# design 1

### Register map, names as in the netlist, design 1

Other sequential cells in the stronger grey, the rest of the logic in the fainter grey.
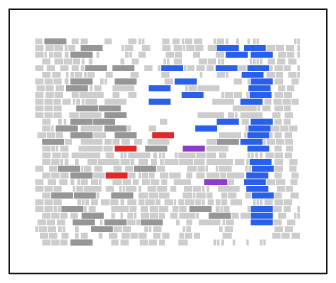

File: src/rtl/pmem_read_arbiter_pkg.sv
// Shared types, access-size encodings and the alignment/size legality helper
// for the physical-memory read arbiter.
package pmem_arb_pkg;

   typedef enum logic [1:0] {
      IDLE  = 2'd0,
      ISSUE = 2'd1,
      WAIT  = 2'd2,
      RESP  = 2'd3
   } arb_state_e;

   localparam logic [2:0] LEN_B = 3'd1;
   localparam logic [2:0] LEN_H = 3'd2;
   localparam logic [2:0] LEN_W = 3'd4;

   localparam int PERF_W = 32;

   // Only byte, halfword and word sizes exist, and each must be naturally aligned.
   // The two low address bits are all that alignment needs.
   function automatic logic len_legal(input logic [1:0] addr_lo, input logic [2:0] len);
      logic ok;
      case (len)
         LEN_B:   ok = 1'b1;
         LEN_H:   ok = ~addr_lo[0];
         LEN_W:   ok = (addr_lo == 2'b00);
         default: ok = 1'b0;
      endcase
      return ok;
   endfunction

endpackage

File: src/rtl/pmem_read_arbiter_if.sv
// Requester-facing bus of the read arbiter: per-requester request and response
// valid/ready channels plus the shared response data/error.
interface pmem_read_arbiter_if #(
   parameter int NUM_REQ = 2,
   parameter int AW      = 32,
   parameter int DW      = 32
);

   logic [NUM_REQ-1:0]    req_valid;
   logic [NUM_REQ-1:0]    req_ready;
   logic [NUM_REQ*AW-1:0] req_addr;
   logic [NUM_REQ*3-1:0]  req_len;
   logic [NUM_REQ-1:0]    rsp_valid;
   logic [NUM_REQ-1:0]    rsp_ready;
   logic [DW-1:0]         rsp_data;
   logic                  rsp_err;

   // Requester side (fetch / load units)
   modport master (
      output req_valid, req_addr, req_len, rsp_ready,
      input  req_ready, rsp_valid, rsp_data, rsp_err
   );

   // Arbiter side
   modport slave (
      input  req_valid, req_addr, req_len, rsp_ready,
      output req_ready, rsp_valid, rsp_data, rsp_err
   );

endinterface

File: src/rtl/pmem_read_arbiter_rr_picker.sv
// Combinational round-robin picker: grants the first asserted request at or
// after the pointer, searching in wrap-around order.
module rr_picker #(
   parameter  int N  = 2,
   localparam int IW = (N > 1) ? $clog2(N) : 1
) (
   input  logic [N-1:0]  i_req,
   input  logic [IW-1:0] i_ptr,
   output logic [N-1:0]  o_grant,
   output logic [IW-1:0] o_grant_idx
);

   logic [IW-1:0] w_cand_idx [N];
   logic [N-1:0]  w_cand_req;

   // Candidate gi is the requester gi positions after the pointer.
   for (genvar gi = 0; gi < N; gi++) begin : g_rot
      assign w_cand_idx[gi] = IW'((int'(i_ptr) + gi) % N);
      assign w_cand_req[gi] = i_req[w_cand_idx[gi]];
   end

   // Lowest rotated position wins; grant is empty when nobody requests.
   always_comb begin
      o_grant     = '0;
      o_grant_idx = '0;
      for (int k = N - 1; k >= 0; k--) begin
         if (w_cand_req[k]) begin
            o_grant_idx = w_cand_idx[k];
         end
      end
      if (|i_req) begin
         o_grant[o_grant_idx] = 1'b1;
      end
   end

endmodule

File: src/rtl/pmem_read_arbiter.sv
// Physical-memory read arbiter: shares one DPI read port among NUM_REQ
// requesters with round-robin grant and a single outstanding access.
// Optional feature macro: PMEM_ARB_PERF_EN adds per-requester grant and
// wait-cycle counters (perf_grant_cnt / perf_wait_cnt).
module pmem_read_arbiter
   import pmem_arb_pkg::*;
#(
   parameter int NUM_REQ = 2,
   parameter int AW      = 32,
   parameter int DW      = 32
) (
   input  logic                    clock,
   input  logic                    reset_n,
   pmem_read_arbiter_if.slave      s_bus,
   output logic                    mem_en_o,
   output logic [AW-1:0]           mem_addr_o,
   output logic [31:0]             mem_len_o,
   input  logic [DW-1:0]           mem_data_i
`ifdef PMEM_ARB_PERF_EN
   ,
   output logic [NUM_REQ*PERF_W-1:0] perf_grant_cnt,
   output logic [NUM_REQ*PERF_W-1:0] perf_wait_cnt
`endif
);

   localparam int IW = (NUM_REQ > 1) ? $clog2(NUM_REQ) : 1;

   arb_state_e          r_state;
   arb_state_e          w_next_state;

   logic [NUM_REQ-1:0]  w_grant;
   logic [IW-1:0]       w_grant_idx;
   logic [NUM_REQ-1:0]  w_req_ready;
   logic [NUM_REQ-1:0]  w_rsp_valid;

   logic [AW-1:0]       w_addr_arr [NUM_REQ];
   logic [2:0]          w_len_arr  [NUM_REQ];
   logic [AW-1:0]       w_sel_addr;
   logic [2:0]          w_sel_len;

   logic                w_accept;
   logic                w_legal;
   logic                w_rsp_hs;

   logic [IW-1:0]       r_owner;
   logic [IW-1:0]       r_rr_ptr;
   logic [AW-1:0]       r_addr;
   logic [2:0]          r_len;
   logic [DW-1:0]       r_rsp_data;
   logic                r_rsp_err;

   // Unpack the per-requester address and size fields.
   for (genvar gi = 0; gi < NUM_REQ; gi++) begin : g_unpack
      assign w_addr_arr[gi] = s_bus.req_addr[gi*AW +: AW];
      assign w_len_arr[gi]  = s_bus.req_len[gi*3 +: 3];
   end

   rr_picker #(
      .N (NUM_REQ)
   ) u_picker (
      .i_req       (s_bus.req_valid),
      .i_ptr       (r_rr_ptr),
      .o_grant     (w_grant),
      .o_grant_idx (w_grant_idx)
   );

   assign w_sel_addr = w_addr_arr[w_grant_idx];
   assign w_sel_len  = w_len_arr[w_grant_idx];
   assign w_legal    = len_legal(w_sel_addr[1:0], w_sel_len);

   // Ready is only ever raised in IDLE, so any valid&ready is an acceptance.
   assign w_accept   = |(s_bus.req_valid & w_req_ready);
   assign w_rsp_hs   = (r_state == RESP) && s_bus.rsp_ready[r_owner];

   // State register
   always_ff @(posedge clock or negedge reset_n) begin
      if (!reset_n) begin
         r_state <= IDLE;
      end else begin
         r_state <= w_next_state;
      end
   end

   // Next-state logic; illegal accesses bypass the memory and answer at once.
   always_comb begin
      w_next_state = r_state;
      case (r_state)
         IDLE:    if (w_accept) w_next_state = w_legal ? ISSUE : RESP;
         ISSUE:   w_next_state = WAIT;
         WAIT:    w_next_state = RESP;
         RESP:    if (w_rsp_hs) w_next_state = IDLE;
         default: w_next_state = IDLE;
      endcase
   end

   // State-decoded outputs; ready is held low while reset is asserted.
   always_comb begin
      w_req_ready = '0;
      w_rsp_valid = '0;
      mem_en_o    = 1'b0;
      case (r_state)
         IDLE:    if (reset_n) w_req_ready = w_grant;
         ISSUE:   mem_en_o = 1'b1;
         RESP:    w_rsp_valid[r_owner] = 1'b1;
         default: ;
      endcase
   end

   // Latch owner, address and size of the accepted request.
   always_ff @(posedge clock or negedge reset_n) begin
      if (!reset_n) begin
         r_owner <= '0;
         r_addr  <= '0;
         r_len   <= '0;
      end else if (w_accept) begin
         r_owner <= w_grant_idx;
         r_addr  <= w_sel_addr;
         r_len   <= w_sel_len;
      end
   end

   // Response payload: error on illegal accept, memory data captured in WAIT only.
   always_ff @(posedge clock or negedge reset_n) begin
      if (!reset_n) begin
         r_rsp_data <= '0;
         r_rsp_err  <= 1'b0;
      end else if (w_accept && !w_legal) begin
         r_rsp_data <= '0;
         r_rsp_err  <= 1'b1;
      end else if (r_state == WAIT) begin
         r_rsp_data <= mem_data_i;
         r_rsp_err  <= 1'b0;
      end
   end

   // Advance the round-robin pointer past the owner once its response is taken.
   always_ff @(posedge clock or negedge reset_n) begin
      if (!reset_n) begin
         r_rr_ptr <= '0;
      end else if (w_rsp_hs) begin
         r_rr_ptr <= (r_owner == IW'(NUM_REQ - 1)) ? '0 : r_owner + IW'(1);
      end
   end

   assign s_bus.req_ready = w_req_ready;
   assign s_bus.rsp_valid = w_rsp_valid;
   assign s_bus.rsp_data  = r_rsp_data;
   assign s_bus.rsp_err   = r_rsp_err;
   assign mem_addr_o      = r_addr;
   assign mem_len_o       = {29'd0, r_len};

`ifdef PMEM_ARB_PERF_EN
   logic [PERF_W-1:0] r_perf_grant [NUM_REQ];
   logic [PERF_W-1:0] r_perf_wait  [NUM_REQ];

   for (genvar gi = 0; gi < NUM_REQ; gi++) begin : g_perf
      // Saturating count of grants to this requester.
      always_ff @(posedge clock or negedge reset_n) begin
         if (!reset_n) begin
            r_perf_grant[gi] <= '0;
         end else if (w_accept && w_grant[gi] && (r_perf_grant[gi] != '1)) begin
            r_perf_grant[gi] <= r_perf_grant[gi] + PERF_W'(1);
         end
      end

      // Saturating count of cycles this requester waited with valid high.
      always_ff @(posedge clock or negedge reset_n) begin
         if (!reset_n) begin
            r_perf_wait[gi] <= '0;
         end else if (s_bus.req_valid[gi] && !w_req_ready[gi] && (r_perf_wait[gi] != '1)) begin
            r_perf_wait[gi] <= r_perf_wait[gi] + PERF_W'(1);
         end
      end

      assign perf_grant_cnt[gi*PERF_W +: PERF_W] = r_perf_grant[gi];
      assign perf_wait_cnt[gi*PERF_W +: PERF_W]  = r_perf_wait[gi];
   end
`else
   // Performance counters are not built in this configuration.
`endif

endmodule
File: src/flat_wrapper.sv
// flat-port wrapper written by rule: the top's interface ports become plain ports
module pmem_read_arbiter_flat import pmem_arb_pkg::*;
#(
   parameter int NUM_REQ = 2,
   parameter int AW      = 32,
   parameter int DW      = 32
)
  (clock, reset_n, mem_en_o, mem_addr_o, mem_len_o, mem_data_i, s_bus_req_valid, s_bus_req_addr, s_bus_req_len, s_bus_rsp_ready, s_bus_req_ready, s_bus_rsp_valid, s_bus_rsp_data, s_bus_rsp_err);
  pmem_read_arbiter_if #(.NUM_REQ(NUM_REQ), .AW(AW), .DW(DW)) s_bus_i ();
  input  logic clock;
  input  logic reset_n;
  output logic mem_en_o;
  output logic [AW-1:0] mem_addr_o;
  output logic [31:0] mem_len_o;
  input  logic [DW-1:0] mem_data_i;
  input wire logic [$bits(s_bus_i.req_valid)-1:0] s_bus_req_valid;
  input wire logic [$bits(s_bus_i.req_addr)-1:0] s_bus_req_addr;
  input wire logic [$bits(s_bus_i.req_len)-1:0] s_bus_req_len;
  input wire logic [$bits(s_bus_i.rsp_ready)-1:0] s_bus_rsp_ready;
  output wire logic [$bits(s_bus_i.req_ready)-1:0] s_bus_req_ready;
  output wire logic [$bits(s_bus_i.rsp_valid)-1:0] s_bus_rsp_valid;
  output wire logic [$bits(s_bus_i.rsp_data)-1:0] s_bus_rsp_data;
  output wire logic [$bits(s_bus_i.rsp_err)-1:0] s_bus_rsp_err;
  assign s_bus_i.req_valid = s_bus_req_valid;
  assign s_bus_i.req_addr = s_bus_req_addr;
  assign s_bus_i.req_len = s_bus_req_len;
  assign s_bus_i.rsp_ready = s_bus_rsp_ready;
  assign s_bus_req_ready = s_bus_i.req_ready;
  assign s_bus_rsp_valid = s_bus_i.rsp_valid;
  assign s_bus_rsp_data = s_bus_i.rsp_data;
  assign s_bus_rsp_err = s_bus_i.rsp_err;
  pmem_read_arbiter #(.NUM_REQ(NUM_REQ), .AW(AW), .DW(DW)) u_core (.clock(clock), .reset_n(reset_n), .s_bus(s_bus_i), .mem_en_o(mem_en_o), .mem_addr_o(mem_addr_o), .mem_len_o(mem_len_o), .mem_data_i(mem_data_i));
endmodule
File: config.mk
export PLATFORM = sky130hd
export DESIGN_NAME = pmem_read_arbiter_flat
export DESIGN_NICKNAME = d
export VERILOG_FILES = /design/src/rtl/pmem_read_arbiter_pkg.sv /design/src/rtl/pmem_read_arbiter_if.sv /design/src/rtl/pmem_read_arbiter_rr_picker.sv /design/src/rtl/pmem_read_arbiter.sv /design/src/flat_wrapper.sv
export SDC_FILE = /design/constraint.sdc
export NUM_CORES = 1
export LEC_CHECK = 0
export CAP_MARGIN = 20
export CORE_ASPECT_RATIO = 0.8
export CORE_MARGIN = 10
export CORE_UTILIZATION = 38
export DETAILED_ROUTE_END_ITERATION = 10
export PLACE_DENSITY = 0.81
export SETUP_SLACK_MARGIN = 0.5
export SLEW_MARGIN = 25
export SYNTH_ARGS = -nofsm -noshare
export SYNTH_HDL_FRONTEND = slang
export SYNTH_HIERARCHICAL = 1
export SYNTH_SLANG_ARGS = --single-unit
File: constraint.sdc
create_clock -name clock -period 2 [get_ports clock]
set_input_delay 0.4 -clock clock [delete_from_list [all_inputs] [get_ports clock]]
set_output_delay 0.4 -clock clock [all_outputs]
set_load 0.01 [all_outputs]
# design 2

[config.mk]
export PLATFORM = sky130hd
export DESIGN_NAME = game_round_sequencer_flat
export DESIGN_NICKNAME = d
export VERILOG_FILES = /design/src/rtl/game_round_sequencer_if.sv /design/src/rtl/game_round_sequencer.sv /design/src/flat_wrapper.sv
export SDC_FILE = /design/constraint.sdc
export NUM_CORES = 1
export LEC_CHECK = 0
export ABC_CLOCK_PERIOD_IN_PS = 3500
export CAP_MARGIN = 25
export CORE_MARGIN = 2
export CORE_UTILIZATION = 44
export CTS_BUF_LIST = sky130_fd_sc_hd__clkbuf_4 sky130_fd_sc_hd__clkbuf_8 sky130_fd_sc_hd__clkbuf_16
export DETAILED_ROUTE_END_ITERATION = 7
export PLACE_DENSITY = 0.66
export RECOVER_POWER = 50
export SLEW_MARGIN = 20
export SYNTH_ARGS = -nofsm -noshare
export SYNTH_HDL_FRONTEND = slang
export SYNTH_SLANG_ARGS = --single-unit
export TNS_END_PERCENT = 10
[constraint.sdc]
create_clock -name clk -period 3.5 [get_ports clk]
set_input_delay 0.35 -clock clk [delete_from_list [all_inputs] [get_ports clk]]
set_output_delay 0.35 -clock clk [all_outputs]
set_load 0.01 [all_outputs]
[src/rtl/game_round_sequencer_if.sv]
// Signal bundle between the round sequencer and the surrounding game blocks
// (buttons, comparator, timer, generator, display driver).
interface game_round_sequencer_if;
  logic       start_btn;
  logic       guess_btn;
  logic       match;
  logic       timer_end;
  logic       gen_enable;
  logic       time_load;
  logic [4:0] time_value;
  logic [1:0] state;
  logic       result_ok;
  logic [7:0] level;
  logic [7:0] score;
  logic [2:0] lives;

  modport master (
    input  start_btn, guess_btn, match, timer_end,
    output gen_enable, time_load, time_value, state, result_ok, level, score, lives
  );

  modport slave (
    output start_btn, guess_btn, match, timer_end,
    input  gen_enable, time_load, time_value, state, result_ok, level, score, lives
  );
endinterface

[src/rtl/game_round_sequencer.sv]
// Round controller for the binary number game: runs generate/play/feedback
// rounds and keeps score, level and lives.
module game_round_sequencer #(
  parameter int INIT_TIME       = 20,
  parameter int MIN_TIME        = 5,
  parameter int TIME_STEP       = 1,
  parameter int LIVES           = 3,
  parameter int MAX_LEVEL       = 255,
  parameter int FEEDBACK_CYCLES = 25000000
) (
  input logic clk,
  input logic rst,
  game_round_sequencer_if.master bus
);

  localparam int CNT_W = (FEEDBACK_CYCLES > 1) ? $clog2(FEEDBACK_CYCLES) : 1;
  localparam logic [CNT_W-1:0] FB_LOAD = CNT_W'(FEEDBACK_CYCLES - 1);

  typedef enum logic [2:0] {S_IDLE, S_GEN, S_PLAY, S_FB, S_OVER} state_e;

  state_e           state_q, state_d;
  logic [7:0]       level_q, level_d;
  logic [7:0]       score_q, score_d;
  logic [2:0]       lives_q, lives_d;
  logic             result_ok_q, result_ok_d;
  logic [CNT_W-1:0] cnt_q, cnt_d;
  logic [4:0]       time_value_q;
  logic [1:0]       disp_q;
  logic             gen_q, load_q;
  logic             start_prev_q, guess_prev_q;
  logic             start_edge, guess_edge;

  function automatic logic [7:0] sat_inc8(input logic [7:0] v, input logic [7:0] lim);
    return (v >= lim) ? v : v + 8'd1;
  endfunction

  function automatic logic [4:0] round_time(input logic [7:0] lvl);
    logic signed [31:0] d;
    if (lvl == 8'd0) return 5'(INIT_TIME);
    d = ($signed(32'(lvl)) - 32'sd1) * TIME_STEP;
    if (d >= INIT_TIME - MIN_TIME) return 5'(MIN_TIME);
    return 5'(INIT_TIME - d);
  endfunction

  function automatic logic [1:0] disp_code(input state_e s);
    case (s)
      S_GEN, S_PLAY: return 2'b01;
      S_FB:          return 2'b10;
      S_OVER:        return 2'b11;
      default:       return 2'b00;
    endcase
  endfunction

  // Previous-value registers reset to 1 so a button held through reset never fires.
  assign start_edge = bus.start_btn & ~start_prev_q;
  assign guess_edge = bus.guess_btn & ~guess_prev_q;

  always_comb begin
    state_d     = state_q;
    level_d     = level_q;
    score_d     = score_q;
    lives_d     = lives_q;
    result_ok_d = result_ok_q;
    cnt_d       = cnt_q;
    case (state_q)
      S_IDLE, S_OVER: begin
        if (start_edge) begin
          level_d = 8'd1;
          score_d = 8'd0;
          lives_d = 3'(LIVES);
          state_d = S_GEN;
        end
      end
      S_GEN: state_d = S_PLAY;
      S_PLAY: begin
        // A guess in the same cycle as the timeout takes priority.
        if (guess_edge) begin
          result_ok_d = bus.match;
          cnt_d       = FB_LOAD;
          state_d     = S_FB;
        end else if (bus.timer_end) begin
          result_ok_d = 1'b0;
          cnt_d       = FB_LOAD;
          state_d     = S_FB;
        end
      end
      S_FB: begin
        if (cnt_q == '0) begin
          if (result_ok_q) begin
            score_d = sat_inc8(score_q, 8'hFF);
            level_d = sat_inc8(level_q, 8'(MAX_LEVEL));
            state_d = S_GEN;
          end else begin
            lives_d = lives_q - 3'd1;
            state_d = (lives_q == 3'd1) ? S_OVER : S_GEN;
          end
        end else begin
          cnt_d = cnt_q - 1'b1;
        end
      end
      default: state_d = S_IDLE;
    endcase
  end

  always_ff @(posedge clk) begin
    if (rst) begin
      state_q      <= S_IDLE;
      level_q      <= 8'd0;
      score_q      <= 8'd0;
      lives_q      <= 3'd0;
      result_ok_q  <= 1'b0;
      cnt_q        <= '0;
      time_value_q <= 5'(INIT_TIME);
      disp_q       <= 2'b00;
      gen_q        <= 1'b0;
      load_q       <= 1'b0;
      start_prev_q <= 1'b1;
      guess_prev_q <= 1'b1;
    end else begin
      state_q      <= state_d;
      level_q      <= level_d;
      score_q      <= score_d;
      lives_q      <= lives_d;
      result_ok_q  <= result_ok_d;
      cnt_q        <= cnt_d;
      disp_q       <= disp_code(state_d);
      gen_q        <= (state_d == S_GEN);
      load_q       <= (state_d == S_GEN);
      start_prev_q <= bus.start_btn;
      guess_prev_q <= bus.guess_btn;
      if (level_d != level_q) time_value_q <= round_time(level_d);
    end
  end

  assign bus.gen_enable = gen_q;
  assign bus.time_load  = load_q;
  assign bus.time_value = time_value_q;
  assign bus.state      = disp_q;
  assign bus.result_ok  = result_ok_q;
  assign bus.level      = level_q;
  assign bus.score      = score_q;
  assign bus.lives      = lives_q;

endmodule

[src/flat_wrapper.sv]
// flat-port wrapper written by rule: the top's interface ports become plain ports
module game_round_sequencer_flat 
#(
  parameter int INIT_TIME       = 20,
  parameter int MIN_TIME        = 5,
  parameter int TIME_STEP       = 1,
  parameter int LIVES           = 3,
  parameter int MAX_LEVEL       = 255,
  parameter int FEEDBACK_CYCLES = 25000000
)
  (clk, rst, bus_start_btn, bus_guess_btn, bus_match, bus_timer_end, bus_gen_enable, bus_time_load, bus_time_value, bus_state, bus_result_ok, bus_level, bus_score, bus_lives);
  game_round_sequencer_if bus_i ();
  input logic clk;
  input logic rst;
  input wire logic [$bits(bus_i.start_btn)-1:0] bus_start_btn;
  input wire logic [$bits(bus_i.guess_btn)-1:0] bus_guess_btn;
  input wire logic [$bits(bus_i.match)-1:0] bus_match;
  input wire logic [$bits(bus_i.timer_end)-1:0] bus_timer_end;
  output wire logic [$bits(bus_i.gen_enable)-1:0] bus_gen_enable;
  output wire logic [$bits(bus_i.time_load)-1:0] bus_time_load;
  output wire logic [$bits(bus_i.time_value)-1:0] bus_time_value;
  output wire logic [$bits(bus_i.state)-1:0] bus_state;
  output wire logic [$bits(bus_i.result_ok)-1:0] bus_result_ok;
  output wire logic [$bits(bus_i.level)-1:0] bus_level;
  output wire logic [$bits(bus_i.score)-1:0] bus_score;
  output wire logic [$bits(bus_i.lives)-1:0] bus_lives;
  assign bus_i.start_btn = bus_start_btn;
  assign bus_i.guess_btn = bus_guess_btn;
  assign bus_i.match = bus_match;
  assign bus_i.timer_end = bus_timer_end;
  assign bus_gen_enable = bus_i.gen_enable;
  assign bus_time_load = bus_i.time_load;
  assign bus_time_value = bus_i.time_value;
  assign bus_state = bus_i.state;
  assign bus_result_ok = bus_i.result_ok;
  assign bus_level = bus_i.level;
  assign bus_score = bus_i.score;
  assign bus_lives = bus_i.lives;
  game_round_sequencer #(.INIT_TIME(INIT_TIME), .MIN_TIME(MIN_TIME), .TIME_STEP(TIME_STEP), .LIVES(LIVES), .MAX_LEVEL(MAX_LEVEL), .FEEDBACK_CYCLES(FEEDBACK_CYCLES)) u_core (.clk(clk), .rst(rst), .bus(bus_i));
endmodule
# design 3

[config.mk]
export PLATFORM = sky130hd
export DESIGN_NAME = regfile_write_arbiter_flat
export DESIGN_NICKNAME = d
export VERILOG_FILES = /design/src/rtl/regfile_write_arbiter_if.sv /design/src/rtl/regfile_write_arbiter.sv /design/src/flat_wrapper.sv
export SDC_FILE = /design/constraint.sdc
export NUM_CORES = 2
export LEC_CHECK = 0
export CAP_MARGIN = 40
export CELL_PAD_IN_SITES_DETAIL_PLACEMENT = 0
export CELL_PAD_IN_SITES_GLOBAL_PLACEMENT = 1
export CORE_AREA = 8 8 440 442
export CTS_BUF_LIST = sky130_fd_sc_hd__clkbuf_16
export DETAILED_ROUTE_END_ITERATION = 6
export DIE_AREA = 0 0 448 450
export DONT_BUFFER_PORTS = 1
export GPL_TIMING_DRIVEN = 0
export PLACE_DENSITY = 0.52
export SYNTH_ARGS = -nofsm -noshare
export SYNTH_HDL_FRONTEND = slang
export SYNTH_SLANG_ARGS = --single-unit
[constraint.sdc]
create_clock -name clock -period 5.3 [get_ports clock]
set_input_delay 1.06 -clock clock [delete_from_list [all_inputs] [get_ports clock]]
set_output_delay 1.06 -clock clock [all_outputs]
set_load 0.02 [all_outputs]
[src/rtl/regfile_write_arbiter_if.sv]
// Multi-port register-file write request bundle: per-port valid/address/data from the
// writeback side and per-port ready back from the arbiter.
interface regfile_write_arbiter_if #(
    parameter int N_PORTS = 2,
    parameter int ADDR_W  = 5,
    parameter int DATA_W  = 32
);
    logic [N_PORTS-1:0]        wr_valid;
    logic [N_PORTS*ADDR_W-1:0] wr_addr;
    logic [N_PORTS*DATA_W-1:0] wr_data;
    logic [N_PORTS-1:0]        wr_ready;

    modport master (
        output wr_valid,
        output wr_addr,
        output wr_data,
        input  wr_ready
    );

    modport slave (
        input  wr_valid,
        input  wr_addr,
        input  wr_data,
        output wr_ready
    );
endinterface

[src/rtl/regfile_write_arbiter.sv]
// Multi-port register-file write front-end: arbitrates same-register conflicts, decodes
// winners to one-hot enables and registers enables/data one cycle later. Register 0 is never written.
module regfile_write_arbiter #(
    parameter int N_REGS   = 32,
    parameter int ADDR_W   = 5,
    parameter int DATA_W   = 32,
    parameter int N_PORTS  = 2,
    parameter int ARB_MODE = 0,
    parameter int CNT_W    = 16
) (
    input  logic                      clock,
    input  logic                      ctrl_reset,
    regfile_write_arbiter_if.slave    wr,
    output logic [N_REGS-1:0]         reg_we,
    output logic [N_REGS*DATA_W-1:0]  reg_wdata,
    output logic [CNT_W-1:0]          conflict_count
);

    localparam int PTR_W = (N_PORTS > 1) ? $clog2(N_PORTS) : 1;

    logic [ADDR_W-1:0]        addr [N_PORTS];
    logic [DATA_W-1:0]        data [N_PORTS];
    logic [N_PORTS-1:0]       lost;
    logic [N_PORTS-1:0]       grant;
    logic                     conflict;

    logic [N_REGS-1:0]        reg_we_q, reg_we_d;
    logic [N_REGS*DATA_W-1:0] reg_wdata_q, reg_wdata_d;
    logic [CNT_W-1:0]         conflict_count_q;
    logic [PTR_W-1:0]         rr_ptr_q;

    function automatic logic [CNT_W-1:0] sat_inc(input logic [CNT_W-1:0] v);
        return (v == {CNT_W{1'b1}}) ? v : v + CNT_W'(1);
    endfunction

    function automatic logic [PTR_W-1:0] ptr_next(input logic [PTR_W-1:0] p);
        return (int'(p) >= N_PORTS - 1) ? '0 : p + PTR_W'(1);
    endfunction

    // Round-robin ranks ports by cyclic distance from rr_ptr; smaller distance wins.
    function automatic logic beats(input int q, input int p, input logic [PTR_W-1:0] ptr);
        int dq;
        int dp;
        dq = (q - int'(ptr) + N_PORTS) % N_PORTS;
        dp = (p - int'(ptr) + N_PORTS) % N_PORTS;
        if (ARB_MODE == 0) begin
            return q < p;
        end
        return dq < dp;
    endfunction

    for (genvar g = 0; g < N_PORTS; g++) begin : g_unpack
        assign addr[g] = wr.wr_addr[g*ADDR_W +: ADDR_W];
        assign data[g] = wr.wr_data[g*DATA_W +: DATA_W];
    end

    always_comb begin
        lost = '0;
        for (int p = 0; p < N_PORTS; p++) begin
            for (int q = 0; q < N_PORTS; q++) begin
                if (q != p && wr.wr_valid[p] && wr.wr_valid[q] && addr[p] != '0 &&
                    addr[q] == addr[p] && beats(q, p, rr_ptr_q)) begin
                    lost[p] = 1'b1;
                end
            end
        end
    end

    // Ready depends only on valid/address/pointer and is forced low during reset.
    assign grant       = wr.wr_valid & ~lost & {N_PORTS{~ctrl_reset}};
    assign wr.wr_ready = grant;
    assign conflict    = |lost;

    always_comb begin
        reg_we_d    = '0;
        reg_wdata_d = reg_wdata_q;
        for (int p = 0; p < N_PORTS; p++) begin
            if (grant[p] && addr[p] != '0) begin
                reg_we_d[addr[p]] = 1'b1;
                reg_wdata_d[int'(addr[p])*DATA_W +: DATA_W] = data[p];
            end
        end
    end

    always_ff @(posedge clock) begin
        if (ctrl_reset) begin
            reg_we_q         <= '0;
            reg_wdata_q      <= '0;
            conflict_count_q <= '0;
            rr_ptr_q         <= '0;
        end else begin
            reg_we_q    <= reg_we_d;
            reg_wdata_q <= reg_wdata_d;
            if (conflict) begin
                conflict_count_q <= sat_inc(conflict_count_q);
                rr_ptr_q         <= ptr_next(rr_ptr_q);
            end
        end
    end

    assign reg_we         = reg_we_q;
    assign reg_wdata      = reg_wdata_q;
    assign conflict_count = conflict_count_q;

endmodule

[src/flat_wrapper.sv]
// flat-port wrapper written by rule: the top's interface ports become plain ports
module regfile_write_arbiter_flat 
#(
    parameter int N_REGS   = 32,
    parameter int ADDR_W   = 5,
    parameter int DATA_W   = 32,
    parameter int N_PORTS  = 2,
    parameter int ARB_MODE = 0,
    parameter int CNT_W    = 16
)
  (clock, ctrl_reset, reg_we, reg_wdata, conflict_count, wr_wr_valid, wr_wr_addr, wr_wr_data, wr_wr_ready);
  regfile_write_arbiter_if #(.N_PORTS(N_PORTS), .ADDR_W(ADDR_W), .DATA_W(DATA_W)) wr_i ();
  input  logic clock;
  input  logic ctrl_reset;
  output logic [N_REGS-1:0] reg_we;
  output logic [N_REGS*DATA_W-1:0] reg_wdata;
  output logic [CNT_W-1:0] conflict_count;
  input wire logic [$bits(wr_i.wr_valid)-1:0] wr_wr_valid;
  input wire logic [$bits(wr_i.wr_addr)-1:0] wr_wr_addr;
  input wire logic [$bits(wr_i.wr_data)-1:0] wr_wr_data;
  output wire logic [$bits(wr_i.wr_ready)-1:0] wr_wr_ready;
  assign wr_i.wr_valid = wr_wr_valid;
  assign wr_i.wr_addr = wr_wr_addr;
  assign wr_i.wr_data = wr_wr_data;
  assign wr_wr_ready = wr_i.wr_ready;
  regfile_write_arbiter #(.N_REGS(N_REGS), .ADDR_W(ADDR_W), .DATA_W(DATA_W), .N_PORTS(N_PORTS), .ARB_MODE(ARB_MODE), .CNT_W(CNT_W)) u_core (.clock(clock), .ctrl_reset(ctrl_reset), .wr(wr_i), .reg_we(reg_we), .reg_wdata(reg_wdata), .conflict_count(conflict_count));
endmodule
# design 4

### src/rtl/pc_sequencer.sv
// pc_sequencer: program counter owner and fetch/execute sequencer for BRISC.
// Walks IDLE -> FETCH -> WAIT -> EXEC and back, and folds jump/halt handling
// into the EXEC handshake so that each jump is acted on exactly once.
// Optional build macro PC_SEQ_WRAP_EN: when defined, finishing LAST_ADDR
// loops back to address 0 instead of halting.
module pc_sequencer #(
    parameter int ADDR_W    = 5,
    parameter int LAST_ADDR = 31,
    parameter int MEM_LAT   = 1
) (
    input  logic              CLK,
    input  logic              RST,
    input  logic              load_done,
    input  logic              run,
    output logic              imem_rd,
    output logic [ADDR_W-1:0] imem_addr,
    output logic              exec_valid,
    input  logic              exec_done,
    input  logic              jump_en,
    input  logic [ADDR_W-1:0] jump_address,
    input  logic              halt_req,
    output logic [ADDR_W-1:0] program_counter,
    output logic              running,
    output logic              halted
);

    typedef enum logic [2:0] {
        S_IDLE  = 3'd0,
        S_FETCH = 3'd1,
        S_WAIT  = 3'd2,
        S_EXEC  = 3'd3,
        S_HALT  = 3'd4
    } state_t;

    localparam logic [ADDR_W-1:0] LAST      = ADDR_W'(LAST_ADDR);
    // Counter is loaded in FETCH and the WAIT state exits when it reads 0,
    // giving MEM_LAT WAIT cycles between the read strobe and EXEC.
    localparam logic [2:0]        WAIT_INIT = 3'(MEM_LAT - 1);

    state_t            r_state;
    state_t            w_state_next;
    logic [ADDR_W-1:0] r_pc;
    logic [ADDR_W-1:0] w_pc_next;
    logic [2:0]        r_wait_cnt;
    logic [2:0]        w_wait_next;
    logic              r_imem_rd;
    logic              r_exec_valid;
    logic              r_running;
    logic              r_halted;

    // Next-state, next-PC and wait-counter decision for the sequencer.
    always_comb begin
        w_state_next = r_state;
        w_pc_next    = r_pc;
        w_wait_next  = r_wait_cnt;
        case (r_state)
            S_IDLE: begin
                if (load_done && run) begin
                    w_state_next = S_FETCH;
                end
            end
            S_FETCH: begin
                w_wait_next  = WAIT_INIT;
                w_state_next = S_WAIT;
            end
            S_WAIT: begin
                if (r_wait_cnt == 3'd0) begin
                    w_state_next = S_EXEC;
                end else begin
                    w_wait_next = r_wait_cnt - 3'd1;
                end
            end
            S_EXEC: begin
                // jump_en/halt_req mean nothing until the execute stage
                // reports completion, so nothing is ever latched early.
                if (exec_done) begin
                    if (halt_req) begin
                        w_state_next = S_HALT;
                    end else if (jump_en) begin
                        w_pc_next    = jump_address;
                        w_state_next = S_FETCH;
                    end else if (!run) begin
                        w_state_next = S_IDLE;
                    end else if (r_pc == LAST) begin
`ifdef PC_SEQ_WRAP_EN
                        w_pc_next    = '0;
                        w_state_next = S_FETCH;
`else
                        w_state_next = S_HALT;
`endif
                    end else begin
                        w_pc_next    = r_pc + ADDR_W'(1);
                        w_state_next = S_FETCH;
                    end
                end
            end
            S_HALT: begin
                if (!run) begin
                    w_pc_next    = '0;
                    w_state_next = S_IDLE;
                end
            end
            default: begin
                w_state_next = S_IDLE;
            end
        endcase
        // Losing the program image aborts whatever is in flight.
        if ((r_state != S_IDLE) && !load_done) begin
            w_state_next = S_IDLE;
            w_pc_next    = '0;
            w_wait_next  = 3'd0;
        end
    end

    // State, PC and output registers; outputs are decoded from the next state
    // so they line up with the state they describe and never see inputs directly.
    always_ff @(posedge CLK) begin
        if (RST) begin
            r_state      <= S_IDLE;
            r_pc         <= '0;
            r_wait_cnt   <= 3'd0;
            r_imem_rd    <= 1'b0;
            r_exec_valid <= 1'b0;
            r_running    <= 1'b0;
            r_halted     <= 1'b0;
        end else begin
            r_state      <= w_state_next;
            r_pc         <= w_pc_next;
            r_wait_cnt   <= w_wait_next;
            r_imem_rd    <= (w_state_next == S_FETCH);
            r_exec_valid <= (w_state_next == S_EXEC);
            r_running    <= (w_state_next == S_FETCH) ||
                            (w_state_next == S_WAIT)  ||
                            (w_state_next == S_EXEC);
            r_halted     <= (w_state_next == S_HALT);
        end
    end

    assign imem_rd         = r_imem_rd;
    assign imem_addr       = r_pc;
    assign program_counter = r_pc;
    assign exec_valid      = r_exec_valid;
    assign running         = r_running;
    assign halted          = r_halted;

endmodule

### config.mk
export PLATFORM = sky130hd
export DESIGN_NAME = pc_sequencer
export DESIGN_NICKNAME = d
export VERILOG_FILES = /design/src/rtl/pc_sequencer.sv
export SDC_FILE = /design/constraint.sdc
export NUM_CORES = 1
export LEC_CHECK = 0
export CAP_MARGIN = 20
export CORE_UTILIZATION = 46
export CTS_CLUSTER_SIZE = 14
export DETAILED_ROUTE_END_ITERATION = 7
export GPL_ROUTABILITY_DRIVEN = 0
export GPL_TIMING_DRIVEN = 0
export PLACE_DENSITY = 0.89
export SLEW_MARGIN = 40
export SYNTH_ARGS = -nofsm -noshare
export SYNTH_HDL_FRONTEND = slang
export SYNTH_SLANG_ARGS = --single-unit
### constraint.sdc
create_clock -name CLK -period 2.5 [get_ports CLK]
set_clock_uncertainty 0.2 [all_clocks]
set_input_delay 0.5 -clock CLK [delete_from_list [all_inputs] [get_ports CLK]]
set_output_delay 0.5 -clock CLK [all_outputs]
set_load 0.01 [all_outputs]
### Register map, names as in the netlist, design 4

Other sequential cells in the stronger grey, the rest of the logic in the fainter grey.
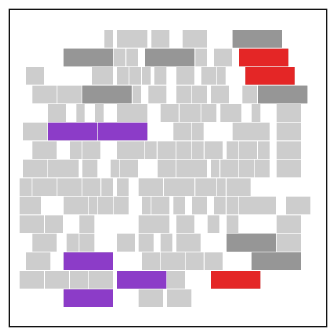
- purple: imem_addr (sequential cells 5)
- red: r_state (sequential cells 3)
- not coloured: 7

==> job_summary.md, design 4 <==
## PnR job results

| Metric | Value |
|---|---|
| Area leader, netlist | dfxtp_1 |
| Initial antenna violation count | 0 |
| CP Data Arrival Time | ~2100 ps |
| Max-cap violations | 0 |
| Met3 WL post-DR | 133 um |
| Worst vdd ir | between 200 and 300 uV |
| Aoi share | 24.7% |
| Largest class | multi-input combinational cells |
| Combinational share of cell area | 43.9% |
| DR top layer | met4 |
| Synth Register Bits | 15 |
| TAP cells | 25 |
| FP Util | between 50% and 60% |
| Placed cell area | 0.00119 sq mm |
| ANT nets after route | 0 |
| Final worst slack | 370 ps |
| Max-area cell share | 33.1% |
| Port bufs | 25 |
| Root Buffer | clkbuf_4 |
| First-pass GRT wire length | ~3.3 mm |
| Synth top cell by count | dfxtp_1 |
| Commonest cells in the netlist | dfxtp_1, a21oi_1, inv_1, nor2_1, buf_4 |
| Outcome | complete, no violations |
| Routing usage on met3 | 4.31% |
| Sequential Power Share | 53.3% |
| Non-clk bufs | 32 |
## design 4: critical path, stage by stage, from the launching register on
cell      delay [ps]
dfxtp_1          370
ha_1             240
and3_1           190
ha_1             190
and2b_1          240
o211ai_2         190
and3_1           230
o21a_1           180
## design 4: power groups by stage
stage	registers [mW]	clock network (mW)	logic, mW
floorplan	0.257	0	0.0454
global placement	0.256	0	0.0787
detailed placement	0.256	0	0.0815
CTS	0.251	0.140	0.0823
global route	0.252	0.153	0.0901
finish	0.251	0.137	0.0821
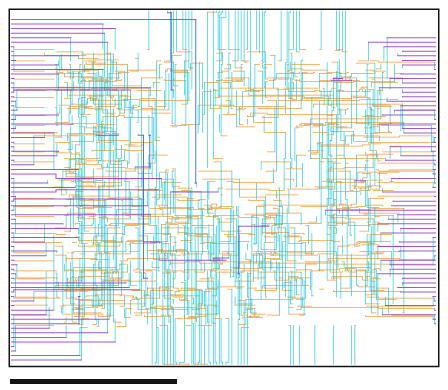
*Wiring by layer, design 1*
The bar under the picture is 50 um long.
- cyan: metal 2 (wire length 6430 um)
- purple: metal 3 (wire length 1830 um)
- blue: metal 4 (wire length 147 um)
- orange: metal 1 (wire length 4830 um)
routed via count: 3241
gr usage total: 17.7%
Detailed Route WL: 13.2 mm

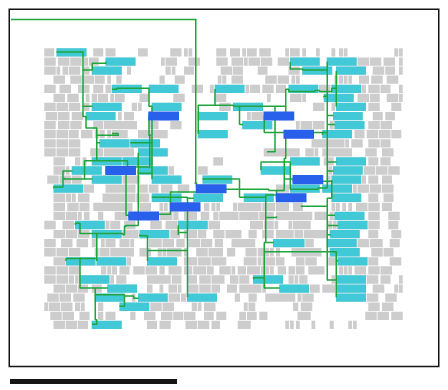
*Clock wires, drivers and flops, design 1*
The bar under the picture is 50 um long.
- cyan: flip-flops (count 72)
- green: clock wires (length 949 um)
- blue: clock drivers (count 9)
- routed clock nets: 10
Clk Latency, worst-skew pair: 320 ps
P_clk: 1.79 mW
Worst Skew: 7.22 ps
Clk pwr share: 21.3%

## Picture notes: 'Register map, names as in the netlist' of design 1
- blue: u_core/s_bus.rsp_data (sequential cells 32)
- purple: u_core/r_state (sequential cells 2)
- red: u_core/r_len (sequential cells 3)

==> job_summary.md, design 1 <==
## PnR job results

| Metric | Value |
|---|---|
| Ys async rst share | 100% |
| Area leader, netlist | dfrtp_1 |
| CP Data Arrival Time | roughly 2100 ps |
| Pre-antenna DRT Iters | 6 |
| Reg2Reg Depth | 9 |
| Sequential Power Share | around a third |
| Setup bufs post-CTS | 13 |
| Switching fraction of total power | 35.7% |
| Routed len/inst | 19.6 um |
| Top pwr grp | combinational logic |
| Initial drt markers | 166 |
| Most frequent logic cells in the routed design | clkdlybuf4s50_1, dfrtp_1, dlygate4sd2_1, nor2_1, mux2i_1 |
| Hold WC Path Type | in2async |
| Internal power | 5.40 mW |
| GR met1 Demand/Resource | around 18% |
| Worst reg2reg endpoint | u_core/mem_addr_o[16]$_DFFE_PN0P_ |
| Drt via density | 4.79 |
| Worst vdd ir | 789 uV |
| Routed met2 length | 6.43 mm |
| CP cell instances | buf_4 -> buf_6 -> a21boi_2 -> a22o_1 -> and3_4 -> buf_6 -> bufbuf_16 -> nor2_1 -> a21oi_1 |
| Outcome | complete, no violations |
==> design 1: sequential cells by signal, indices dropped and copies added (netlist names) <==
name                   cells
u_core/r_len               3
u_core/r_state             2
u_core/mem_addr_o         32
u_core/s_bus.rsp_data     32
u_core/r_rr_ptr            1
u_core/s_bus.rsp_err       1
u_core/r_owner             1
==> design 1: kinds of logic after synthesis <==
group	count (synthesis)	synth area share [%]
DFF	72	50.6
other	1	0.105
buffers and inverters	54	9.77
muxes	68	19.1
and+or+nand+nor	86	10.0
adders and majority gates	5	1.76
AOI/OAI and AO/OA	50	8.58
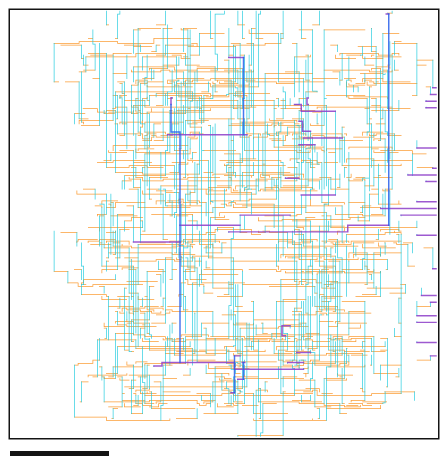
*Wiring by layer, design 2*
The bar under the picture is 20 um long.
- cyan: metal 2 (wire length 3340 um)
- blue: metal 4 (wire length 124 um)
- orange: metal 1 (wire length 3640 um)
- purple: metal 3 (wire length 230 um)
routed via count: 2823
routed len/inst: 14.3 um
gr usage total: 20.7%

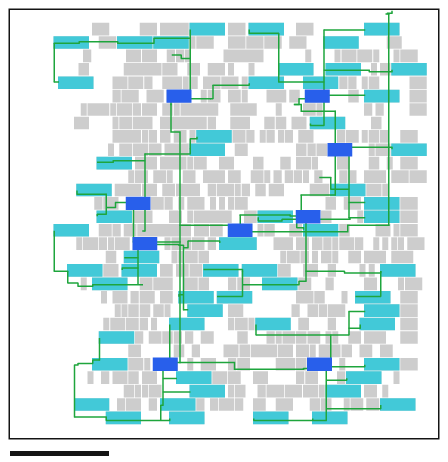
*Clock wires, drivers and flops, design 2*
The bar under the picture is 20 um long.
- cyan: flip-flops (count 58)
- green: clock wires (length 845 um)
- blue: clock drivers (count 9)
- routed clock nets: 10
- flops lie: widely spread

==> job_summary.md, design 2 <==
## PnR job results

| Metric | Value |
|---|---|
| Outcome | complete, but fails checks |
| Clk Latency, worst-skew pair | 340 ps |
| Setup-failing EPs final | 5 |
| Max-cap violations | 1 |
| Max reg flops | 25 |
| WHS Path Cells | 2 |
| Syn-to-layout area delta | 32.2% |
| Buffering overhead | 16.1% |
| R2R Path Start | u_core.state_q[2]$_SDFF_PP0_ |
| Number of non-clock inverters | 12 |
| Comb_multi_in | 271 |
| Failing checks | max-capacitance violations, max-slew violations, negative setup slack |
| Xor and xnor area share after synthesis | under 10% |
| Final worst slack | -66.2 ps |
| Pins over their slew limit | 39 |
| Worst path bufs/invs | 1 |
| ANT cells | 0 |
| Relative slew slack | -12.5% |
| CP delay by family, top | simple AND/OR/NAND/NOR gates |
| Max-area cell share | 38.5% |
| Tcrit/Tclk final | 102% |
| Commonest Layout Cell | dfxtp_1 |
| CTS clk-pin slew, worst paths | ~60 ps |
[design 2: repair_timing]
| action | 4_1_cts | 5_1_grt |
|---|---|---|
| pin swaps | 8 | 7 |
| endpoints found under the setup margin | 5 | 5 |
| buffers inserted | 2 | 0 |
| gates resized | 8 | 12 |
| hold endpoints to repair | 0 | 0 |
[design 2: worst reg2reg max path, stage by stage, from the launching register on]
cell and delay, ps:
dfxtp_1 310, or4bb_1 530, or4_4 560, or4b_4 510, a21o_1 190, inv_2 60
ha_2 180, nor2b_4 140, o311a_2 210, nor2_4 60, nor3_4 220, nor3_4 80
nor4_4 280, a22o_1 180
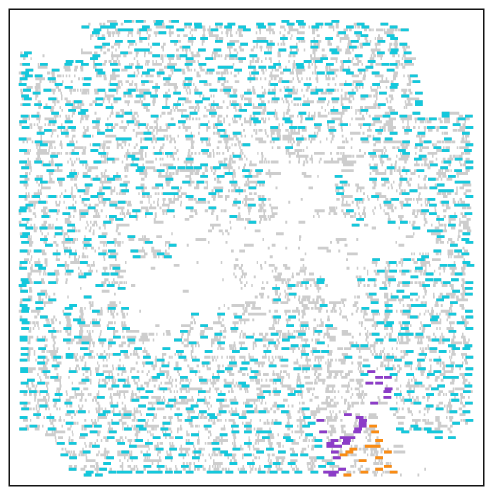
*Register map, names as in the netlist, design 3*
Other cells in grey.
- orange: u_core.conflict_count (sequential cells 16; where lower right)
- purple: u_core.reg_we (sequential cells 32; where lower right)
- cyan: u_core.reg_wdata (sequential cells 1024; where widely spread)
Seq group: 8.39 mW
Seq area share: 36.4%
register area: 0.0215 sq mm
fin util: 31.6%

==> job_summary.md, design 3 <==
## PnR job results

| Metric | Value |
|---|---|
| Outcome | complete, but fails checks |
| Failing checks | negative setup slack |
| Final Hold Fails | 0 |
| Least-Margin Pin Slew | 1040 ps |
| Internal power | 13.8 mW |
| First-pass GRT wire length | 538 mm |
| Crit path max-delay cell type | nand3_1 |
| Xor and xnor area share after synthesis | 0.373% |
| Setup-failing EPs final | 6 |
| Initial antenna violation count | 72 |
| Final net count | 6559 |
| Reg2Reg Depth | 7 |
| Port bufs | 0 |
| YS chip area | slightly below 0.05 sq mm |
| CTS Buf Count | ~140 |
| ANT nets after route | 0 |
| Hold Crit Start | wr_wr_data[35] |
| Largest family of logic cells by area | simple AND/OR/NAND/NOR gates |
| Worst path bufs/invs | 6 |
| Root Buffer | clkbuf_16 |
| Ys flop type | dfxtp_1 |
| Grt total ovfl | 0 |
| Max-cap violations | 0 |
| Vias in the first global route | 51900 |
| Routed via count | 56200 |
| CTS tree | built |
| Tmin final | 5330 ps |
| Relative slew slack | 30.8% |
| Die Size | 0.202 sq mm |
| Area leader, netlist | dfxtp_1 |
| Final worst slack | -34.5 ps |
| Top pwr grp | the clock network |
| Comb_multi_in | about 4400 |
| Commonest cells in the netlist | nor2_1, dfxtp_1, a211oi_1, nand2_1, clkbuf_1 |
| Count of library flops with an enable pin | 0 |
| Non-clk bufs | 834 |
| WHS Path Cells | 2 |
| Top cells by area | dfxtp_1, a211oi_1, nor2_1, nand2_1, clkbuf_1 |
| Largest class | multi-input combinational cells |
| Cell Pwr Density | between 300 and 400 mW/mm^2 |
| Required @ worst endpoint | approximately 6000 ps |
| Syn-to-layout area delta | 20.6% |
| Detailed Route WL | 420 mm |
| WHS Endpoint | u_core.reg_wdata[259]$_SDFF_PP0_ |
| Die Y-Extent | 450 um |
| Setup Slack @ Placement | -1030 ps |
| P_clk | 9.44 mW |
| Post-synthesis cell type count | 77 |
| Post-Syn Area per Cell | 7.90 sq um |
==> design 3: what timing repair did <==
item / CTS / global route
endpoints found under the setup margin: 39 / 169
pin swaps: 1 / 1
gates resized: 2 / 4
hold buffers: 0 / 0
setup buffers: 1 / 0
==> design 3: registers in the layout (all words and copies together), names as in the netlist <==
register and count:
u_core.reg_wdata 1024, u_core.reg_we 32, u_core.conflict_count 16
==> design 3: metal layers <==
layer / vias up / track usage, % / wire [um]
met1: 28200 / 44.0 / 148000
met2: 4025 / 60.3 / 185000
met3: 1044 / 15.0 / 48700
met5: - / 0 / 150
met4: 22 / 29.9 / 38700
li1: 22900 / - / -

==> notes/layouts.md <==
Pictures saved along the way, in no particular order.

Ports around the boundary.
Pins as bars across the die edge, other pins in grey.
Plate I
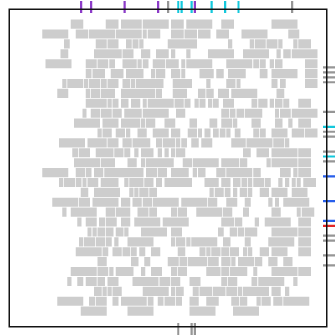
Plate II
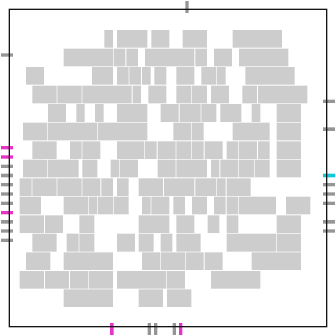
Plate III
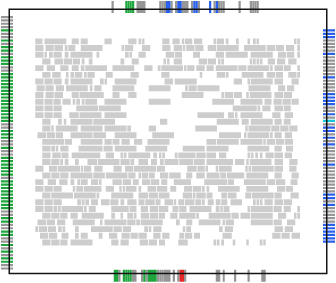
Plate IV
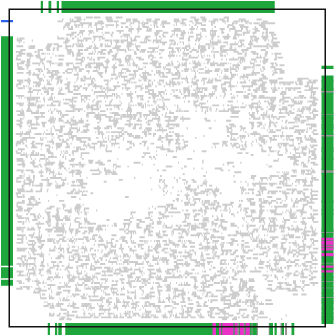
- Plate III = design 1
- Plate I = design 2
- Plate IV = design 3
- Plate II = design 4
- most pins: Plate IV


# design 5

### Wiring by layer, design 5

The bar under the picture is 20 um long.
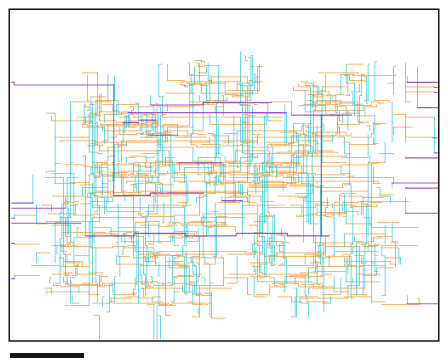

$ cat src/rtl/seg_scan_ctrl.sv
// Three-digit multiplexed 7-segment driver with sequential shift-add-3 binary-to-BCD conversion.
// Optional build macro SEG_BLANK_LEADING_ZEROS_EN blanks leading zero digits (hundreds, tens).
module seg_scan_ctrl #(
    parameter int scan_limit = 100000
) (
    input  logic       clk,
    input  logic       rst_n,
    input  logic [7:0] value,
    input  logic       load,
    output logic       busy,
    output logic [2:0] digit_en,
    output logic [6:0] seg
);

    localparam int CW = (scan_limit > 1) ? $clog2(scan_limit) : 1;

    typedef enum logic {
        IDLE,
        CONVERT
    } state_t;

    state_t      state_q;
    logic        busy_q;
    logic [2:0]  iter_q;
    logic [7:0]  bin_q;
    logic [11:0] work_q;
    logic        pend_q;
    logic [7:0]  pend_val_q;
    logic [3:0]  hund_q, tens_q, units_q;
    logic [CW-1:0] cnt_q;
    logic [2:0]  en_q;
    logic [6:0]  seg_q;

    logic [11:0] adj;
    logic [11:0] shifted;
    logic        last_iter;
    logic [3:0]  hund_d, tens_d, units_d;
    logic        wrap;
    logic [2:0]  en_d;
    logic [3:0]  nib;
    logic [6:0]  seg_d;

    function automatic logic [6:0] decode(input logic [3:0] n);
        case (n)
            4'd0:    decode = 7'h3F;
            4'd1:    decode = 7'h06;
            4'd2:    decode = 7'h5B;
            4'd3:    decode = 7'h4F;
            4'd4:    decode = 7'h66;
            4'd5:    decode = 7'h6D;
            4'd6:    decode = 7'h7D;
            4'd7:    decode = 7'h07;
            4'd8:    decode = 7'h7F;
            4'd9:    decode = 7'h6F;
            default: decode = 7'h00;
        endcase
    endfunction

    // The glyph is computed from next-cycle enable and display values so seg and digit_en change together.
    always_comb begin
        adj = work_q;
        for (int i = 0; i < 3; i++) begin
            if (work_q[4*i +: 4] >= 4'd5) begin
                adj[4*i +: 4] = work_q[4*i +: 4] + 4'd3;
            end
        end
        shifted   = {adj[10:0], bin_q[7]};
        last_iter = (state_q == CONVERT) && (iter_q == 3'd7);
        hund_d    = last_iter ? shifted[11:8] : hund_q;
        tens_d    = last_iter ? shifted[7:4]  : tens_q;
        units_d   = last_iter ? shifted[3:0]  : units_q;
        wrap      = (cnt_q == CW'(scan_limit - 1));
        en_d      = wrap ? {en_q[1:0], en_q[2]} : en_q;
        nib       = en_d[2] ? hund_d : (en_d[1] ? tens_d : units_d);
        seg_d     = decode(nib);
`ifdef SEG_BLANK_LEADING_ZEROS_EN
        if (en_d[2] && hund_d == 4'd0) begin
            seg_d = 7'h00;
        end
        if (en_d[1] && hund_d == 4'd0 && tens_d == 4'd0) begin
            seg_d = 7'h00;
        end
`else
`endif
    end

    // A pending request restarts conversion from IDLE one cycle after completion; a fresh load then wins.
    always_ff @(posedge clk or negedge rst_n) begin
        if (!rst_n) begin
            state_q    <= IDLE;
            busy_q     <= 1'b0;
            iter_q     <= 3'd0;
            bin_q      <= 8'd0;
            work_q     <= 12'd0;
            pend_q     <= 1'b0;
            pend_val_q <= 8'd0;
            hund_q     <= 4'd0;
            tens_q     <= 4'd0;
            units_q    <= 4'd0;
        end else begin
            case (state_q)
                IDLE: begin
                    if (load || pend_q) begin
                        state_q <= CONVERT;
                        busy_q  <= 1'b1;
                        bin_q   <= load ? value : pend_val_q;
                        work_q  <= 12'd0;
                        iter_q  <= 3'd0;
                        pend_q  <= 1'b0;
                    end
                end
                CONVERT: begin
                    bin_q  <= {bin_q[6:0], 1'b0};
                    work_q <= shifted;
                    iter_q <= iter_q + 3'd1;
                    if (load) begin
                        pend_q     <= 1'b1;
                        pend_val_q <= value;
                    end
                    if (last_iter) begin
                        hund_q  <= shifted[11:8];
                        tens_q  <= shifted[7:4];
                        units_q <= shifted[3:0];
                        state_q <= IDLE;
                        busy_q  <= 1'b0;
                    end
                end
                default: state_q <= IDLE;
            endcase
        end
    end

    always_ff @(posedge clk or negedge rst_n) begin
        if (!rst_n) begin
            cnt_q <= '0;
            en_q  <= 3'b001;
            seg_q <= 7'h3F;
        end else begin
            cnt_q <= wrap ? '0 : cnt_q + CW'(1);
            en_q  <= en_d;
            seg_q <= seg_d;
        end
    end

    assign busy     = busy_q;
    assign digit_en = en_q;
    assign seg      = seg_q;

endmodule
$ cat config.mk
export PLATFORM = sky130hd
export DESIGN_NAME = seg_scan_ctrl
export DESIGN_NICKNAME = d
export VERILOG_FILES = /design/src/rtl/seg_scan_ctrl.sv
export SDC_FILE = /design/constraint.sdc
export NUM_CORES = 1
export LEC_CHECK = 0
export ABC_CLOCK_PERIOD_IN_PS = 3900
export CAP_MARGIN = 20
export CORE_ASPECT_RATIO = 0.75
export CORE_MARGIN = 5
export CORE_UTILIZATION = 45
export CTS_BUF_LIST = sky130_fd_sc_hd__clkbuf_8 sky130_fd_sc_hd__clkbuf_16
export DETAILED_ROUTE_END_ITERATION = 10
export HOLD_SLACK_MARGIN = 0.05
export PLACE_DENSITY = 0.69
export SKIP_LAST_GASP = 1
export SLEW_MARGIN = 20
export SYNTH_ARGS = -nofsm -noshare
export SYNTH_HDL_FRONTEND = slang
export SYNTH_SLANG_ARGS = --single-unit
$ cat constraint.sdc
create_clock -name clk -period 3.9 [get_ports clk]
set_clock_uncertainty 0.2 [all_clocks]
set_input_delay 0.39 -clock clk [delete_from_list [all_inputs] [get_ports clk]]
set_output_delay 0.39 -clock clk [all_outputs]
set_load 0.01 [all_outputs]
# design 6

$ cat src/rtl/alu16_seq.sv
// ---------------------------------------------------------------------------
// alu16_seq
//
// Area-reduced 16-bit ALU. A single 8-bit ALU slice (alu8) is shared across
// two cycles, one per byte, instead of chaining two slices. Operands are
// accepted over a valid/ready handshake. The result comes back over a
// second valid/ready handshake.
//
// Ports
//   clk        in   1   clock, rising edge
//   rst        in   1   asynchronous active-high reset
//   in_valid   in   1   operand request valid
//   in_ready   out  1   block can accept a request this cycle
//   A, B       in   16  operands
//   Op         in   3   opcode
//                       000 ADD, 001 SUB, 010 AND, 011 OR,
//                       100 XOR, 101 SHL, 110 SHR, 111 NOT A
//   Cin        in   1   carry / borrow / shift-in
//   out_valid  out  1   Y/Cout/Z valid
//   out_ready  in   1   consumer accepts result
//   Y          out  16  result
//   Cout       out  1   carry out / shifted-out bit
//   Z          out  1   1 when Y == 0
//
// Parameter
//   ALLOW_B2B  1: a new request may be accepted in DONE on the same edge
//                 that the result is taken (3-clock throughput)
//              0: requests are accepted only in IDLE (4-clock throughput)
// ---------------------------------------------------------------------------

// ---------------------------------------------------------------------------
// alu8 -- purely combinational 8-bit slice shared by both halves.
//   a, b   in  8  operand bytes
//   op     in  3  opcode (same encoding as the 16-bit top)
//   cin    in  1  carry / shift-in
//   y      out 8  result byte
//   cout   out 1  carry out or shifted-out bit (0 for logic ops)
// ---------------------------------------------------------------------------
module alu8 (
    input  logic [7:0] a,
    input  logic [7:0] b,
    input  logic [2:0] op,
    input  logic       cin,
    output logic [7:0] y,
    output logic       cout
);

    localparam logic [2:0] OP_ADD = 3'b000;
    localparam logic [2:0] OP_SUB = 3'b001;
    localparam logic [2:0] OP_AND = 3'b010;
    localparam logic [2:0] OP_OR  = 3'b011;
    localparam logic [2:0] OP_XOR = 3'b100;
    localparam logic [2:0] OP_SHL = 3'b101;
    localparam logic [2:0] OP_SHR = 3'b110;
    localparam logic [2:0] OP_NOT = 3'b111;

    // One slice of the datapath. Subtraction is A + ~B + Cin, so a carry
    // out of 1 means "no borrow". Logic ops never produce a carry, which
    // also means the second half of a logic op sees a harmless 0 carry-in.
    always_comb begin
        y    = 8'h00;
        cout = 1'b0;
        case (op)
            OP_ADD: {cout, y} = {1'b0, a} + {1'b0, b} + {8'h00, cin};
            OP_SUB: {cout, y} = {1'b0, a} + {1'b0, ~b} + {8'h00, cin};
            OP_AND: y = a & b;
            OP_OR:  y = a | b;
            OP_XOR: y = a ^ b;
            OP_SHL: begin
                y    = {a[6:0], cin};
                cout = a[7];
            end
            OP_SHR: begin
                y    = {cin, a[7:1]};
                cout = a[0];
            end
            OP_NOT: y = ~a;
            default: begin
                y    = 8'h00;
                cout = 1'b0;
            end
        endcase
    end

endmodule

module alu16_seq #(
    parameter bit ALLOW_B2B = 1'b1
) (
    input  logic        clk,
    input  logic        rst,
    input  logic        in_valid,
    output logic        in_ready,
    input  logic [15:0] A,
    input  logic [15:0] B,
    input  logic [2:0]  Op,
    input  logic        Cin,
    output logic        out_valid,
    input  logic        out_ready,
    output logic [15:0] Y,
    output logic        Cout,
    output logic        Z
);

    localparam logic [2:0] OP_SHR = 3'b110;

    typedef enum logic [1:0] {
        S_IDLE   = 2'd0,
        S_FIRST  = 2'd1,
        S_SECOND = 2'd2,
        S_DONE   = 2'd3
    } state_t;

    state_t      state;
    state_t      next_state;

    logic [15:0] a_q;
    logic [15:0] b_q;
    logic [2:0]  op_q;
    logic        cin_q;

    logic [7:0]  half_q;
    logic        carry_q;

    logic [15:0] y_q;
    logic        cout_q;
    logic        z_q;

    logic        accept;
    logic        is_shr;
    logic        hi_phase;
    logic [7:0]  alu_a;
    logic [7:0]  alu_b;
    logic        alu_cin;
    logic [7:0]  alu_y;
    logic        alu_cout;
    logic [15:0] result;

    // in_ready is combinational so the producer learns in the same cycle
    // whether the DONE slot can be recycled. It is held low during reset
    // so nothing is accepted while the block is being cleared.
    assign in_ready  = !rst &&
                       ((state == S_IDLE) ||
                        (ALLOW_B2B && (state == S_DONE) && out_ready));
    assign accept    = in_valid && in_ready;
    assign out_valid = (state == S_DONE);

    assign Y    = y_q;
    assign Cout = cout_q;
    assign Z    = z_q;

    // State register. Reset drops any in-flight operation on the floor.
    always_ff @(posedge clk or posedge rst) begin
        if (rst) begin
            state <= S_IDLE;
        end else begin
            state <= next_state;
        end
    end

    // Next-state logic. FIRST and SECOND always take exactly one cycle each.
    // DONE waits for the consumer. If a new request is accepted on the same
    // edge as the result handshake, the next op starts directly in FIRST.
    always_comb begin
        next_state = state;
        case (state)
            S_IDLE: begin
                if (accept) begin
                    next_state = S_FIRST;
                end
            end
            S_FIRST:  next_state = S_SECOND;
            S_SECOND: next_state = S_DONE;
            S_DONE: begin
                if (out_ready) begin
                    next_state = accept ? S_FIRST : S_IDLE;
                end
            end
            default: next_state = S_IDLE;
        endcase
    end

    // Byte sequencing for the shared slice. Most ops run low byte then high
    // byte, so the low carry (or SHL's A[7]) ripples upward. SHR runs the
    // other way. The high byte goes first with the external Cin entering
    // bit 15. Its shifted-out A[8] then becomes the low byte's shift-in.
    assign is_shr   = (op_q == OP_SHR);
    assign hi_phase = (state == S_FIRST) ? is_shr : !is_shr;

    always_comb begin
        alu_a   = a_q[7:0];
        alu_b   = b_q[7:0];
        alu_cin = carry_q;
        if (hi_phase) begin
            alu_a = a_q[15:8];
            alu_b = b_q[15:8];
        end
        if (state == S_FIRST) begin
            alu_cin = cin_q;
        end
    end

    alu8 u_alu8 (
        .a    (alu_a),
        .b    (alu_b),
        .op   (op_q),
        .cin  (alu_cin),
        .y    (alu_y),
        .cout (alu_cout)
    );

    // The slice output in SECOND is the half that was not stored in FIRST.
    // Its carry is the 16-bit carry for every op:
    //   ADD/SUB -> high-half carry
    //   SHL     -> A[15]
    //   SHR     -> A[0]
    //   logic   -> 0
    assign result = is_shr ? {half_q, alu_y} : {alu_y, half_q};

    // Operand capture. Only the accepting edge loads these registers, so
    // later changes on A/B/Op/Cin cannot disturb an operation in progress.
    always_ff @(posedge clk or posedge rst) begin
        if (rst) begin
            a_q   <= 16'h0000;
            b_q   <= 16'h0000;
            op_q  <= 3'b000;
            cin_q <= 1'b0;
        end else if (accept) begin
            a_q   <= A;
            b_q   <= B;
            op_q  <= Op;
            cin_q <= Cin;
        end
    end

    // Intermediate half-result and carry produced in FIRST and consumed in
    // SECOND.
    always_ff @(posedge clk or posedge rst) begin
        if (rst) begin
            half_q  <= 8'h00;
            carry_q <= 1'b0;
        end else if (state == S_FIRST) begin
            half_q  <= alu_y;
            carry_q <= alu_cout;
        end
    end

    // Result registers. They are written only at the end of SECOND, so
    // they stay rock-steady for as long as DONE is back-pressured.
    always_ff @(posedge clk or posedge rst) begin
        if (rst) begin
            y_q    <= 16'h0000;
            cout_q <= 1'b0;
            z_q    <= 1'b0;
        end else if (state == S_SECOND) begin
            y_q    <= result;
            cout_q <= alu_cout;
            z_q    <= (result == 16'h0000);
        end
    end

endmodule

$ cat config.mk
export PLATFORM = sky130hd
export DESIGN_NAME = alu16_seq
export DESIGN_NICKNAME = d
export VERILOG_FILES = /design/src/rtl/alu16_seq.sv
export SDC_FILE = /design/constraint.sdc
export NUM_CORES = 1
export LEC_CHECK = 0
export CAP_MARGIN = 20
export CORE_MARGIN = 2
export CORE_UTILIZATION = 25
export CTS_BUF_LIST = sky130_fd_sc_hd__clkbuf_4 sky130_fd_sc_hd__clkbuf_8
export DETAILED_ROUTE_END_ITERATION = 16
export GPL_ROUTABILITY_DRIVEN = 0
export SYNTH_ARGS = -nofsm -noshare
export SYNTH_HDL_FRONTEND = slang
export SYNTH_SLANG_ARGS = --single-unit
$ cat constraint.sdc
create_clock -name clk -period 3.99 [get_ports clk]
set_input_delay 0.9975 -clock clk [delete_from_list [all_inputs] [get_ports clk]]
set_output_delay 0.9975 -clock clk [all_outputs]
set_load 0.02 [all_outputs]
# design 7

$ cat config.mk
export PLATFORM = sky130hd
export DESIGN_NAME = bullet_engine
export DESIGN_NICKNAME = d
export VERILOG_FILES = /design/src/rtl/game_pkg.sv /design/src/rtl/bullet_slot.sv /design/src/rtl/bullet_engine.sv
export SDC_FILE = /design/constraint.sdc
export NUM_CORES = 1
export LEC_CHECK = 0
export CORE_MARGIN = 2
export CORE_UTILIZATION = 30
export CTS_CLUSTER_SIZE = 40
export DETAILED_ROUTE_END_ITERATION = 12
export GPL_TIMING_DRIVEN = 1
export PLACE_DENSITY = 0.46
export RECOVER_POWER = 100
export SLEW_MARGIN = 20
export SYNTH_ARGS = -nofsm -noshare
export SYNTH_HDL_FRONTEND = slang
export SYNTH_SLANG_ARGS = --single-unit
export TNS_END_PERCENT = 5
$ cat constraint.sdc
create_clock -name iVGA_CLK -period 12.2 [get_ports iVGA_CLK]
set_input_delay 2.44 -clock iVGA_CLK [delete_from_list [all_inputs] [get_ports iVGA_CLK]]
set_output_delay 2.44 -clock iVGA_CLK [all_outputs]
set_load 0.01 [all_outputs]
$ cat src/rtl/game_pkg.sv
// Shared game constants and the object-slot record used by the bullet engine
// and by later enemy/collision blocks.
package game_pkg;
  localparam int SCREEN_W        = 640;
  localparam int SCREEN_H        = 480;
  localparam int SHIP_W          = 16;
  localparam int BULLET_W        = 2;
  localparam int BULLET_H        = 6;
  localparam int SPEED           = 4;
  localparam int COOLDOWN_FRAMES = 8;

  localparam int X_W = $clog2(SCREEN_W);
  localparam int Y_W = $clog2(SCREEN_H);

  typedef struct packed {
    logic           active;
    logic [X_W-1:0] x;
    logic [Y_W-1:0] y;
  } slot_t;
endpackage

$ cat src/rtl/bullet_slot.sv
// One bullet slot: holds position/liveness, applies spawn/move strobes and
// reports whether the current scan pixel falls inside the bullet.
module bullet_slot #(
  parameter int BULLET_W = game_pkg::BULLET_W,
  parameter int BULLET_H = game_pkg::BULLET_H,
  parameter int SPEED    = game_pkg::SPEED
) (
  input  logic       iVGA_CLK,
  input  logic       iRST_n,
  input  logic       spawn,
  input  logic       move,
  input  logic [9:0] spawn_x,
  input  logic [8:0] spawn_y,
  input  logic [9:0] pixel_x,
  input  logic [8:0] pixel_y,
  output logic       active,
  output logic       active_nxt,
  output logic       hit
);
  import game_pkg::*;

  localparam logic [8:0] SPEED_Y = 9'(SPEED);

  slot_t       slot_q, slot_d;
  logic [10:0] x_end;
  logic [9:0]  y_end;

  always_comb begin
    slot_d = slot_q;
    if (spawn) begin
      slot_d.active = 1'b1;
      slot_d.x      = spawn_x;
      slot_d.y      = spawn_y;
    end else if (move && slot_q.active) begin
      // Retire instead of wrapping when the bullet would cross the top edge.
      if (slot_q.y < SPEED_Y) slot_d.active = 1'b0;
      else                    slot_d.y      = slot_q.y - SPEED_Y;
    end
  end

  always_comb begin
    x_end = {1'b0, slot_q.x} + 11'(BULLET_W);
    y_end = {1'b0, slot_q.y} + 10'(BULLET_H);
    hit   = slot_q.active
          && (pixel_x >= slot_q.x) && ({1'b0, pixel_x} < x_end)
          && (pixel_y >= slot_q.y) && ({1'b0, pixel_y} < y_end);
  end

  always_ff @(posedge iVGA_CLK or negedge iRST_n) begin
    if (!iRST_n) slot_q <= '0;
    else         slot_q <= slot_d;
  end

  assign active     = slot_q.active;
  assign active_nxt = slot_d.active;
endmodule

$ cat src/rtl/bullet_engine.sv
// Player bullet pool: fire synchroniser and edge detect, shot cooldown,
// lowest-free slot allocation, per-frame motion and per-pixel hit output.
module bullet_engine #(
  parameter int NUM_BULLETS     = 8,
  parameter int BULLET_W        = game_pkg::BULLET_W,
  parameter int BULLET_H        = game_pkg::BULLET_H,
  parameter int SHIP_W          = game_pkg::SHIP_W,
  parameter int SPEED           = game_pkg::SPEED,
  parameter int COOLDOWN_FRAMES = game_pkg::COOLDOWN_FRAMES
) (
  input  logic       iVGA_CLK,
  input  logic       iRST_n,
  input  logic       fire,
  input  logic       pause,
  input  logic       frame_tick,
  input  logic [9:0] ship_x,
  input  logic [8:0] ship_y,
  input  logic [9:0] pixel_x,
  input  logic [8:0] pixel_y,
  output logic       is_bullet,
  output logic [4:0] active_count,
  output logic       fire_dropped
);
  import game_pkg::*;

  localparam logic [7:0] CD_LOAD  = 8'(COOLDOWN_FRAMES);
  localparam logic [9:0] X_OFFSET = 10'(SHIP_W / 2 - BULLET_W / 2);

  logic sync1_q, sync1_d, sync2_q, sync2_d, prev_q, prev_d;
  logic [7:0] cooldown_q, cooldown_d;
  logic is_bullet_q, is_bullet_d;
  logic [4:0] active_count_q, active_count_d;
  logic fire_dropped_q, fire_dropped_d;

  logic [NUM_BULLETS-1:0] slot_active, slot_active_nxt, slot_hit;
  logic [NUM_BULLETS-1:0] first_free, spawn_vec;
  logic press, valid, found, accept, move;
  logic [X_W-1:0] spawn_x;
  logic [Y_W-1:0] spawn_y;

  always_comb begin
    sync1_d = fire;
    sync2_d = sync1_q;
    prev_d  = sync2_q;
    press   = sync2_q & ~prev_q;
    valid   = press && !pause && (cooldown_q == 8'd0) && (ship_y >= 9'(BULLET_H));
    move    = frame_tick & ~pause;

    // Free slots are judged from registered state, so a slot retiring on this
    // same edge is never handed out until the following cycle.
    found      = 1'b0;
    first_free = '0;
    for (int i = 0; i < NUM_BULLETS; i++) begin
      if (!slot_active[i] && !found) begin
        first_free[i] = 1'b1;
        found         = 1'b1;
      end
    end
    accept         = valid & found;
    spawn_vec      = accept ? first_free : '0;
    fire_dropped_d = valid & ~found;

    spawn_x = ship_x + X_OFFSET;
    spawn_y = ship_y - 9'(BULLET_H);

    cooldown_d = cooldown_q;
    if (accept)                            cooldown_d = CD_LOAD;
    else if (move && cooldown_q != 8'd0)   cooldown_d = cooldown_q - 8'd1;

    is_bullet_d    = |slot_hit;
    active_count_d = '0;
    for (int i = 0; i < NUM_BULLETS; i++)
      active_count_d = active_count_d + 5'(slot_active_nxt[i]);
  end

  for (genvar g = 0; g < NUM_BULLETS; g++) begin : g_slot
    bullet_slot #(
      .BULLET_W (BULLET_W),
      .BULLET_H (BULLET_H),
      .SPEED    (SPEED)
    ) u_slot (
      .iVGA_CLK   (iVGA_CLK),
      .iRST_n     (iRST_n),
      .spawn      (spawn_vec[g]),
      .move       (move),
      .spawn_x    (spawn_x),
      .spawn_y    (spawn_y),
      .pixel_x    (pixel_x),
      .pixel_y    (pixel_y),
      .active     (slot_active[g]),
      .active_nxt (slot_active_nxt[g]),
      .hit        (slot_hit[g])
    );
  end

  always_ff @(posedge iVGA_CLK or negedge iRST_n) begin
    if (!iRST_n) begin
      sync1_q        <= 1'b0;
      sync2_q        <= 1'b0;
      prev_q         <= 1'b0;
      cooldown_q     <= '0;
      is_bullet_q    <= 1'b0;
      active_count_q <= '0;
      fire_dropped_q <= 1'b0;
    end else begin
      sync1_q        <= sync1_d;
      sync2_q        <= sync2_d;
      prev_q         <= prev_d;
      cooldown_q     <= cooldown_d;
      is_bullet_q    <= is_bullet_d;
      active_count_q <= active_count_d;
      fire_dropped_q <= fire_dropped_d;
    end
  end

  assign is_bullet    = is_bullet_q;
  assign active_count = active_count_q;
  assign fire_dropped = fire_dropped_q;
endmodule

### The clock network, design 6

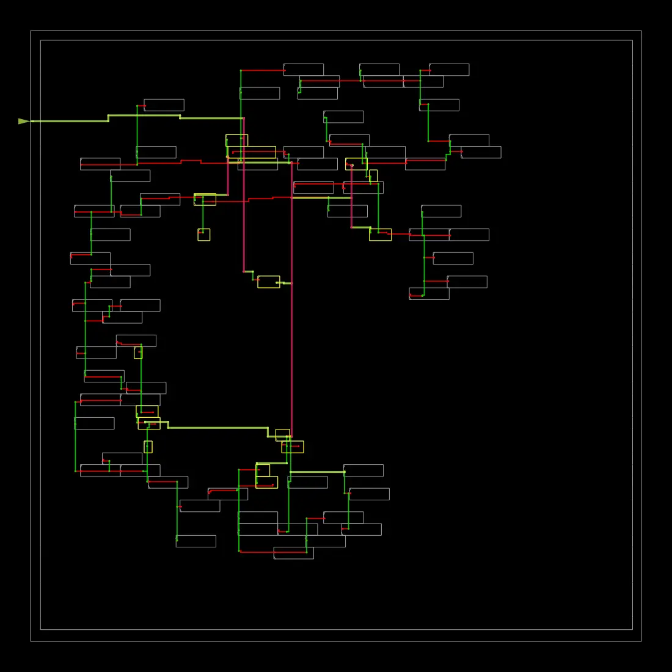
CTS sink count: 65

==> job_summary.md, design 6 <==
## PnR job results

| Metric | Value |
|---|---|
| Count of library flops with an enable pin | 0 |
| Comb_multi_in | between 300 and 400 |
| TAP cells | 234 |
| DR top layer | met4 |
| Crit path max-delay cell type | fa_1 |
| Ys flop type | dfrtp_1 |
| Post-Layout Cell Count | just over 800 |
| CTS clk-pin slew, worst paths | 80 ps |
| # Cells Yosys | around 500 |
| FP Util | 25.2% |
| YS warnings | 0 |
| Clk Latency, worst-skew pair | 360 ps |
| CP Data Arrival Time | 4050 ps |
| Aoi share | 18.7% |
| Commonest cells in the netlist | nand2_1, dfrtp_1, inv_1, mux2_2, nor2_1 |
| Synth top cell by count | nand2_1 |
| Tcrit/Tclk final | 94.1% |
| R2R Path Start | state[1]$_DFFE_PP0P_ |
| Met3 WL post-DR | between 600 and 700 um |
| Basic Gates by Area | 14.2% |
| Post-synthesis cell type count | approximately 66 |
| RSZ-0062 raised after global routing | false |
| Outcome | complete, no violations |
| Placed cells | 790 |
| Fin util | 30.9% |
| Vias in the first global route | 3851 |
-- design 6: registers in the layout, summed over array words and instances (netlist names) --
| signal | flops |
|---|---|
| Cout | 1 |
| Y | 16 |
| Z | 1 |
| a_q | 16 |
| b_q | 16 |
| carry_q | 1 |
| cin_q | 1 |
| half_q | 8 |
| op_q | 3 |
| state | 2 |
-- design 6: layer usage --
layer  up-vias  track usage (%)
li1       1918                -
met1      1912             19.2
met2       147             20.6
met3        31             2.68
met4         0             4.63
met5         -                0
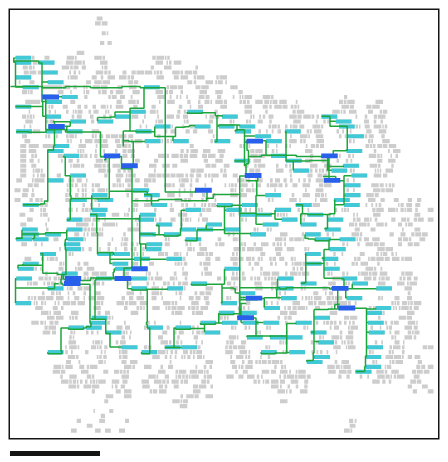
*Clock wires, drivers and flops, design 7*
The bar under the picture is 50 um long.
- blue: clock drivers (count 17)
- green: clock wires (length 2710 um)
- cyan: flip-flops (count 177)
- routed clock nets: 18
Clk Latency, worst-skew pair: 460 ps

==> job_summary.md, design 7 <==
## PnR job results

| Metric | Value |
|---|---|
| CP max FO | 116 |
| Outcome | complete, but fails checks |
| Syn-to-layout area delta | 11.6% |
| Failing checks | max-capacitance violations, max-slew violations |
| Kind of critical path | in2async |
| Core Area | 0.0538 sq mm |
| Hold WC Path Type | reg2reg |
| Clock buffers | 21 |
| Adder Area Share | 26.2% |
| Most frequent logic cells in the routed design | ha_1, o21ai_0, nand2_1, dfrtp_1, inv_1 |
| Initial antenna violation count | 1 |
| Final net count | 2311 |
| Non-clk bufs | 82 |
| Aoi share | 16.9% |
| Worst Skew | 12.9 ps |
| RSZ-0062 raised after global routing | false |
| Grt total ovfl | 0 |
| Synthesized instance count | 1882 |
| GP Congestion | 0.815 |
| Buffering overhead | 3.94% |
| Pins over their slew limit | 231 |
| Post-CTS sizing | 0 |
| Fmax | 121 MHz |
| Syn nets | around 2300 |
| Max-cap violations | 4 |
| Die width | between 200 and 250 um |
| Root Buffer | clkbuf_16 |
| Clock-cell share | between 3 and 4% |
| H-tree Lvls | 4 |
-- design 7: metal layers --
metal	GRT usage [%]	share of wire, %	up-vias
met1	23.5	48	6448
li1	-	-	6811
met4	4.08	1.5	0
met2	30.1	48	153
met5	0	0	-
met3	2.16	2.4	37
-- design 7: sequential cells by signal, indices dropped and copies added (netlist names) --
signal / cells
g_slot.u_slot.slot_q: 152
cooldown_q: 8
g_slot.u_slot.active: 8
active_count: 4
fire_dropped: 1
is_bullet: 1
prev_d: 1
prev_q: 1
sync1_q: 1
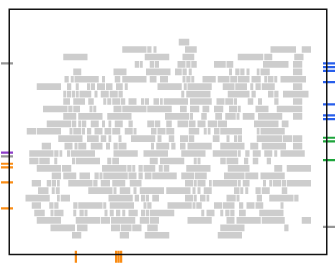
*Ports around the boundary, design 5*
Pins as bars across the die edge, other pins in grey.
- blue: seg (pins 7; direction output; edge right)
- purple: load (pins 1; direction input; edge left)
- orange: value (pins 8; direction input; edge 4 left, 4 bottom)
- green: digit_en (pins 3; direction output; edge right)
- all pins by edge: 11 right, 7 left, 4 bottom
Die Y-Extent: 89.3 um
die width: 116 um

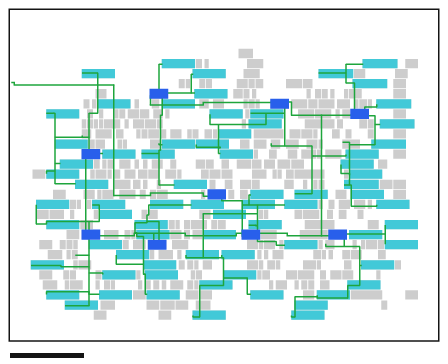
*Clock wires, drivers and flops, design 5*
The bar under the picture is 20 um long.
- blue: clock drivers (count 9)
- green: clock wires (length 951 um)
- cyan: flip-flops (count 73)
- routed clock nets: 10

## Picture notes: 'Wiring by layer' of design 5
- purple: metal 3 (wire length 350 um)
- blue: metal 4 (wire length 62.6 um)
- orange: metal 1 (wire length 3730 um)
- cyan: metal 2 (wire length 3020 um)

==> job_summary.md, design 5 <==
## PnR job results

| Metric | Value |
|---|---|
| DP HPWL | roughly 5.2 mm |
| Placed cells | 479 |
| Clock buffers | 10 |
| Register area | 0.00184 sq mm |
| WHS Endpoint | bin_q[5]$_DFFE_PN0P_ |
| Number of non-clock inverters | 20 |
| Final Hold Fails | 0 |
| Flop count | 73 |
| Comb area | 0.00180 sq mm |
| Gr usage total | approximately 16% |
| Core Area | 0.00802 sq mm |
| Reg2Reg Depth | 12 |
| Port bufs | 21 |
| # hold bufs at CTS | 1 |
| CP delay by family, top | AND-OR/OR-AND gates |
| Post-Layout Cell Count | 496 |
| Largest class | registers |
| First-pass GRT wire length | 12.7 mm |
| Required @ worst endpoint | 3980 ps |
| YS warnings | 0 |
| Fin util | 53.3% |
| Register area share after synthesis | between 40 and 50% |
| Ys async rst share | 100% |
| Layout filler cell count | 757 |
| Cell mode on critical path | ha_1 |
| Fmax | 322 MHz |
| Non-clk bufs | 27 |
| Die Size | 0.0103 sq mm |
| Outcome | complete, no violations |
| TAP cells | about 110 |
| Initial drt markers | 148 |
| Max-area cell share | 43.8% |
| Row count | 28 |
| Worst path bufs/invs | 2 |
| RSZ-0062 raised after global routing | false |
| Number of remaining DRC errors | 0 |
| CTS clk-pin slew, worst paths | roughly 80 ps |
| Log Warnings | 34 |
| Most frequent logic cells in the routed design | dfrtp_1, nor2_1, nand2_1 |
| Count of library flops with an enable pin | 0 |
| Reg2reg setup slack | between 700 and 800 ps |
| Aoi share | 13.2% |
| Relative slew slack | 55.3% |
| Final worst hold slack | 279 ps |
| Syn nets | approximately 390 |
| # Cells Yosys | 361 |
| Layout cells sized above 1 | 12.8% |
| Clk Latency, worst-skew pair | 350 ps |
| Hold Crit Start | bin_q[4]$_DFFE_PN0P_ |
| Setup Slack @ Placement | 800 ps |
| Synth top cell by count | dfrtp_1 |
design 5: routing by layer:
| layer | global-route usage (%) | share of wire, % | vias to the layer above |
|---|---|---|---|
| li1 | - | - | 1322 |
| met1 | 22.9 | 52 | 1265 |
| met2 | 22.7 | 42 | 38 |
| met3 | 5.41 | 4.9 | 4 |
| met4 | 4.74 | 0.87 | 0 |
| met5 | 0 | 0 | - |
design 5: registers in the layout, summed over array words and instances, names as in the netlist:
name,flops
pend_val_q,8
digit_en,3
hund_q,4
work_q,12
cnt_q,17
tens_q,4
units_q,4
iter_q,3
busy,1
state_q,1
bin_q,8
seg,7
pend_q,1

==> layout pictures side by side <==
Register map, names as in the netlist.
Other sequential cells in the stronger grey, the rest of the logic in the fainter grey.
(a)
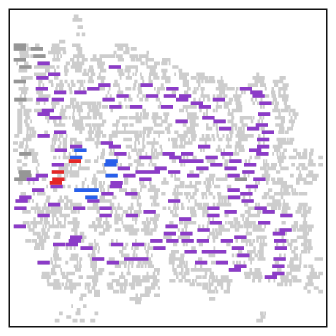
(b)
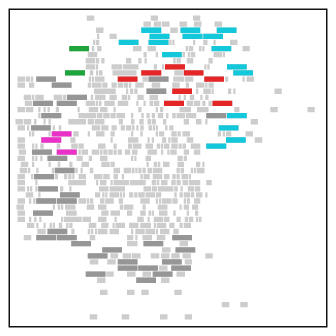
(c)
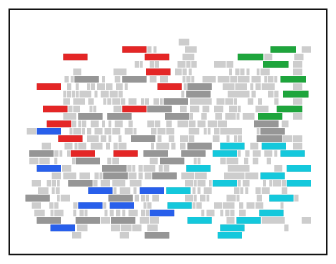
(c) is design 5.
(b) is design 6.
(a) is design 7.
Of these, most cells: (a)
Of these, most sequential cells: (a)


# design 8

### The clock network, design 8

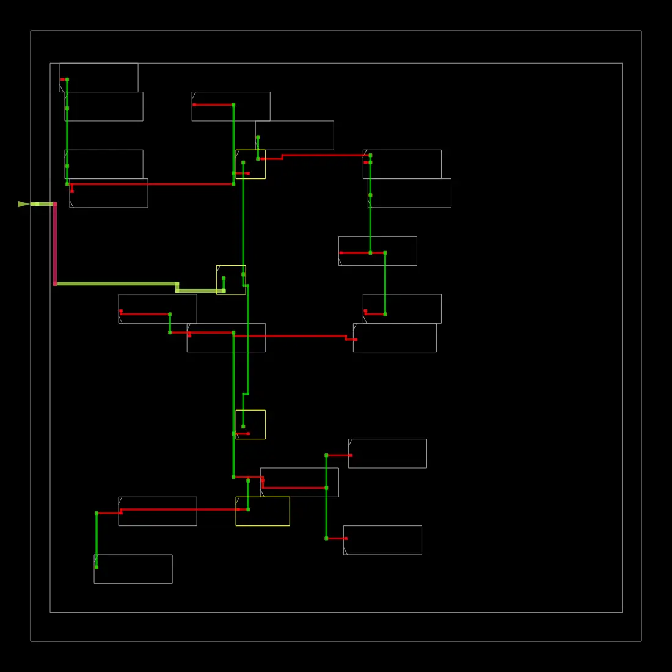

===== src/rtl/fmap_stream_source_if.sv =====
// ---------------------------------------------------------------------------
// fmap_stream_source_if
//   Bundles the frame-SRAM read port, the line-buffer pixel stream and the
//   frame control/status strobes of fmap_stream_source.
//
//   Signals:
//     start      frame start request (sampled only while idle)
//     stall      pause read issue while high
//     mem_ren    frame SRAM read enable
//     mem_addr   frame SRAM read address, row*NW+col
//     mem_rdata  SRAM read data, valid one cycle after mem_ren
//     valid      pixel strobe to the line buffer
//     D          packed pixel word (NFMAPS channels of BITWIDTH bits)
//     busy       frame in progress
//     done       one-cycle completion pulse
//
//   master: the stream source.  slave: the environment (controller, SRAM,
//   line buffer) around it.
// ---------------------------------------------------------------------------
interface fmap_stream_source_if #(
    parameter int BITWIDTH = 8,
    parameter int NFMAPS   = 3,
    parameter int AW       = 10
);
    logic                         start;
    logic                         stall;
    logic                         mem_ren;
    logic [AW-1:0]                mem_addr;
    logic [NFMAPS*BITWIDTH-1:0]   mem_rdata;
    logic                         valid;
    logic [NFMAPS*BITWIDTH-1:0]   D;
    logic                         busy;
    logic                         done;

    modport master (
        input  start, stall, mem_rdata,
        output mem_ren, mem_addr, valid, D, busy, done
    );

    modport slave (
        output start, stall, mem_rdata,
        input  mem_ren, mem_addr, valid, D, busy, done
    );
endinterface


===== src/rtl/fmap_stream_source.sv =====
// ---------------------------------------------------------------------------
// fmap_stream_source
//   Frame-side producer for the sliding-window line buffer. Reads a stored
//   multi-channel feature map from a frame SRAM in raster order (one packed
//   pixel per cycle), inserts ROW_GAP idle cycles between rows, appends PAD
//   all-zero rows for bottom padding and pulses done when the frame is out.
//
//   Ports:
//     clk    clock
//     rstn   synchronous active-low reset
//     bus    fmap_stream_source_if.master:
//              start/stall in, mem_ren/mem_addr out, mem_rdata in,
//              valid/D out, busy/done out
//
//   Timing: a read (or zero-pixel dummy) issued in cycle t is presented as
//   valid=1 in cycle t+1; D is the SRAM output for reads, zero for dummies.
// ---------------------------------------------------------------------------
module fmap_stream_source #(
    parameter int BITWIDTH = 8,
    parameter int NFMAPS   = 3,
    parameter int NW       = 32,
    parameter int NH       = 32,
    parameter int PAD      = 1,
    parameter int ROW_GAP  = 2,
    parameter int AW       = $clog2(NW*NH)
) (
    input  logic                 clk,
    input  logic                 rstn,
    fmap_stream_source_if.master bus
);

    localparam int CW = (NW > 1)      ? $clog2(NW)      : 1;
    localparam int RW = (NH > 1)      ? $clog2(NH)      : 1;
    localparam int PW = (PAD > 1)     ? $clog2(PAD)     : 1;
    localparam int GW = (ROW_GAP > 1) ? $clog2(ROW_GAP) : 1;

    localparam logic [CW-1:0] COL_LAST = CW'(NW - 1);
    localparam logic [RW-1:0] ROW_LAST = RW'(NH - 1);
    localparam logic [PW-1:0] PAD_LAST = PW'(PAD - 1);
    localparam logic [GW-1:0] GAP_LAST = GW'(ROW_GAP - 1);

    typedef enum logic [2:0] {
        S_IDLE,
        S_ROW,
        S_GAP,
        S_PADROW,
        S_FLUSH
    } state_t;

    state_t        r_state,         w_state_nxt;
    logic [CW-1:0] r_col,           w_col_nxt;
    logic [RW-1:0] r_row,           w_row_nxt;
    logic [PW-1:0] r_pad_row,       w_pad_row_nxt;
    logic [GW-1:0] r_gap_cnt,       w_gap_cnt_nxt;
    logic          r_gap_after_pad, w_gap_after_pad_nxt;
    logic          r_rd_issued;
    logic          r_dummy_issued;
    logic          r_done;
    logic          w_mem_ren;
    logic          w_dummy;
    logic          w_last_frame_row;
    logic          w_last_pad_row;

    // The very last row of the frame goes straight to FLUSH: a trailing gap
    // would only delay done, since nothing follows it.
    assign w_last_frame_row = (r_row == ROW_LAST) && (PAD == 0);
    assign w_last_pad_row   = (r_pad_row == PAD_LAST);

    // -----------------------------------------------------------------------
    // Next-state / issue logic
    // -----------------------------------------------------------------------
    always_comb begin
        // NOTE: every signal gets its default before the case so no path
        // leaves one unassigned, which would infer a latch.
        w_state_nxt         = r_state;
        w_col_nxt           = r_col;
        w_row_nxt           = r_row;
        w_pad_row_nxt       = r_pad_row;
        w_gap_cnt_nxt       = r_gap_cnt;
        w_gap_after_pad_nxt = r_gap_after_pad;
        w_mem_ren           = 1'b0;
        w_dummy             = 1'b0;

        case (r_state)
            S_IDLE: begin
                if (bus.start) begin
                    w_state_nxt         = S_ROW;
                    w_col_nxt           = '0;
                    w_row_nxt           = '0;
                    w_pad_row_nxt       = '0;
                    w_gap_cnt_nxt       = '0;
                    w_gap_after_pad_nxt = 1'b0;
                end
            end

            S_ROW: begin
                if (!bus.stall) begin
                    w_mem_ren = 1'b1;
                    if (r_col == COL_LAST) begin
                        w_col_nxt = '0;
                        if (ROW_GAP > 0 && !w_last_frame_row) begin
                            w_state_nxt         = S_GAP;
                            w_gap_cnt_nxt       = '0;
                            w_gap_after_pad_nxt = 1'b0;
                        end else if (r_row != ROW_LAST) begin
                            w_state_nxt = S_ROW;
                            w_row_nxt   = r_row + RW'(1);
                        end else if (PAD > 0) begin
                            w_state_nxt   = S_PADROW;
                            w_row_nxt     = '0;
                            w_pad_row_nxt = '0;
                        end else begin
                            w_state_nxt = S_FLUSH;
                            w_row_nxt   = '0;
                        end
                    end else begin
                        w_col_nxt = r_col + CW'(1);
                    end
                end
            end

            // The gap counts wall-clock cycles; stall does not stretch it.
            S_GAP: begin
                if (r_gap_cnt == GAP_LAST) begin
                    w_gap_cnt_nxt = '0;
                    if (r_gap_after_pad) begin
                        if (!w_last_pad_row) begin
                            w_state_nxt   = S_PADROW;
                            w_pad_row_nxt = r_pad_row + PW'(1);
                        end else begin
                            w_state_nxt   = S_FLUSH;
                            w_pad_row_nxt = '0;
                        end
                    end else if (r_row != ROW_LAST) begin
                        w_state_nxt = S_ROW;
                        w_row_nxt   = r_row + RW'(1);
                    end else if (PAD > 0) begin
                        w_state_nxt   = S_PADROW;
                        w_row_nxt     = '0;
                        w_pad_row_nxt = '0;
                    end else begin
                        w_state_nxt = S_FLUSH;
                        w_row_nxt   = '0;
                    end
                end else begin
                    w_gap_cnt_nxt = r_gap_cnt + GW'(1);
                end
            end

            S_PADROW: begin
                if (!bus.stall) begin
                    w_dummy = 1'b1;
                    if (r_col == COL_LAST) begin
                        w_col_nxt = '0;
                        if (ROW_GAP > 0 && !w_last_pad_row) begin
                            w_state_nxt         = S_GAP;
                            w_gap_cnt_nxt       = '0;
                            w_gap_after_pad_nxt = 1'b1;
                        end else if (!w_last_pad_row) begin
                            w_state_nxt   = S_PADROW;
                            w_pad_row_nxt = r_pad_row + PW'(1);
                        end else begin
                            w_state_nxt   = S_FLUSH;
                            w_pad_row_nxt = '0;
                        end
                    end else begin
                        w_col_nxt = r_col + CW'(1);
                    end
                end
            end

            // One cycle for the last issued pixel to reach the output.
            S_FLUSH: w_state_nxt = S_IDLE;

            default: w_state_nxt = S_IDLE;
        endcase
    end

    // -----------------------------------------------------------------------
    // State and output pipeline registers
    // -----------------------------------------------------------------------
    always_ff @(posedge clk) begin
        // NOTE: reset is sampled on the clock edge only (synchronous), and all
        // state uses non-blocking assignments so every flop sees pre-edge values.
        if (!rstn) begin
            r_state         <= S_IDLE;
            r_col           <= '0;
            r_row           <= '0;
            r_pad_row       <= '0;
            r_gap_cnt       <= '0;
            r_gap_after_pad <= 1'b0;
            r_rd_issued     <= 1'b0;
            r_dummy_issued  <= 1'b0;
            r_done          <= 1'b0;
        end else begin
            r_state         <= w_state_nxt;
            r_col           <= w_col_nxt;
            r_row           <= w_row_nxt;
            r_pad_row       <= w_pad_row_nxt;
            r_gap_cnt       <= w_gap_cnt_nxt;
            r_gap_after_pad <= w_gap_after_pad_nxt;
            r_rd_issued     <= w_mem_ren;
            r_dummy_issued  <= w_dummy;
            // done lands in the IDLE cycle after FLUSH, when busy drops.
            r_done          <= (r_state == S_FLUSH);
        end
    end

    // -----------------------------------------------------------------------
    // Outputs
    // -----------------------------------------------------------------------
    assign bus.mem_ren  = w_mem_ren;
    assign bus.mem_addr = AW'(r_row) * AW'(NW) + AW'(r_col);
    assign bus.valid    = r_rd_issued | r_dummy_issued;
    // SRAM data arrives exactly one cycle after the read, aligned with valid;
    // dummy (pad) pixels and idle cycles present zero.
    assign bus.D        = r_rd_issued ? bus.mem_rdata : {(NFMAPS*BITWIDTH){1'b0}};
    assign bus.busy     = (r_state != S_IDLE);
    assign bus.done     = r_done;

endmodule


===== src/flat_wrapper.sv =====
// flat-port wrapper written by rule: the top's interface ports become plain ports
module fmap_stream_source_flat 
#(
    parameter int BITWIDTH = 8,
    parameter int NFMAPS   = 3,
    parameter int NW       = 32,
    parameter int NH       = 32,
    parameter int PAD      = 1,
    parameter int ROW_GAP  = 2,
    parameter int AW       = $clog2(NW*NH)
)
  (clk, rstn, bus_start, bus_stall, bus_mem_rdata, bus_mem_ren, bus_mem_addr, bus_valid, bus_D, bus_busy, bus_done);
  fmap_stream_source_if #(.BITWIDTH(BITWIDTH), .NFMAPS(NFMAPS), .AW(AW)) bus_i ();
  input  logic clk;
  input  logic rstn;
  input wire logic [$bits(bus_i.start)-1:0] bus_start;
  input wire logic [$bits(bus_i.stall)-1:0] bus_stall;
  input wire logic [$bits(bus_i.mem_rdata)-1:0] bus_mem_rdata;
  output wire logic [$bits(bus_i.mem_ren)-1:0] bus_mem_ren;
  output wire logic [$bits(bus_i.mem_addr)-1:0] bus_mem_addr;
  output wire logic [$bits(bus_i.valid)-1:0] bus_valid;
  output wire logic [$bits(bus_i.D)-1:0] bus_D;
  output wire logic [$bits(bus_i.busy)-1:0] bus_busy;
  output wire logic [$bits(bus_i.done)-1:0] bus_done;
  assign bus_i.start = bus_start;
  assign bus_i.stall = bus_stall;
  assign bus_i.mem_rdata = bus_mem_rdata;
  assign bus_mem_ren = bus_i.mem_ren;
  assign bus_mem_addr = bus_i.mem_addr;
  assign bus_valid = bus_i.valid;
  assign bus_D = bus_i.D;
  assign bus_busy = bus_i.busy;
  assign bus_done = bus_i.done;
  fmap_stream_source #(.BITWIDTH(BITWIDTH), .NFMAPS(NFMAPS), .NW(NW), .NH(NH), .PAD(PAD), .ROW_GAP(ROW_GAP), .AW(AW)) u_core (.clk(clk), .rstn(rstn), .bus(bus_i));
endmodule

===== config.mk =====
export PLATFORM = sky130hd
export DESIGN_NAME = fmap_stream_source_flat
export DESIGN_NICKNAME = d
export VERILOG_FILES = /design/src/rtl/fmap_stream_source_if.sv /design/src/rtl/fmap_stream_source.sv /design/src/flat_wrapper.sv
export SDC_FILE = /design/constraint.sdc
export NUM_CORES = 1
export LEC_CHECK = 0
export CORE_MARGIN = 1.5
export CORE_UTILIZATION = 37
export CTS_CLUSTER_SIZE = 8
export DETAILED_ROUTE_END_ITERATION = 8
export PLACE_DENSITY = 0.8
export SYNTH_ARGS = -nofsm -noshare
export SYNTH_HDL_FRONTEND = slang
export SYNTH_SLANG_ARGS = --single-unit

===== constraint.sdc =====
create_clock -name clk -period 2.2 [get_ports clk]
set_input_delay 0.55 -clock clk [delete_from_list [all_inputs] [get_ports clk]]
set_output_delay 0.55 -clock clk [all_outputs]
set_load 0.01 [all_outputs]

# design 9

`config.mk`:
```
export PLATFORM = sky130hd
export DESIGN_NAME = decodificador_pt2272
export DESIGN_NICKNAME = d
export VERILOG_FILES = /design/src/rtl/decodificador_pt2272.sv
export SDC_FILE = /design/constraint.sdc
export NUM_CORES = 1
export LEC_CHECK = 0
export ABC_AREA = 1
export CORE_ASPECT_RATIO = 0.8
export CORE_UTILIZATION = 45
export CTS_BUF_LIST = sky130_fd_sc_hd__clkbuf_4
export DETAILED_ROUTE_END_ITERATION = 10
export PLACE_DENSITY_LB_ADDON = 0.2
export SETUP_SLACK_MARGIN = 0.02
export SLEW_MARGIN = 20
export SYNTH_ARGS = -nofsm -noshare
export SYNTH_HDL_FRONTEND = slang
export SYNTH_SLANG_ARGS = --single-unit
export TNS_END_PERCENT = 5
```
`constraint.sdc`:
```
create_clock -name clk -period 5.62 [get_ports clk]
set_clock_uncertainty 0.2 [all_clocks]
set_input_delay 0.843 -clock clk [delete_from_list [all_inputs] [get_ports clk]]
set_output_delay 0.843 -clock clk [all_outputs]
set_load 0.05 [all_outputs]
```
`src/rtl/decodificador_pt2272.sv`:
```
// PT2262-style serial frame receiver: pulse-width classifier, frame FSM,
// address/data decode and valid-transmission tracking.
module decodificador_pt2272 #(
   parameter int unsigned MIN_W      = 250,
   parameter int unsigned SHORT_MAX  = 2000,
   parameter int unsigned LONG_MAX   = 4500,
   parameter int unsigned SYNC_GAP   = 10000,
   parameter int unsigned FRAMES_REQ = 2,
   parameter int unsigned TIMEOUT    = 300000
) (
   input  logic       clk,
   input  logic       reset,
   input  logic       cod_i,
   input  logic [7:0] A_01,
   input  logic [7:0] A_F,
   output logic [0:3] D_o,
   output logic       vt,
   output logic       frame_ok
);

   localparam int unsigned CNT_W  = 16;
   localparam int unsigned PCNT_W = 5;
   localparam int unsigned NPULSE = 24;
   localparam int unsigned MCNT_W = (FRAMES_REQ < 2) ? 1 : $clog2(FRAMES_REQ + 1);
   localparam int unsigned TO_W   = (TIMEOUT < 2) ? 1 : $clog2(TIMEOUT + 1);

   localparam logic [CNT_W-1:0]  MIN_W_C      = CNT_W'(MIN_W);
   localparam logic [CNT_W-1:0]  SHORT_MAX_C  = CNT_W'(SHORT_MAX);
   localparam logic [CNT_W-1:0]  LONG_MAX_C   = CNT_W'(LONG_MAX);
   localparam logic [CNT_W-1:0]  SYNC_GAP_C   = CNT_W'(SYNC_GAP);
   localparam logic [MCNT_W-1:0] FREQ_C       = MCNT_W'(FRAMES_REQ);
   localparam logic [TO_W-1:0]   TIMEOUT_C    = TO_W'(TIMEOUT);
   localparam logic [PCNT_W-1:0] PULSES_DATA  = PCNT_W'(NPULSE);
   localparam logic [PCNT_W-1:0] PULSES_FRAME = PCNT_W'(NPULSE + 1);

   typedef enum logic [1:0] {
      ST_HUNT = 2'd0,
      ST_RECV = 2'd1,
      ST_ERR  = 2'd2
   } state_e;

   // Input conditioning and pulse-width counters
   logic [1:0]        sync_q;
   logic              cod_s;
   logic              cod_prev_q;
   logic [CNT_W-1:0]  hi_cnt_q, hi_cnt_d;
   logic [CNT_W-1:0]  lo_cnt_q, lo_cnt_d;

   // Frame FSM and pulse capture
   state_e            state_q, state_d;
   logic [PCNT_W-1:0] pulse_cnt_q, pulse_cnt_d;
   logic [NPULSE-1:0] pulse_q, pulse_d;
   logic              sync_long_q, sync_long_d;

   // Validation and outputs
   logic [0:3]        cand_q, cand_d;
   logic [MCNT_W-1:0] match_cnt_q, match_cnt_d;
   logic [TO_W-1:0]   to_cnt_q, to_cnt_d;
   logic [0:3]        d_q, d_d;
   logic              vt_q, vt_d;
   logic              frame_ok_q, frame_ok_d;

   // Combinational events
   logic              fall_c, rise_c;
   logic              hi_err_c, hi_long_c, lo_err_c, sync_ev_c;
   logic              eval_c, bad_c;
   logic              addr_ok_c, data_ok_c, good_c, bad_frame_c;
   logic [0:3]        frame_data_c;
   logic [TO_W-1:0]   to_inc_c;

   function automatic logic [CNT_W-1:0] sat_inc(input logic [CNT_W-1:0] v);
      return (v == '1) ? v : v + CNT_W'(1);
   endfunction

   assign cod_s = sync_q[1];

   // Two-flop synchroniser, edge history and level-run counters
   always_ff @(posedge clk) begin
      if (!reset) begin
         sync_q     <= '0;
         cod_prev_q <= 1'b0;
         hi_cnt_q   <= '0;
         lo_cnt_q   <= '0;
      end else begin
         sync_q     <= {sync_q[0], cod_i};
         cod_prev_q <= cod_s;
         hi_cnt_q   <= hi_cnt_d;
         lo_cnt_q   <= lo_cnt_d;
      end
   end

   // Each counter runs while its level holds and clears when the level ends
   always_comb begin
      hi_cnt_d = '0;
      lo_cnt_d = '0;
      if (cod_s) begin
         hi_cnt_d = sat_inc(hi_cnt_q);
      end else begin
         lo_cnt_d = sat_inc(lo_cnt_q);
      end
   end

   // Edge detection and width classification of the run that just ended
   always_comb begin
      fall_c    = cod_prev_q & ~cod_s;
      rise_c    = ~cod_prev_q & cod_s;
      hi_err_c  = (hi_cnt_q < MIN_W_C) || (hi_cnt_q >= LONG_MAX_C);
      hi_long_c = (hi_cnt_q >= SHORT_MAX_C);
      // A low run that ends between the longest data gap and the sync gap is malformed
      lo_err_c  = rise_c && (lo_cnt_q >= LONG_MAX_C) && (lo_cnt_q < SYNC_GAP_C);
      // lo_cnt passes SYNC_GAP once per low run, so this is a single-cycle event
      sync_ev_c = (lo_cnt_q == SYNC_GAP_C);
   end

   // Frame FSM state register
   always_ff @(posedge clk) begin
      if (!reset) begin
         state_q <= ST_HUNT;
      end else begin
         state_q <= state_d;
      end
   end

   // Pulse capture registers
   always_ff @(posedge clk) begin
      if (!reset) begin
         pulse_cnt_q <= '0;
         pulse_q     <= '0;
         sync_long_q <= 1'b0;
      end else begin
         pulse_cnt_q <= pulse_cnt_d;
         pulse_q     <= pulse_d;
         sync_long_q <= sync_long_d;
      end
   end

   // Frame FSM next state, pulse shifting and end-of-frame events
   always_comb begin
      state_d     = state_q;
      pulse_cnt_d = pulse_cnt_q;
      pulse_d     = pulse_q;
      sync_long_d = sync_long_q;
      eval_c      = 1'b0;
      bad_c       = 1'b0;
      unique case (state_q)
         ST_HUNT: begin
            if (sync_ev_c) begin
               pulse_cnt_d = '0;
               state_d     = ST_RECV;
            end
         end
         ST_RECV: begin
            if (sync_ev_c) begin
               pulse_cnt_d = '0;
               if (pulse_cnt_q == PULSES_FRAME) begin
                  eval_c = 1'b1;
               end else begin
                  bad_c = 1'b1;
               end
            end else if (fall_c) begin
               if (hi_err_c || (pulse_cnt_q == PULSES_FRAME)) begin
                  state_d = ST_ERR;
               end else begin
                  // Pulse p lands at bit p after 24 shifts; pulse 24 is the sync pulse
                  if (pulse_cnt_q < PULSES_DATA) begin
                     pulse_d = {hi_long_c, pulse_q[NPULSE-1:1]};
                  end else begin
                     sync_long_d = hi_long_c;
                  end
                  pulse_cnt_d = pulse_cnt_q + PCNT_W'(1);
               end
            end else if (lo_err_c) begin
               state_d = ST_ERR;
            end
         end
         ST_ERR: begin
            if (sync_ev_c) begin
               bad_c       = 1'b1;
               pulse_cnt_d = '0;
               state_d     = ST_RECV;
            end
         end
         default: begin
            state_d = ST_HUNT;
         end
      endcase
   end

   // Symbol decode: address compare against local setting and data extraction
   always_comb begin
      addr_ok_c    = 1'b1;
      data_ok_c    = 1'b1;
      frame_data_c = '0;
      for (int k = 0; k < 8; k++) begin
         if (A_F[3'(k)]) begin
            if (pulse_q[5'(2 * k)] || !pulse_q[5'(2 * k + 1)]) begin
               addr_ok_c = 1'b0;
            end
         end else if ((pulse_q[5'(2 * k)] != A_01[3'(k)]) ||
                      (pulse_q[5'(2 * k + 1)] != A_01[3'(k)])) begin
            addr_ok_c = 1'b0;
         end
      end
      for (int i = 0; i < 4; i++) begin
         frame_data_c[2'(i)] = pulse_q[5'(16 + 2 * i)];
         if (pulse_q[5'(16 + 2 * i)] != pulse_q[5'(17 + 2 * i)]) begin
            data_ok_c = 1'b0;
         end
      end
      good_c      = eval_c && addr_ok_c && data_ok_c && !sync_long_q;
      bad_frame_c = bad_c || (eval_c && !good_c);
   end

   // Candidate tracking, acceptance and valid-transmission timeout
   always_comb begin
      frame_ok_d  = 1'b0;
      cand_d      = cand_q;
      match_cnt_d = match_cnt_q;
      d_d         = d_q;
      vt_d        = vt_q;
      to_cnt_d    = to_cnt_q;
      to_inc_c    = to_cnt_q + TO_W'(1);
      if (vt_q) begin
         if (to_inc_c == TIMEOUT_C) begin
            vt_d     = 1'b0;
            to_cnt_d = '0;
         end else begin
            to_cnt_d = to_inc_c;
         end
      end
      if (good_c) begin
         frame_ok_d = 1'b1;
         if (frame_data_c == cand_q) begin
            match_cnt_d = (match_cnt_q == FREQ_C) ? match_cnt_q : match_cnt_q + MCNT_W'(1);
         end else begin
            cand_d      = frame_data_c;
            match_cnt_d = MCNT_W'(1);
         end
         // Acceptance overrides an expiring timeout on the same edge
         if (match_cnt_d == FREQ_C) begin
            d_d      = cand_d;
            vt_d     = 1'b1;
            to_cnt_d = '0;
         end
      end else if (bad_frame_c) begin
         match_cnt_d = '0;
      end
   end

   // Output and validation registers
   always_ff @(posedge clk) begin
      if (!reset) begin
         cand_q      <= '0;
         match_cnt_q <= '0;
         to_cnt_q    <= '0;
         d_q         <= '0;
         vt_q        <= 1'b0;
         frame_ok_q  <= 1'b0;
      end else begin
         cand_q      <= cand_d;
         match_cnt_q <= match_cnt_d;
         to_cnt_q    <= to_cnt_d;
         d_q         <= d_d;
         vt_q        <= vt_d;
         frame_ok_q  <= frame_ok_d;
      end
   end

   assign D_o      = d_q;
   assign vt       = vt_q;
   assign frame_ok = frame_ok_q;

endmodule
```
# design 10

===== config.mk =====
export PLATFORM = sky130hd
export DESIGN_NAME = gfx_cpu_port
export DESIGN_NICKNAME = d
export VERILOG_FILES = /design/src/rtl/gfx_cpu_port.sv
export SDC_FILE = /design/constraint.sdc
export NUM_CORES = 1
export LEC_CHECK = 0
export ABC_AREA = 1
export CORE_ASPECT_RATIO = 1.4
export CORE_MARGIN = 8
export CORE_UTILIZATION = 50
export DETAILED_ROUTE_END_ITERATION = 10
export PLACE_DENSITY = 0.74
export SETUP_SLACK_MARGIN = 0.05
export SLEW_MARGIN = 20
export SYNTH_ARGS = -nofsm -noshare
export SYNTH_HDL_FRONTEND = slang
export SYNTH_SLANG_ARGS = --single-unit

===== constraint.sdc =====
create_clock -name clk -period 2.99 [get_ports clk]
set_input_delay 0.4485 -clock clk [delete_from_list [all_inputs] [get_ports clk]]
set_output_delay 0.4485 -clock clk [all_outputs]
set_load 0.005 [all_outputs]

===== src/rtl/gfx_cpu_port.sv =====
`default_nettype none
// ============================================================================
// Module   : gfx_cpu_port
// Purpose  : Host-bus port for the graphics adapter. Synchronises the
//            asynchronous 8-bit CPU bus into the system clock domain, holds
//            the register file, keeps an auto-incrementing VRAM pointer and
//            buffers pixel writes in a small FIFO that drains to the screen
//            RAM write port through a ready handshake.
// Revision : 1.0 - initial release
// ============================================================================
module gfx_cpu_port #(
    parameter int ADDR_W     = 16,  // VRAM pointer / RAM address width (9..16)
    parameter int RS_W       = 4,   // register-select width, 2**RS_W >= 8
    parameter int FIFO_DEPTH = 4    // write FIFO entries, power of two, 2..128
) (
    input  logic                    clk,
    input  logic                    rst_n,
    input  logic                    bus_cs_n,
    input  logic                    bus_strobe,
    input  logic                    bus_we_n,
    input  logic [RS_W-1:0]         bus_rs,
    input  logic [7:0]              bus_din,
    output logic [7:0]              bus_dout,
    output logic                    bus_oe,
    output logic [ADDR_W-1:0]       ram_addr,
    output logic [7:0]              ram_data,
    output logic                    ram_we,
    input  logic                    ram_ready,
    output logic [(2**RS_W)*8-1:0]  cfg_regs
);

    localparam int NUM_REGS = 2**RS_W;
    localparam int IDX_W    = $clog2(FIFO_DEPTH);
    localparam int LVL_W    = IDX_W + 1;
    localparam int ENT_W    = ADDR_W + 8;

    localparam logic [RS_W-1:0] REG_CTRL    = RS_W'(0);
    localparam logic [RS_W-1:0] REG_DATA    = RS_W'(1);
    localparam logic [RS_W-1:0] REG_ADDR_LO = RS_W'(2);
    localparam logic [RS_W-1:0] REG_ADDR_HI = RS_W'(3);
    localparam logic [RS_W-1:0] REG_STRIDE  = RS_W'(4);
    localparam logic [RS_W-1:0] REG_STATUS  = RS_W'(5);

    // ------------------------------------------------------------------
    // Bus synchronisation and access-edge detection
    // ------------------------------------------------------------------
    logic [1:0]       cs_sync_q;
    logic [1:0]       strobe_sync_q;
    logic             act_s;
    logic             act_q;
    logic             act_rise;
    logic             commit_q;
    logic [RS_W-1:0]  cap_rs_q;
    logic [7:0]       cap_din_q;

    // Two-flop synchronisers; reset to the idle bus state (deselected, no strobe)
    always_ff @(posedge clk or negedge rst_n) begin
        if (!rst_n) begin
            cs_sync_q     <= 2'b11;
            strobe_sync_q <= 2'b00;
        end else begin
            cs_sync_q     <= {cs_sync_q[0], bus_cs_n};
            strobe_sync_q <= {strobe_sync_q[0], bus_strobe};
        end
    end

    assign act_s    = ~cs_sync_q[1] & strobe_sync_q[1];
    assign act_rise = act_s & ~act_q;

    // Capture select/data on the synchronised access edge; writes commit one cycle later
    always_ff @(posedge clk or negedge rst_n) begin
        if (!rst_n) begin
            act_q     <= 1'b0;
            commit_q  <= 1'b0;
            cap_rs_q  <= '0;
            cap_din_q <= 8'h00;
        end else begin
            act_q    <= act_s;
            commit_q <= act_rise & ~bus_we_n;
            if (act_rise) begin
                cap_rs_q  <= bus_rs;
                cap_din_q <= bus_din;
            end
        end
    end

    // ------------------------------------------------------------------
    // Write decode
    // ------------------------------------------------------------------
    logic wr_data;
    logic wr_lo;
    logic wr_hi;
    logic wr_status;
    logic wr_plain;

    assign wr_data   = commit_q && (cap_rs_q == REG_DATA);
    assign wr_lo     = commit_q && (cap_rs_q == REG_ADDR_LO);
    assign wr_hi     = commit_q && (cap_rs_q == REG_ADDR_HI);
    assign wr_status = commit_q && (cap_rs_q == REG_STATUS);
    // Pointer bytes and STATUS live outside the plain byte array
    assign wr_plain  = commit_q && !wr_lo && !wr_hi && !wr_status;

    // ------------------------------------------------------------------
    // FIFO bookkeeping
    // ------------------------------------------------------------------
    logic [ENT_W-1:0] mem_q [FIFO_DEPTH];
    logic [IDX_W-1:0] wr_idx_q;
    logic [IDX_W-1:0] rd_idx_q;
    logic [LVL_W-1:0] count_q;
    logic             fifo_full;
    logic             fifo_empty;
    logic             push;
    logic             pop;
    logic [ENT_W-1:0] head;

    // Full/empty come from the pre-cycle level, so a push while full is dropped even with a pop
    assign fifo_full  = (count_q == LVL_W'(FIFO_DEPTH));
    assign fifo_empty = (count_q == '0);
    assign push       = wr_data & ~fifo_full;
    assign pop        = ~fifo_empty & ram_ready;

    // ------------------------------------------------------------------
    // Register file, pointer and overflow flag
    // ------------------------------------------------------------------
    logic [7:0]        regs_q [NUM_REGS];
    logic [7:0]        regs_d [NUM_REGS];
    logic [ADDR_W-1:0] ptr_q;
    logic [ADDR_W-1:0] ptr_d;
    logic              ovf_q;
    logic              ovf_d;
    logic [ADDR_W-1:0] stride_ext;
    logic [15:0]       ptr_ext;

    assign stride_ext = ADDR_W'(regs_q[REG_STRIDE]);
    assign ptr_ext    = 16'(ptr_q);

    // Next-state for plain registers: byte-wide write of the captured data
    always_comb begin
        for (int i = 0; i < NUM_REGS; i++) begin
            regs_d[i] = regs_q[i];
        end
        if (wr_plain) begin
            regs_d[cap_rs_q] = cap_din_q;
        end
    end

    // Next-state for pointer: byte loads win, otherwise step after an accepted push
    always_comb begin
        ptr_d = ptr_q;
        if (wr_lo) begin
            ptr_d = {ptr_q[ADDR_W-1:8], cap_din_q};
        end else if (wr_hi) begin
            // Truncation drops din bits above the pointer width
            ptr_d = ADDR_W'({cap_din_q, ptr_q[7:0]});
        end else if (push && regs_q[REG_CTRL][0]) begin
            ptr_d = regs_q[REG_CTRL][1] ? (ptr_q - stride_ext) : (ptr_q + stride_ext);
        end
    end

    // Next-state for sticky overflow: set by a dropped push, cleared by any STATUS write
    always_comb begin
        ovf_d = ovf_q;
        if (wr_status) begin
            ovf_d = 1'b0;
        end else if (wr_data && fifo_full) begin
            ovf_d = 1'b1;
        end
    end

    // State registers for the register file, pointer and overflow flag
    always_ff @(posedge clk or negedge rst_n) begin
        if (!rst_n) begin
            for (int i = 0; i < NUM_REGS; i++) begin
                regs_q[i] <= (i == 4) ? 8'h01 : 8'h00;
            end
            ptr_q <= '0;
            ovf_q <= 1'b0;
        end else begin
            for (int i = 0; i < NUM_REGS; i++) begin
                regs_q[i] <= regs_d[i];
            end
            ptr_q <= ptr_d;
            ovf_q <= ovf_d;
        end
    end

    // FIFO storage holds {address, data}; no reset needed since the level guards reads
    always_ff @(posedge clk) begin
        if (push) begin
            mem_q[wr_idx_q] <= {ptr_q, cap_din_q};
        end
    end

    // FIFO indices and level; simultaneous push and pop leaves the level unchanged
    always_ff @(posedge clk or negedge rst_n) begin
        if (!rst_n) begin
            wr_idx_q <= '0;
            rd_idx_q <= '0;
            count_q  <= '0;
        end else begin
            if (push) begin
                wr_idx_q <= wr_idx_q + IDX_W'(1);
            end
            if (pop) begin
                rd_idx_q <= rd_idx_q + IDX_W'(1);
            end
            case ({push, pop})
                2'b10:   count_q <= count_q + LVL_W'(1);
                2'b01:   count_q <= count_q - LVL_W'(1);
                default: count_q <= count_q;
            endcase
        end
    end

    assign head     = mem_q[rd_idx_q];
    assign ram_addr = head[ENT_W-1:8];
    assign ram_data = head[7:0];
    assign ram_we   = ~fifo_empty;

    // ------------------------------------------------------------------
    // Bus read side: combinational from the raw pins
    // ------------------------------------------------------------------
    assign bus_oe = rst_n & ~bus_cs_n & bus_strobe & bus_we_n;

    // Read mux on the raw register select
    always_comb begin
        bus_dout = regs_q[bus_rs];
        case (bus_rs)
            REG_DATA:    bus_dout = 8'(count_q);
            REG_ADDR_LO: bus_dout = ptr_ext[7:0];
            REG_ADDR_HI: bus_dout = ptr_ext[15:8];
            REG_STATUS:  bus_dout = {5'b00000, ovf_q, fifo_full, fifo_empty};
            default:     bus_dout = regs_q[bus_rs];
        endcase
    end

    // Flat copy of the register file; pointer bytes are live, STATUS slot stays zero
    for (genvar g = 0; g < NUM_REGS; g++) begin : g_cfg
        if (g == 2) begin : g_lo
            assign cfg_regs[8*g +: 8] = ptr_ext[7:0];
        end else if (g == 3) begin : g_hi
            assign cfg_regs[8*g +: 8] = ptr_ext[15:8];
        end else begin : g_byte
            assign cfg_regs[8*g +: 8] = regs_q[g];
        end
    end

endmodule
`default_nettype wire


### Register map, names as in the netlist, design 8

Other sequential cells in the stronger grey, the rest of the logic in the fainter grey.
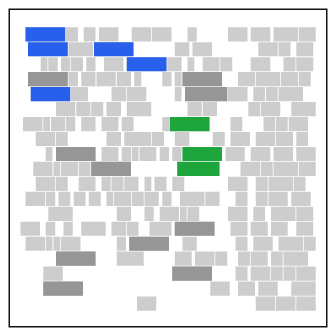
- green: u_core.r_state (sequential cells 3)
- blue: u_core.r_col (sequential cells 5; where upper left)

## Picture notes: 'The clock network' of design 8
CTS Buf Count: 3
CTS sink count: 18
Clk Latency, worst-skew pair: 290 ps

==> job_summary.md, design 8 <==
## PnR job results

| Metric | Value |
|---|---|
| Hold Crit Start | u_core.r_gap_after_pad$_SDFFE_PN0P_ |
| CP cell instances | clkdlybuf4s50_1 -> or3b_1 -> nor2_1 -> buf_2 |
| Vias in the first global route | 1126 |
| WHS Endpoint | u_core.r_gap_after_pad$_SDFFE_PN0P_ |
| Power Combinational | 0.143 mW |
| YS warnings | 0 |
| First-pass GRT wire length | between 5 and 6 mm |
| DP HPWL | 2.45 mm |
| Placed cell area | 0.00181 sq mm |
| # IOs | ~66 |
| Internal power | 0.519 mW |
| Outcome | complete, no violations |
| Number of remaining DRC errors | 0 |
| Comb area | 683 sq um |
| Cell Pwr Density | between 300 and 400 mW/mm^2 |
| GR met1 Demand/Resource | 23.4% |
| Top pwr grp | sequential cells |
| Clk pwr share | about 30% |
| P_clk | 0.202 mW |
| # Cells Yosys | 132 |
| Setup Slack @ Placement | -325 ps |
| Logic pwr share | 21.1% |
| Commonest cells in the netlist | and2_1, dfxtp_1, clkbuf_1, nor2_1, nand3_1 |
| Total negative slack | 0 ps |
| Die width | 57.5 um |
| Initial antenna violation count | 0 |
| H-tree Lvls | 1 |
| Clock-cell share | under 10% |
| M1 WL | 1.32 mm |
| Log Warnings | 26 |
| CP Data Arrival Time | 1560 ps |
| Commonest Layout Cell | clkdlybuf4s50_1 |
| CP max FO | 2 |
[design 8: per-stage QoR]
step / instances / utilization (%) / total power [mW]
finish: 231 / 66.5 / 0.680
global route: 231 / 66.5 / 0.712
floorplan: 132 / - / 0.395
detailed placement: 227 / 65.0 / 0.491
CTS: 231 / 65.6 / 0.688
global placement: 227 / 65.0 / 0.489
[design 8: cells by family (layout without fill, tap and decap cells)]
family	after synthesis	in the layout	synth area share [%]
buffers and inverters	12	80	4.90
AND-OR/OR-AND	20	20	13.7
flip-flops	18	18	32.8
multiplexers	2	2	1.82
adder cells (fa/ha/maj)	4	4	4.56
AND/OR/NAND/NOR	76	76	42.2
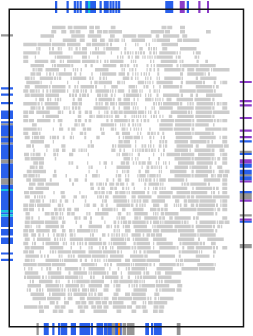
*Ports around the boundary, design 10*
Pins as bars across the die edge, other pins in grey.
- purple: ram_addr (pins 16; direction output; edge 11 right, 5 top)
- cyan: bus_rs (pins 4; direction input; edge 3 left, 1 top)
- blue: cfg_regs (pins 128; direction output; edge 54 left, 39 bottom, 25 top, 10 right)
- orange: bus_cs_n (pins 1; direction input; edge bottom)
- all pins by edge: 66 left, 54 bottom, 31 top, 29 right
port bufs: 179
die width: 150 um
Die Y-Extent: 203 um

==> job_summary.md, design 10 <==
## PnR job results

| Metric | Value |
|---|---|
| Outcome | complete, no violations |
| Placed cell area | roughly 0.014 sq mm |
| CTS sink count | 250 |
| Max reg flops | 112 |
| Required @ worst endpoint | ~2500 ps |
| Synthesized instance count | 1389 |
| Least-Margin Pin Slew | slightly above 1000 ps |
| Pre-antenna DRT Iters | 5 |
| Crit path capture type | output pin |
| Detailed Route WL | 39.3 mm |
| Post-CTS sizing | 17 |
| Fin util | 60.8% |
| Post-Syn Area per Cell | approximately 9 sq um |
| First-pass GRT wire length | 59.3 mm |
| Number of remaining DRC errors | 0 |
| Routed via count | 10100 |
| YS warnings | 0 |
| Drt via density | approximately 5.5 |
| Final Hold Fails | 0 |
| Die Size | approximately 0.030 sq mm |
| Max-cap violations | 0 |
| Clk Latency, worst-skew pair | between 500 and 600 ps |
| Reg2reg setup slack | around 270 ps |
| Tmin final | 2880 ps |
| Post-Layout Cell Count | between 1500 and 2000 |
| Grt total ovfl | 0 |
## design 10: power breakdown
group / leakage, nW / total, mW / internal (mW) / switching [mW]
logic: 3.22 / 6.13 / 2.84 / 3.29
clock network: 0.362 / 2.93 / 1.64 / 1.29
registers: 2.87 / 5.08 / 4.24 / 0.835
total: 6.45 / 14.1 / 8.73 / 5.41
## design 10: cell type report
cell class | instances | area, sq um
tap | 315 | 394
timing repair buffer | 247 | 2350
multi-input combinational | 826 | 4200
clock buffer | 29 | 618
inverter | 138 | 528
fill | 2021 | 9640
clock inverter | 13 | 124
sequential | 250 | 6740
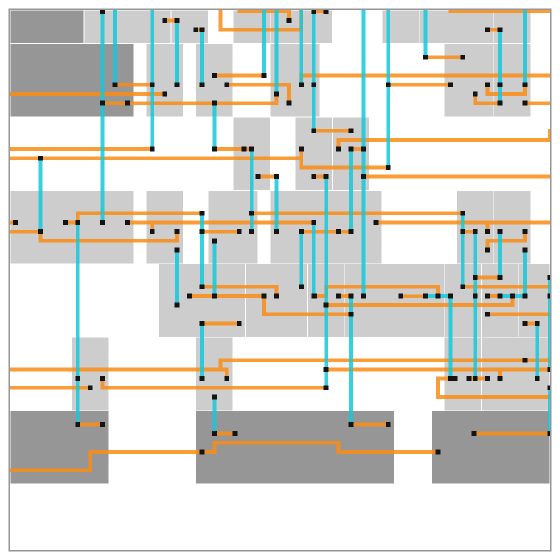
*A small window of the routed layout, design 9*
Window x 6 to 26, y 3 to 23 um. Cells in grey, sequential cells in the stronger grey; small squares are vias.
- orange: metal 1
- cyan: metal 2
- cells with their middle in the window: 28
- sequential cells in the window: 3
- netlist names of flops here include: to_cnt_q (3)
- most frequent: nand2_1 (8), nor2_1 (5)

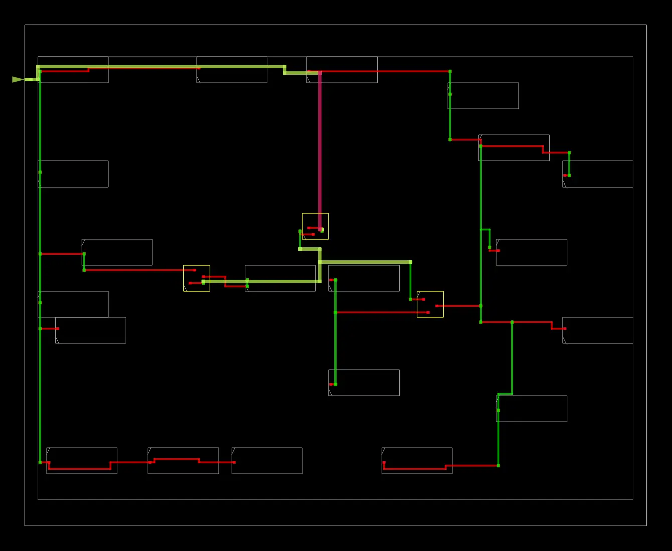
*The clock network, design 9*
P_clk: 0.0716 mW
CTS sink count: 20
Clk Latency, worst-skew pair: 310 ps
CTS Buf Count: 3
flop count: 20

==> job_summary.md, design 9 <==
## PnR job results

| Metric | Value |
|---|---|
| Outcome | complete, no violations |
| Met3 WL post-DR | 88 um |
| Final Cell Area | 0.00148 sq mm |
| Cell depth of the worst setup path | 1 |
| Aoi share | 11.8% |
| YS warnings | 0 |
| Root Buffer | clkbuf_4 |
| Post-synthesis cell type count | 27 |
| Comb area | roughly 900 sq um |
| Post-CTS sizing | 0 |
| Hold WC Path Type | reg2reg |
| Pins over their slew limit | 0 |
| First-pass GRT wire length | 5.48 mm |
| Top cells by area | dfxtp_1, nand2_1, nor2_1, inv_1, nand2_2 |
| GR Util met2 | 31.3% |
| ANT nets after route | 0 |
| Combinational share of cell area | 60.7% |
| Mux area share | 0% |
| Die width | around 65 um |
| Area leader, netlist | dfxtp_1 |
| Commonest cells in the netlist | nand2_1, nor2_1, inv_1, dfxtp_1 |
| Die Y-Extent | 52.3 um |
| Cell area after synthesis | around 0.0014 sq mm |
| Worst path bufs/invs | 1 |
| Register area | 400 sq um |
| Ys async rst share | 0% |
| Buffering overhead | around 1.4% |
| Internal power | 0.168 mW |
| Non-clk bufs | 2 |
| Log Warnings | between 40 and 50 |
| YS chip area | roughly 0.0014 sq mm |
| Hold Crit Start | to_cnt_q[18]$_SDFFE_PN0P_ |
| Syn-to-layout area delta | 3.69% |
| Ys flop type | dfxtp_1 |
| Final Hold Fails | 0 |
| Layout filler cell count | approximately 310 |
| TAP cells | 38 |
| Routed len/inst | ~12 um |
| RSZ-0062 raised after global routing | false |
| Routing usage on met3 | 5.22% |
| Vias in the first global route | 1185 |
| Crit path capture type | output pin |
| Detailed Route WL | 3.13 mm |
| CP Data Arrival Time | between 1500 and 2000 ps |
| Most frequent logic cells in the routed design | nand2_1, nor2_1, inv_1, dfxtp_1 |
| Placed cells | 262 |
-- design 9: power by group through the flow --
stage               clock, mW  combinational [mW]  sequential, mW
floorplan                   0              0.0122           0.145
global placement            0              0.0113           0.145
detailed placement          0              0.0113           0.145
CTS                    0.0753              0.0113           0.142
global route           0.0828              0.0120           0.142
finish                 0.0716              0.0112           0.142
-- design 9: state kept, by name, indices dropped and copies added (netlist names) --
signal	count
to_cnt_q	19
vt	1

==> screenshots <==
Wiring by layer.
panel A
The bar under the picture is 20 um long.
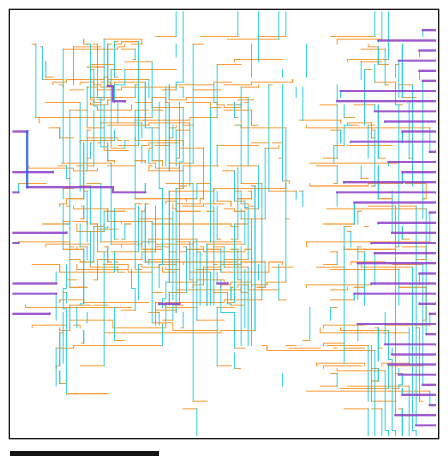
panel B
The bar under the picture is 50 um long.
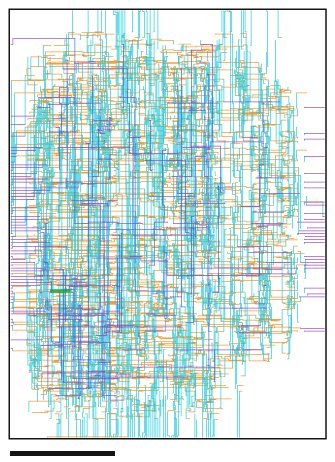
panel C
The bar under the picture is 20 um long.
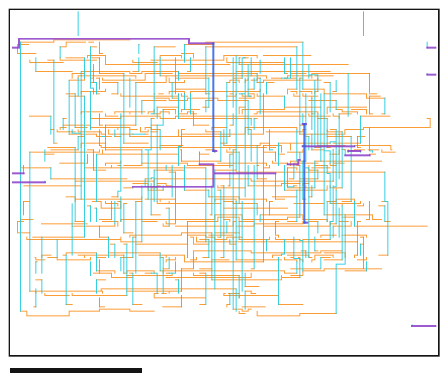
Of these, largest die: panel B
Of these, most wire: panel B
- design 8 = panel A
- design 9 = panel C
- design 10 = panel B



## Gallery

Clock wires, drivers and flops.
picture 1
The bar under the picture is 20 um long.
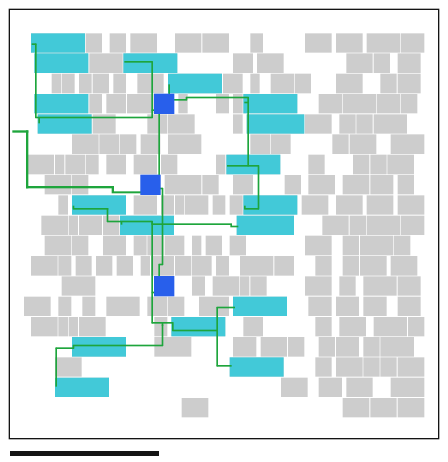
picture 2
The bar under the picture is 50 um long.
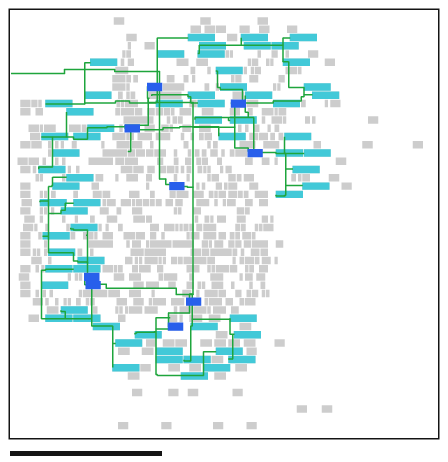
picture 3
The bar under the picture is 50 um long.
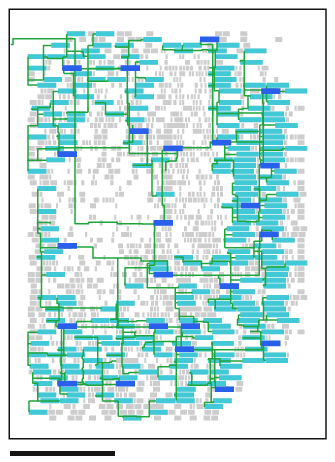
picture 4
The bar under the picture is 20 um long.
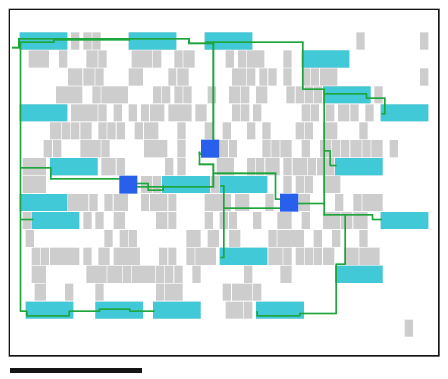
picture 5
The bar under the picture is 100 um long.
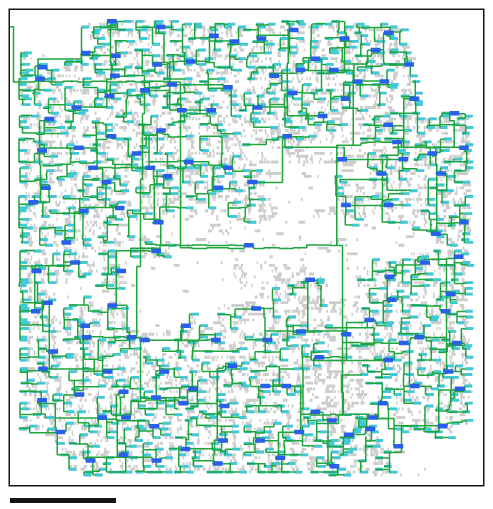
picture 6
The bar under the picture is 10 um long.
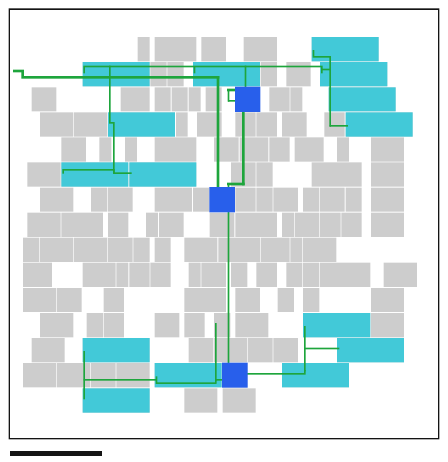
design 9 -> picture 4
design 4 -> picture 6
design 8 -> picture 1
design 6 -> picture 2
design 10 -> picture 3
design 3 -> picture 5

Key to picture 1:
- cyan: flip-flops (count 18)
- green: clock wires (length 211 um)
- blue: clock drivers (count 3)
- routed clock nets: 4


==> layout pictures side by side <==
The clock network.
shot_01.png
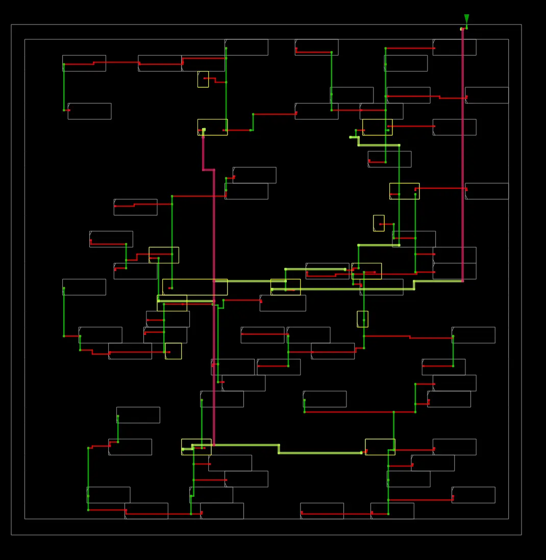
shot_02.png
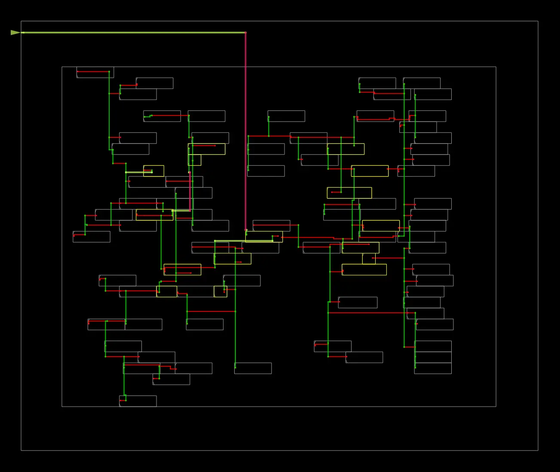
shot_03.png
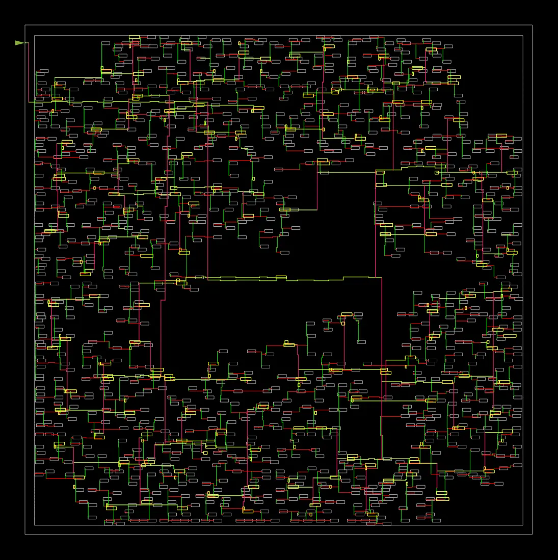
shot_04.png
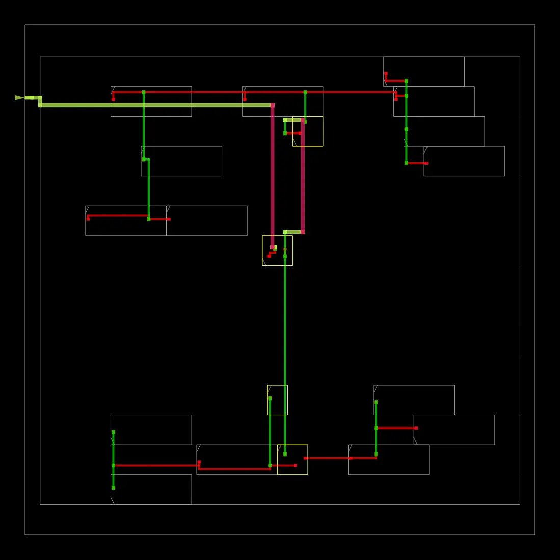
shot_05.png
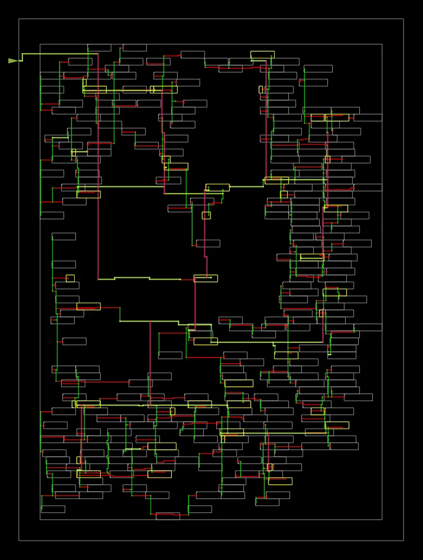
shot_06.png
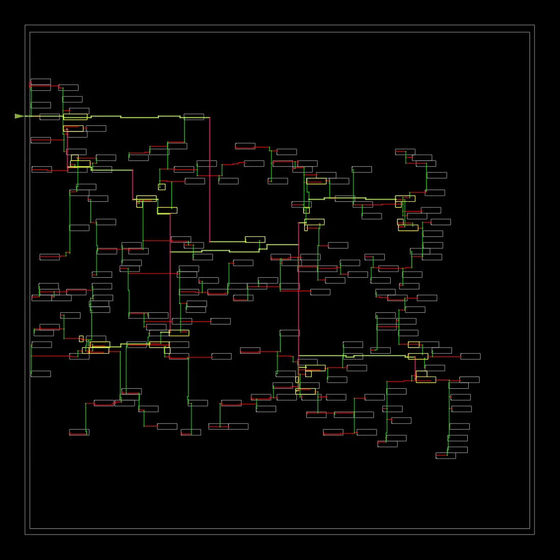
- shot_06.png = design 7
- shot_05.png = design 10
- shot_01.png = design 2
- shot_03.png = design 3
- shot_02.png = design 1
- shot_04.png = design 4
Of these, fewest sequential cells: shot_04.png

Power and IR drop assume default switching activity.
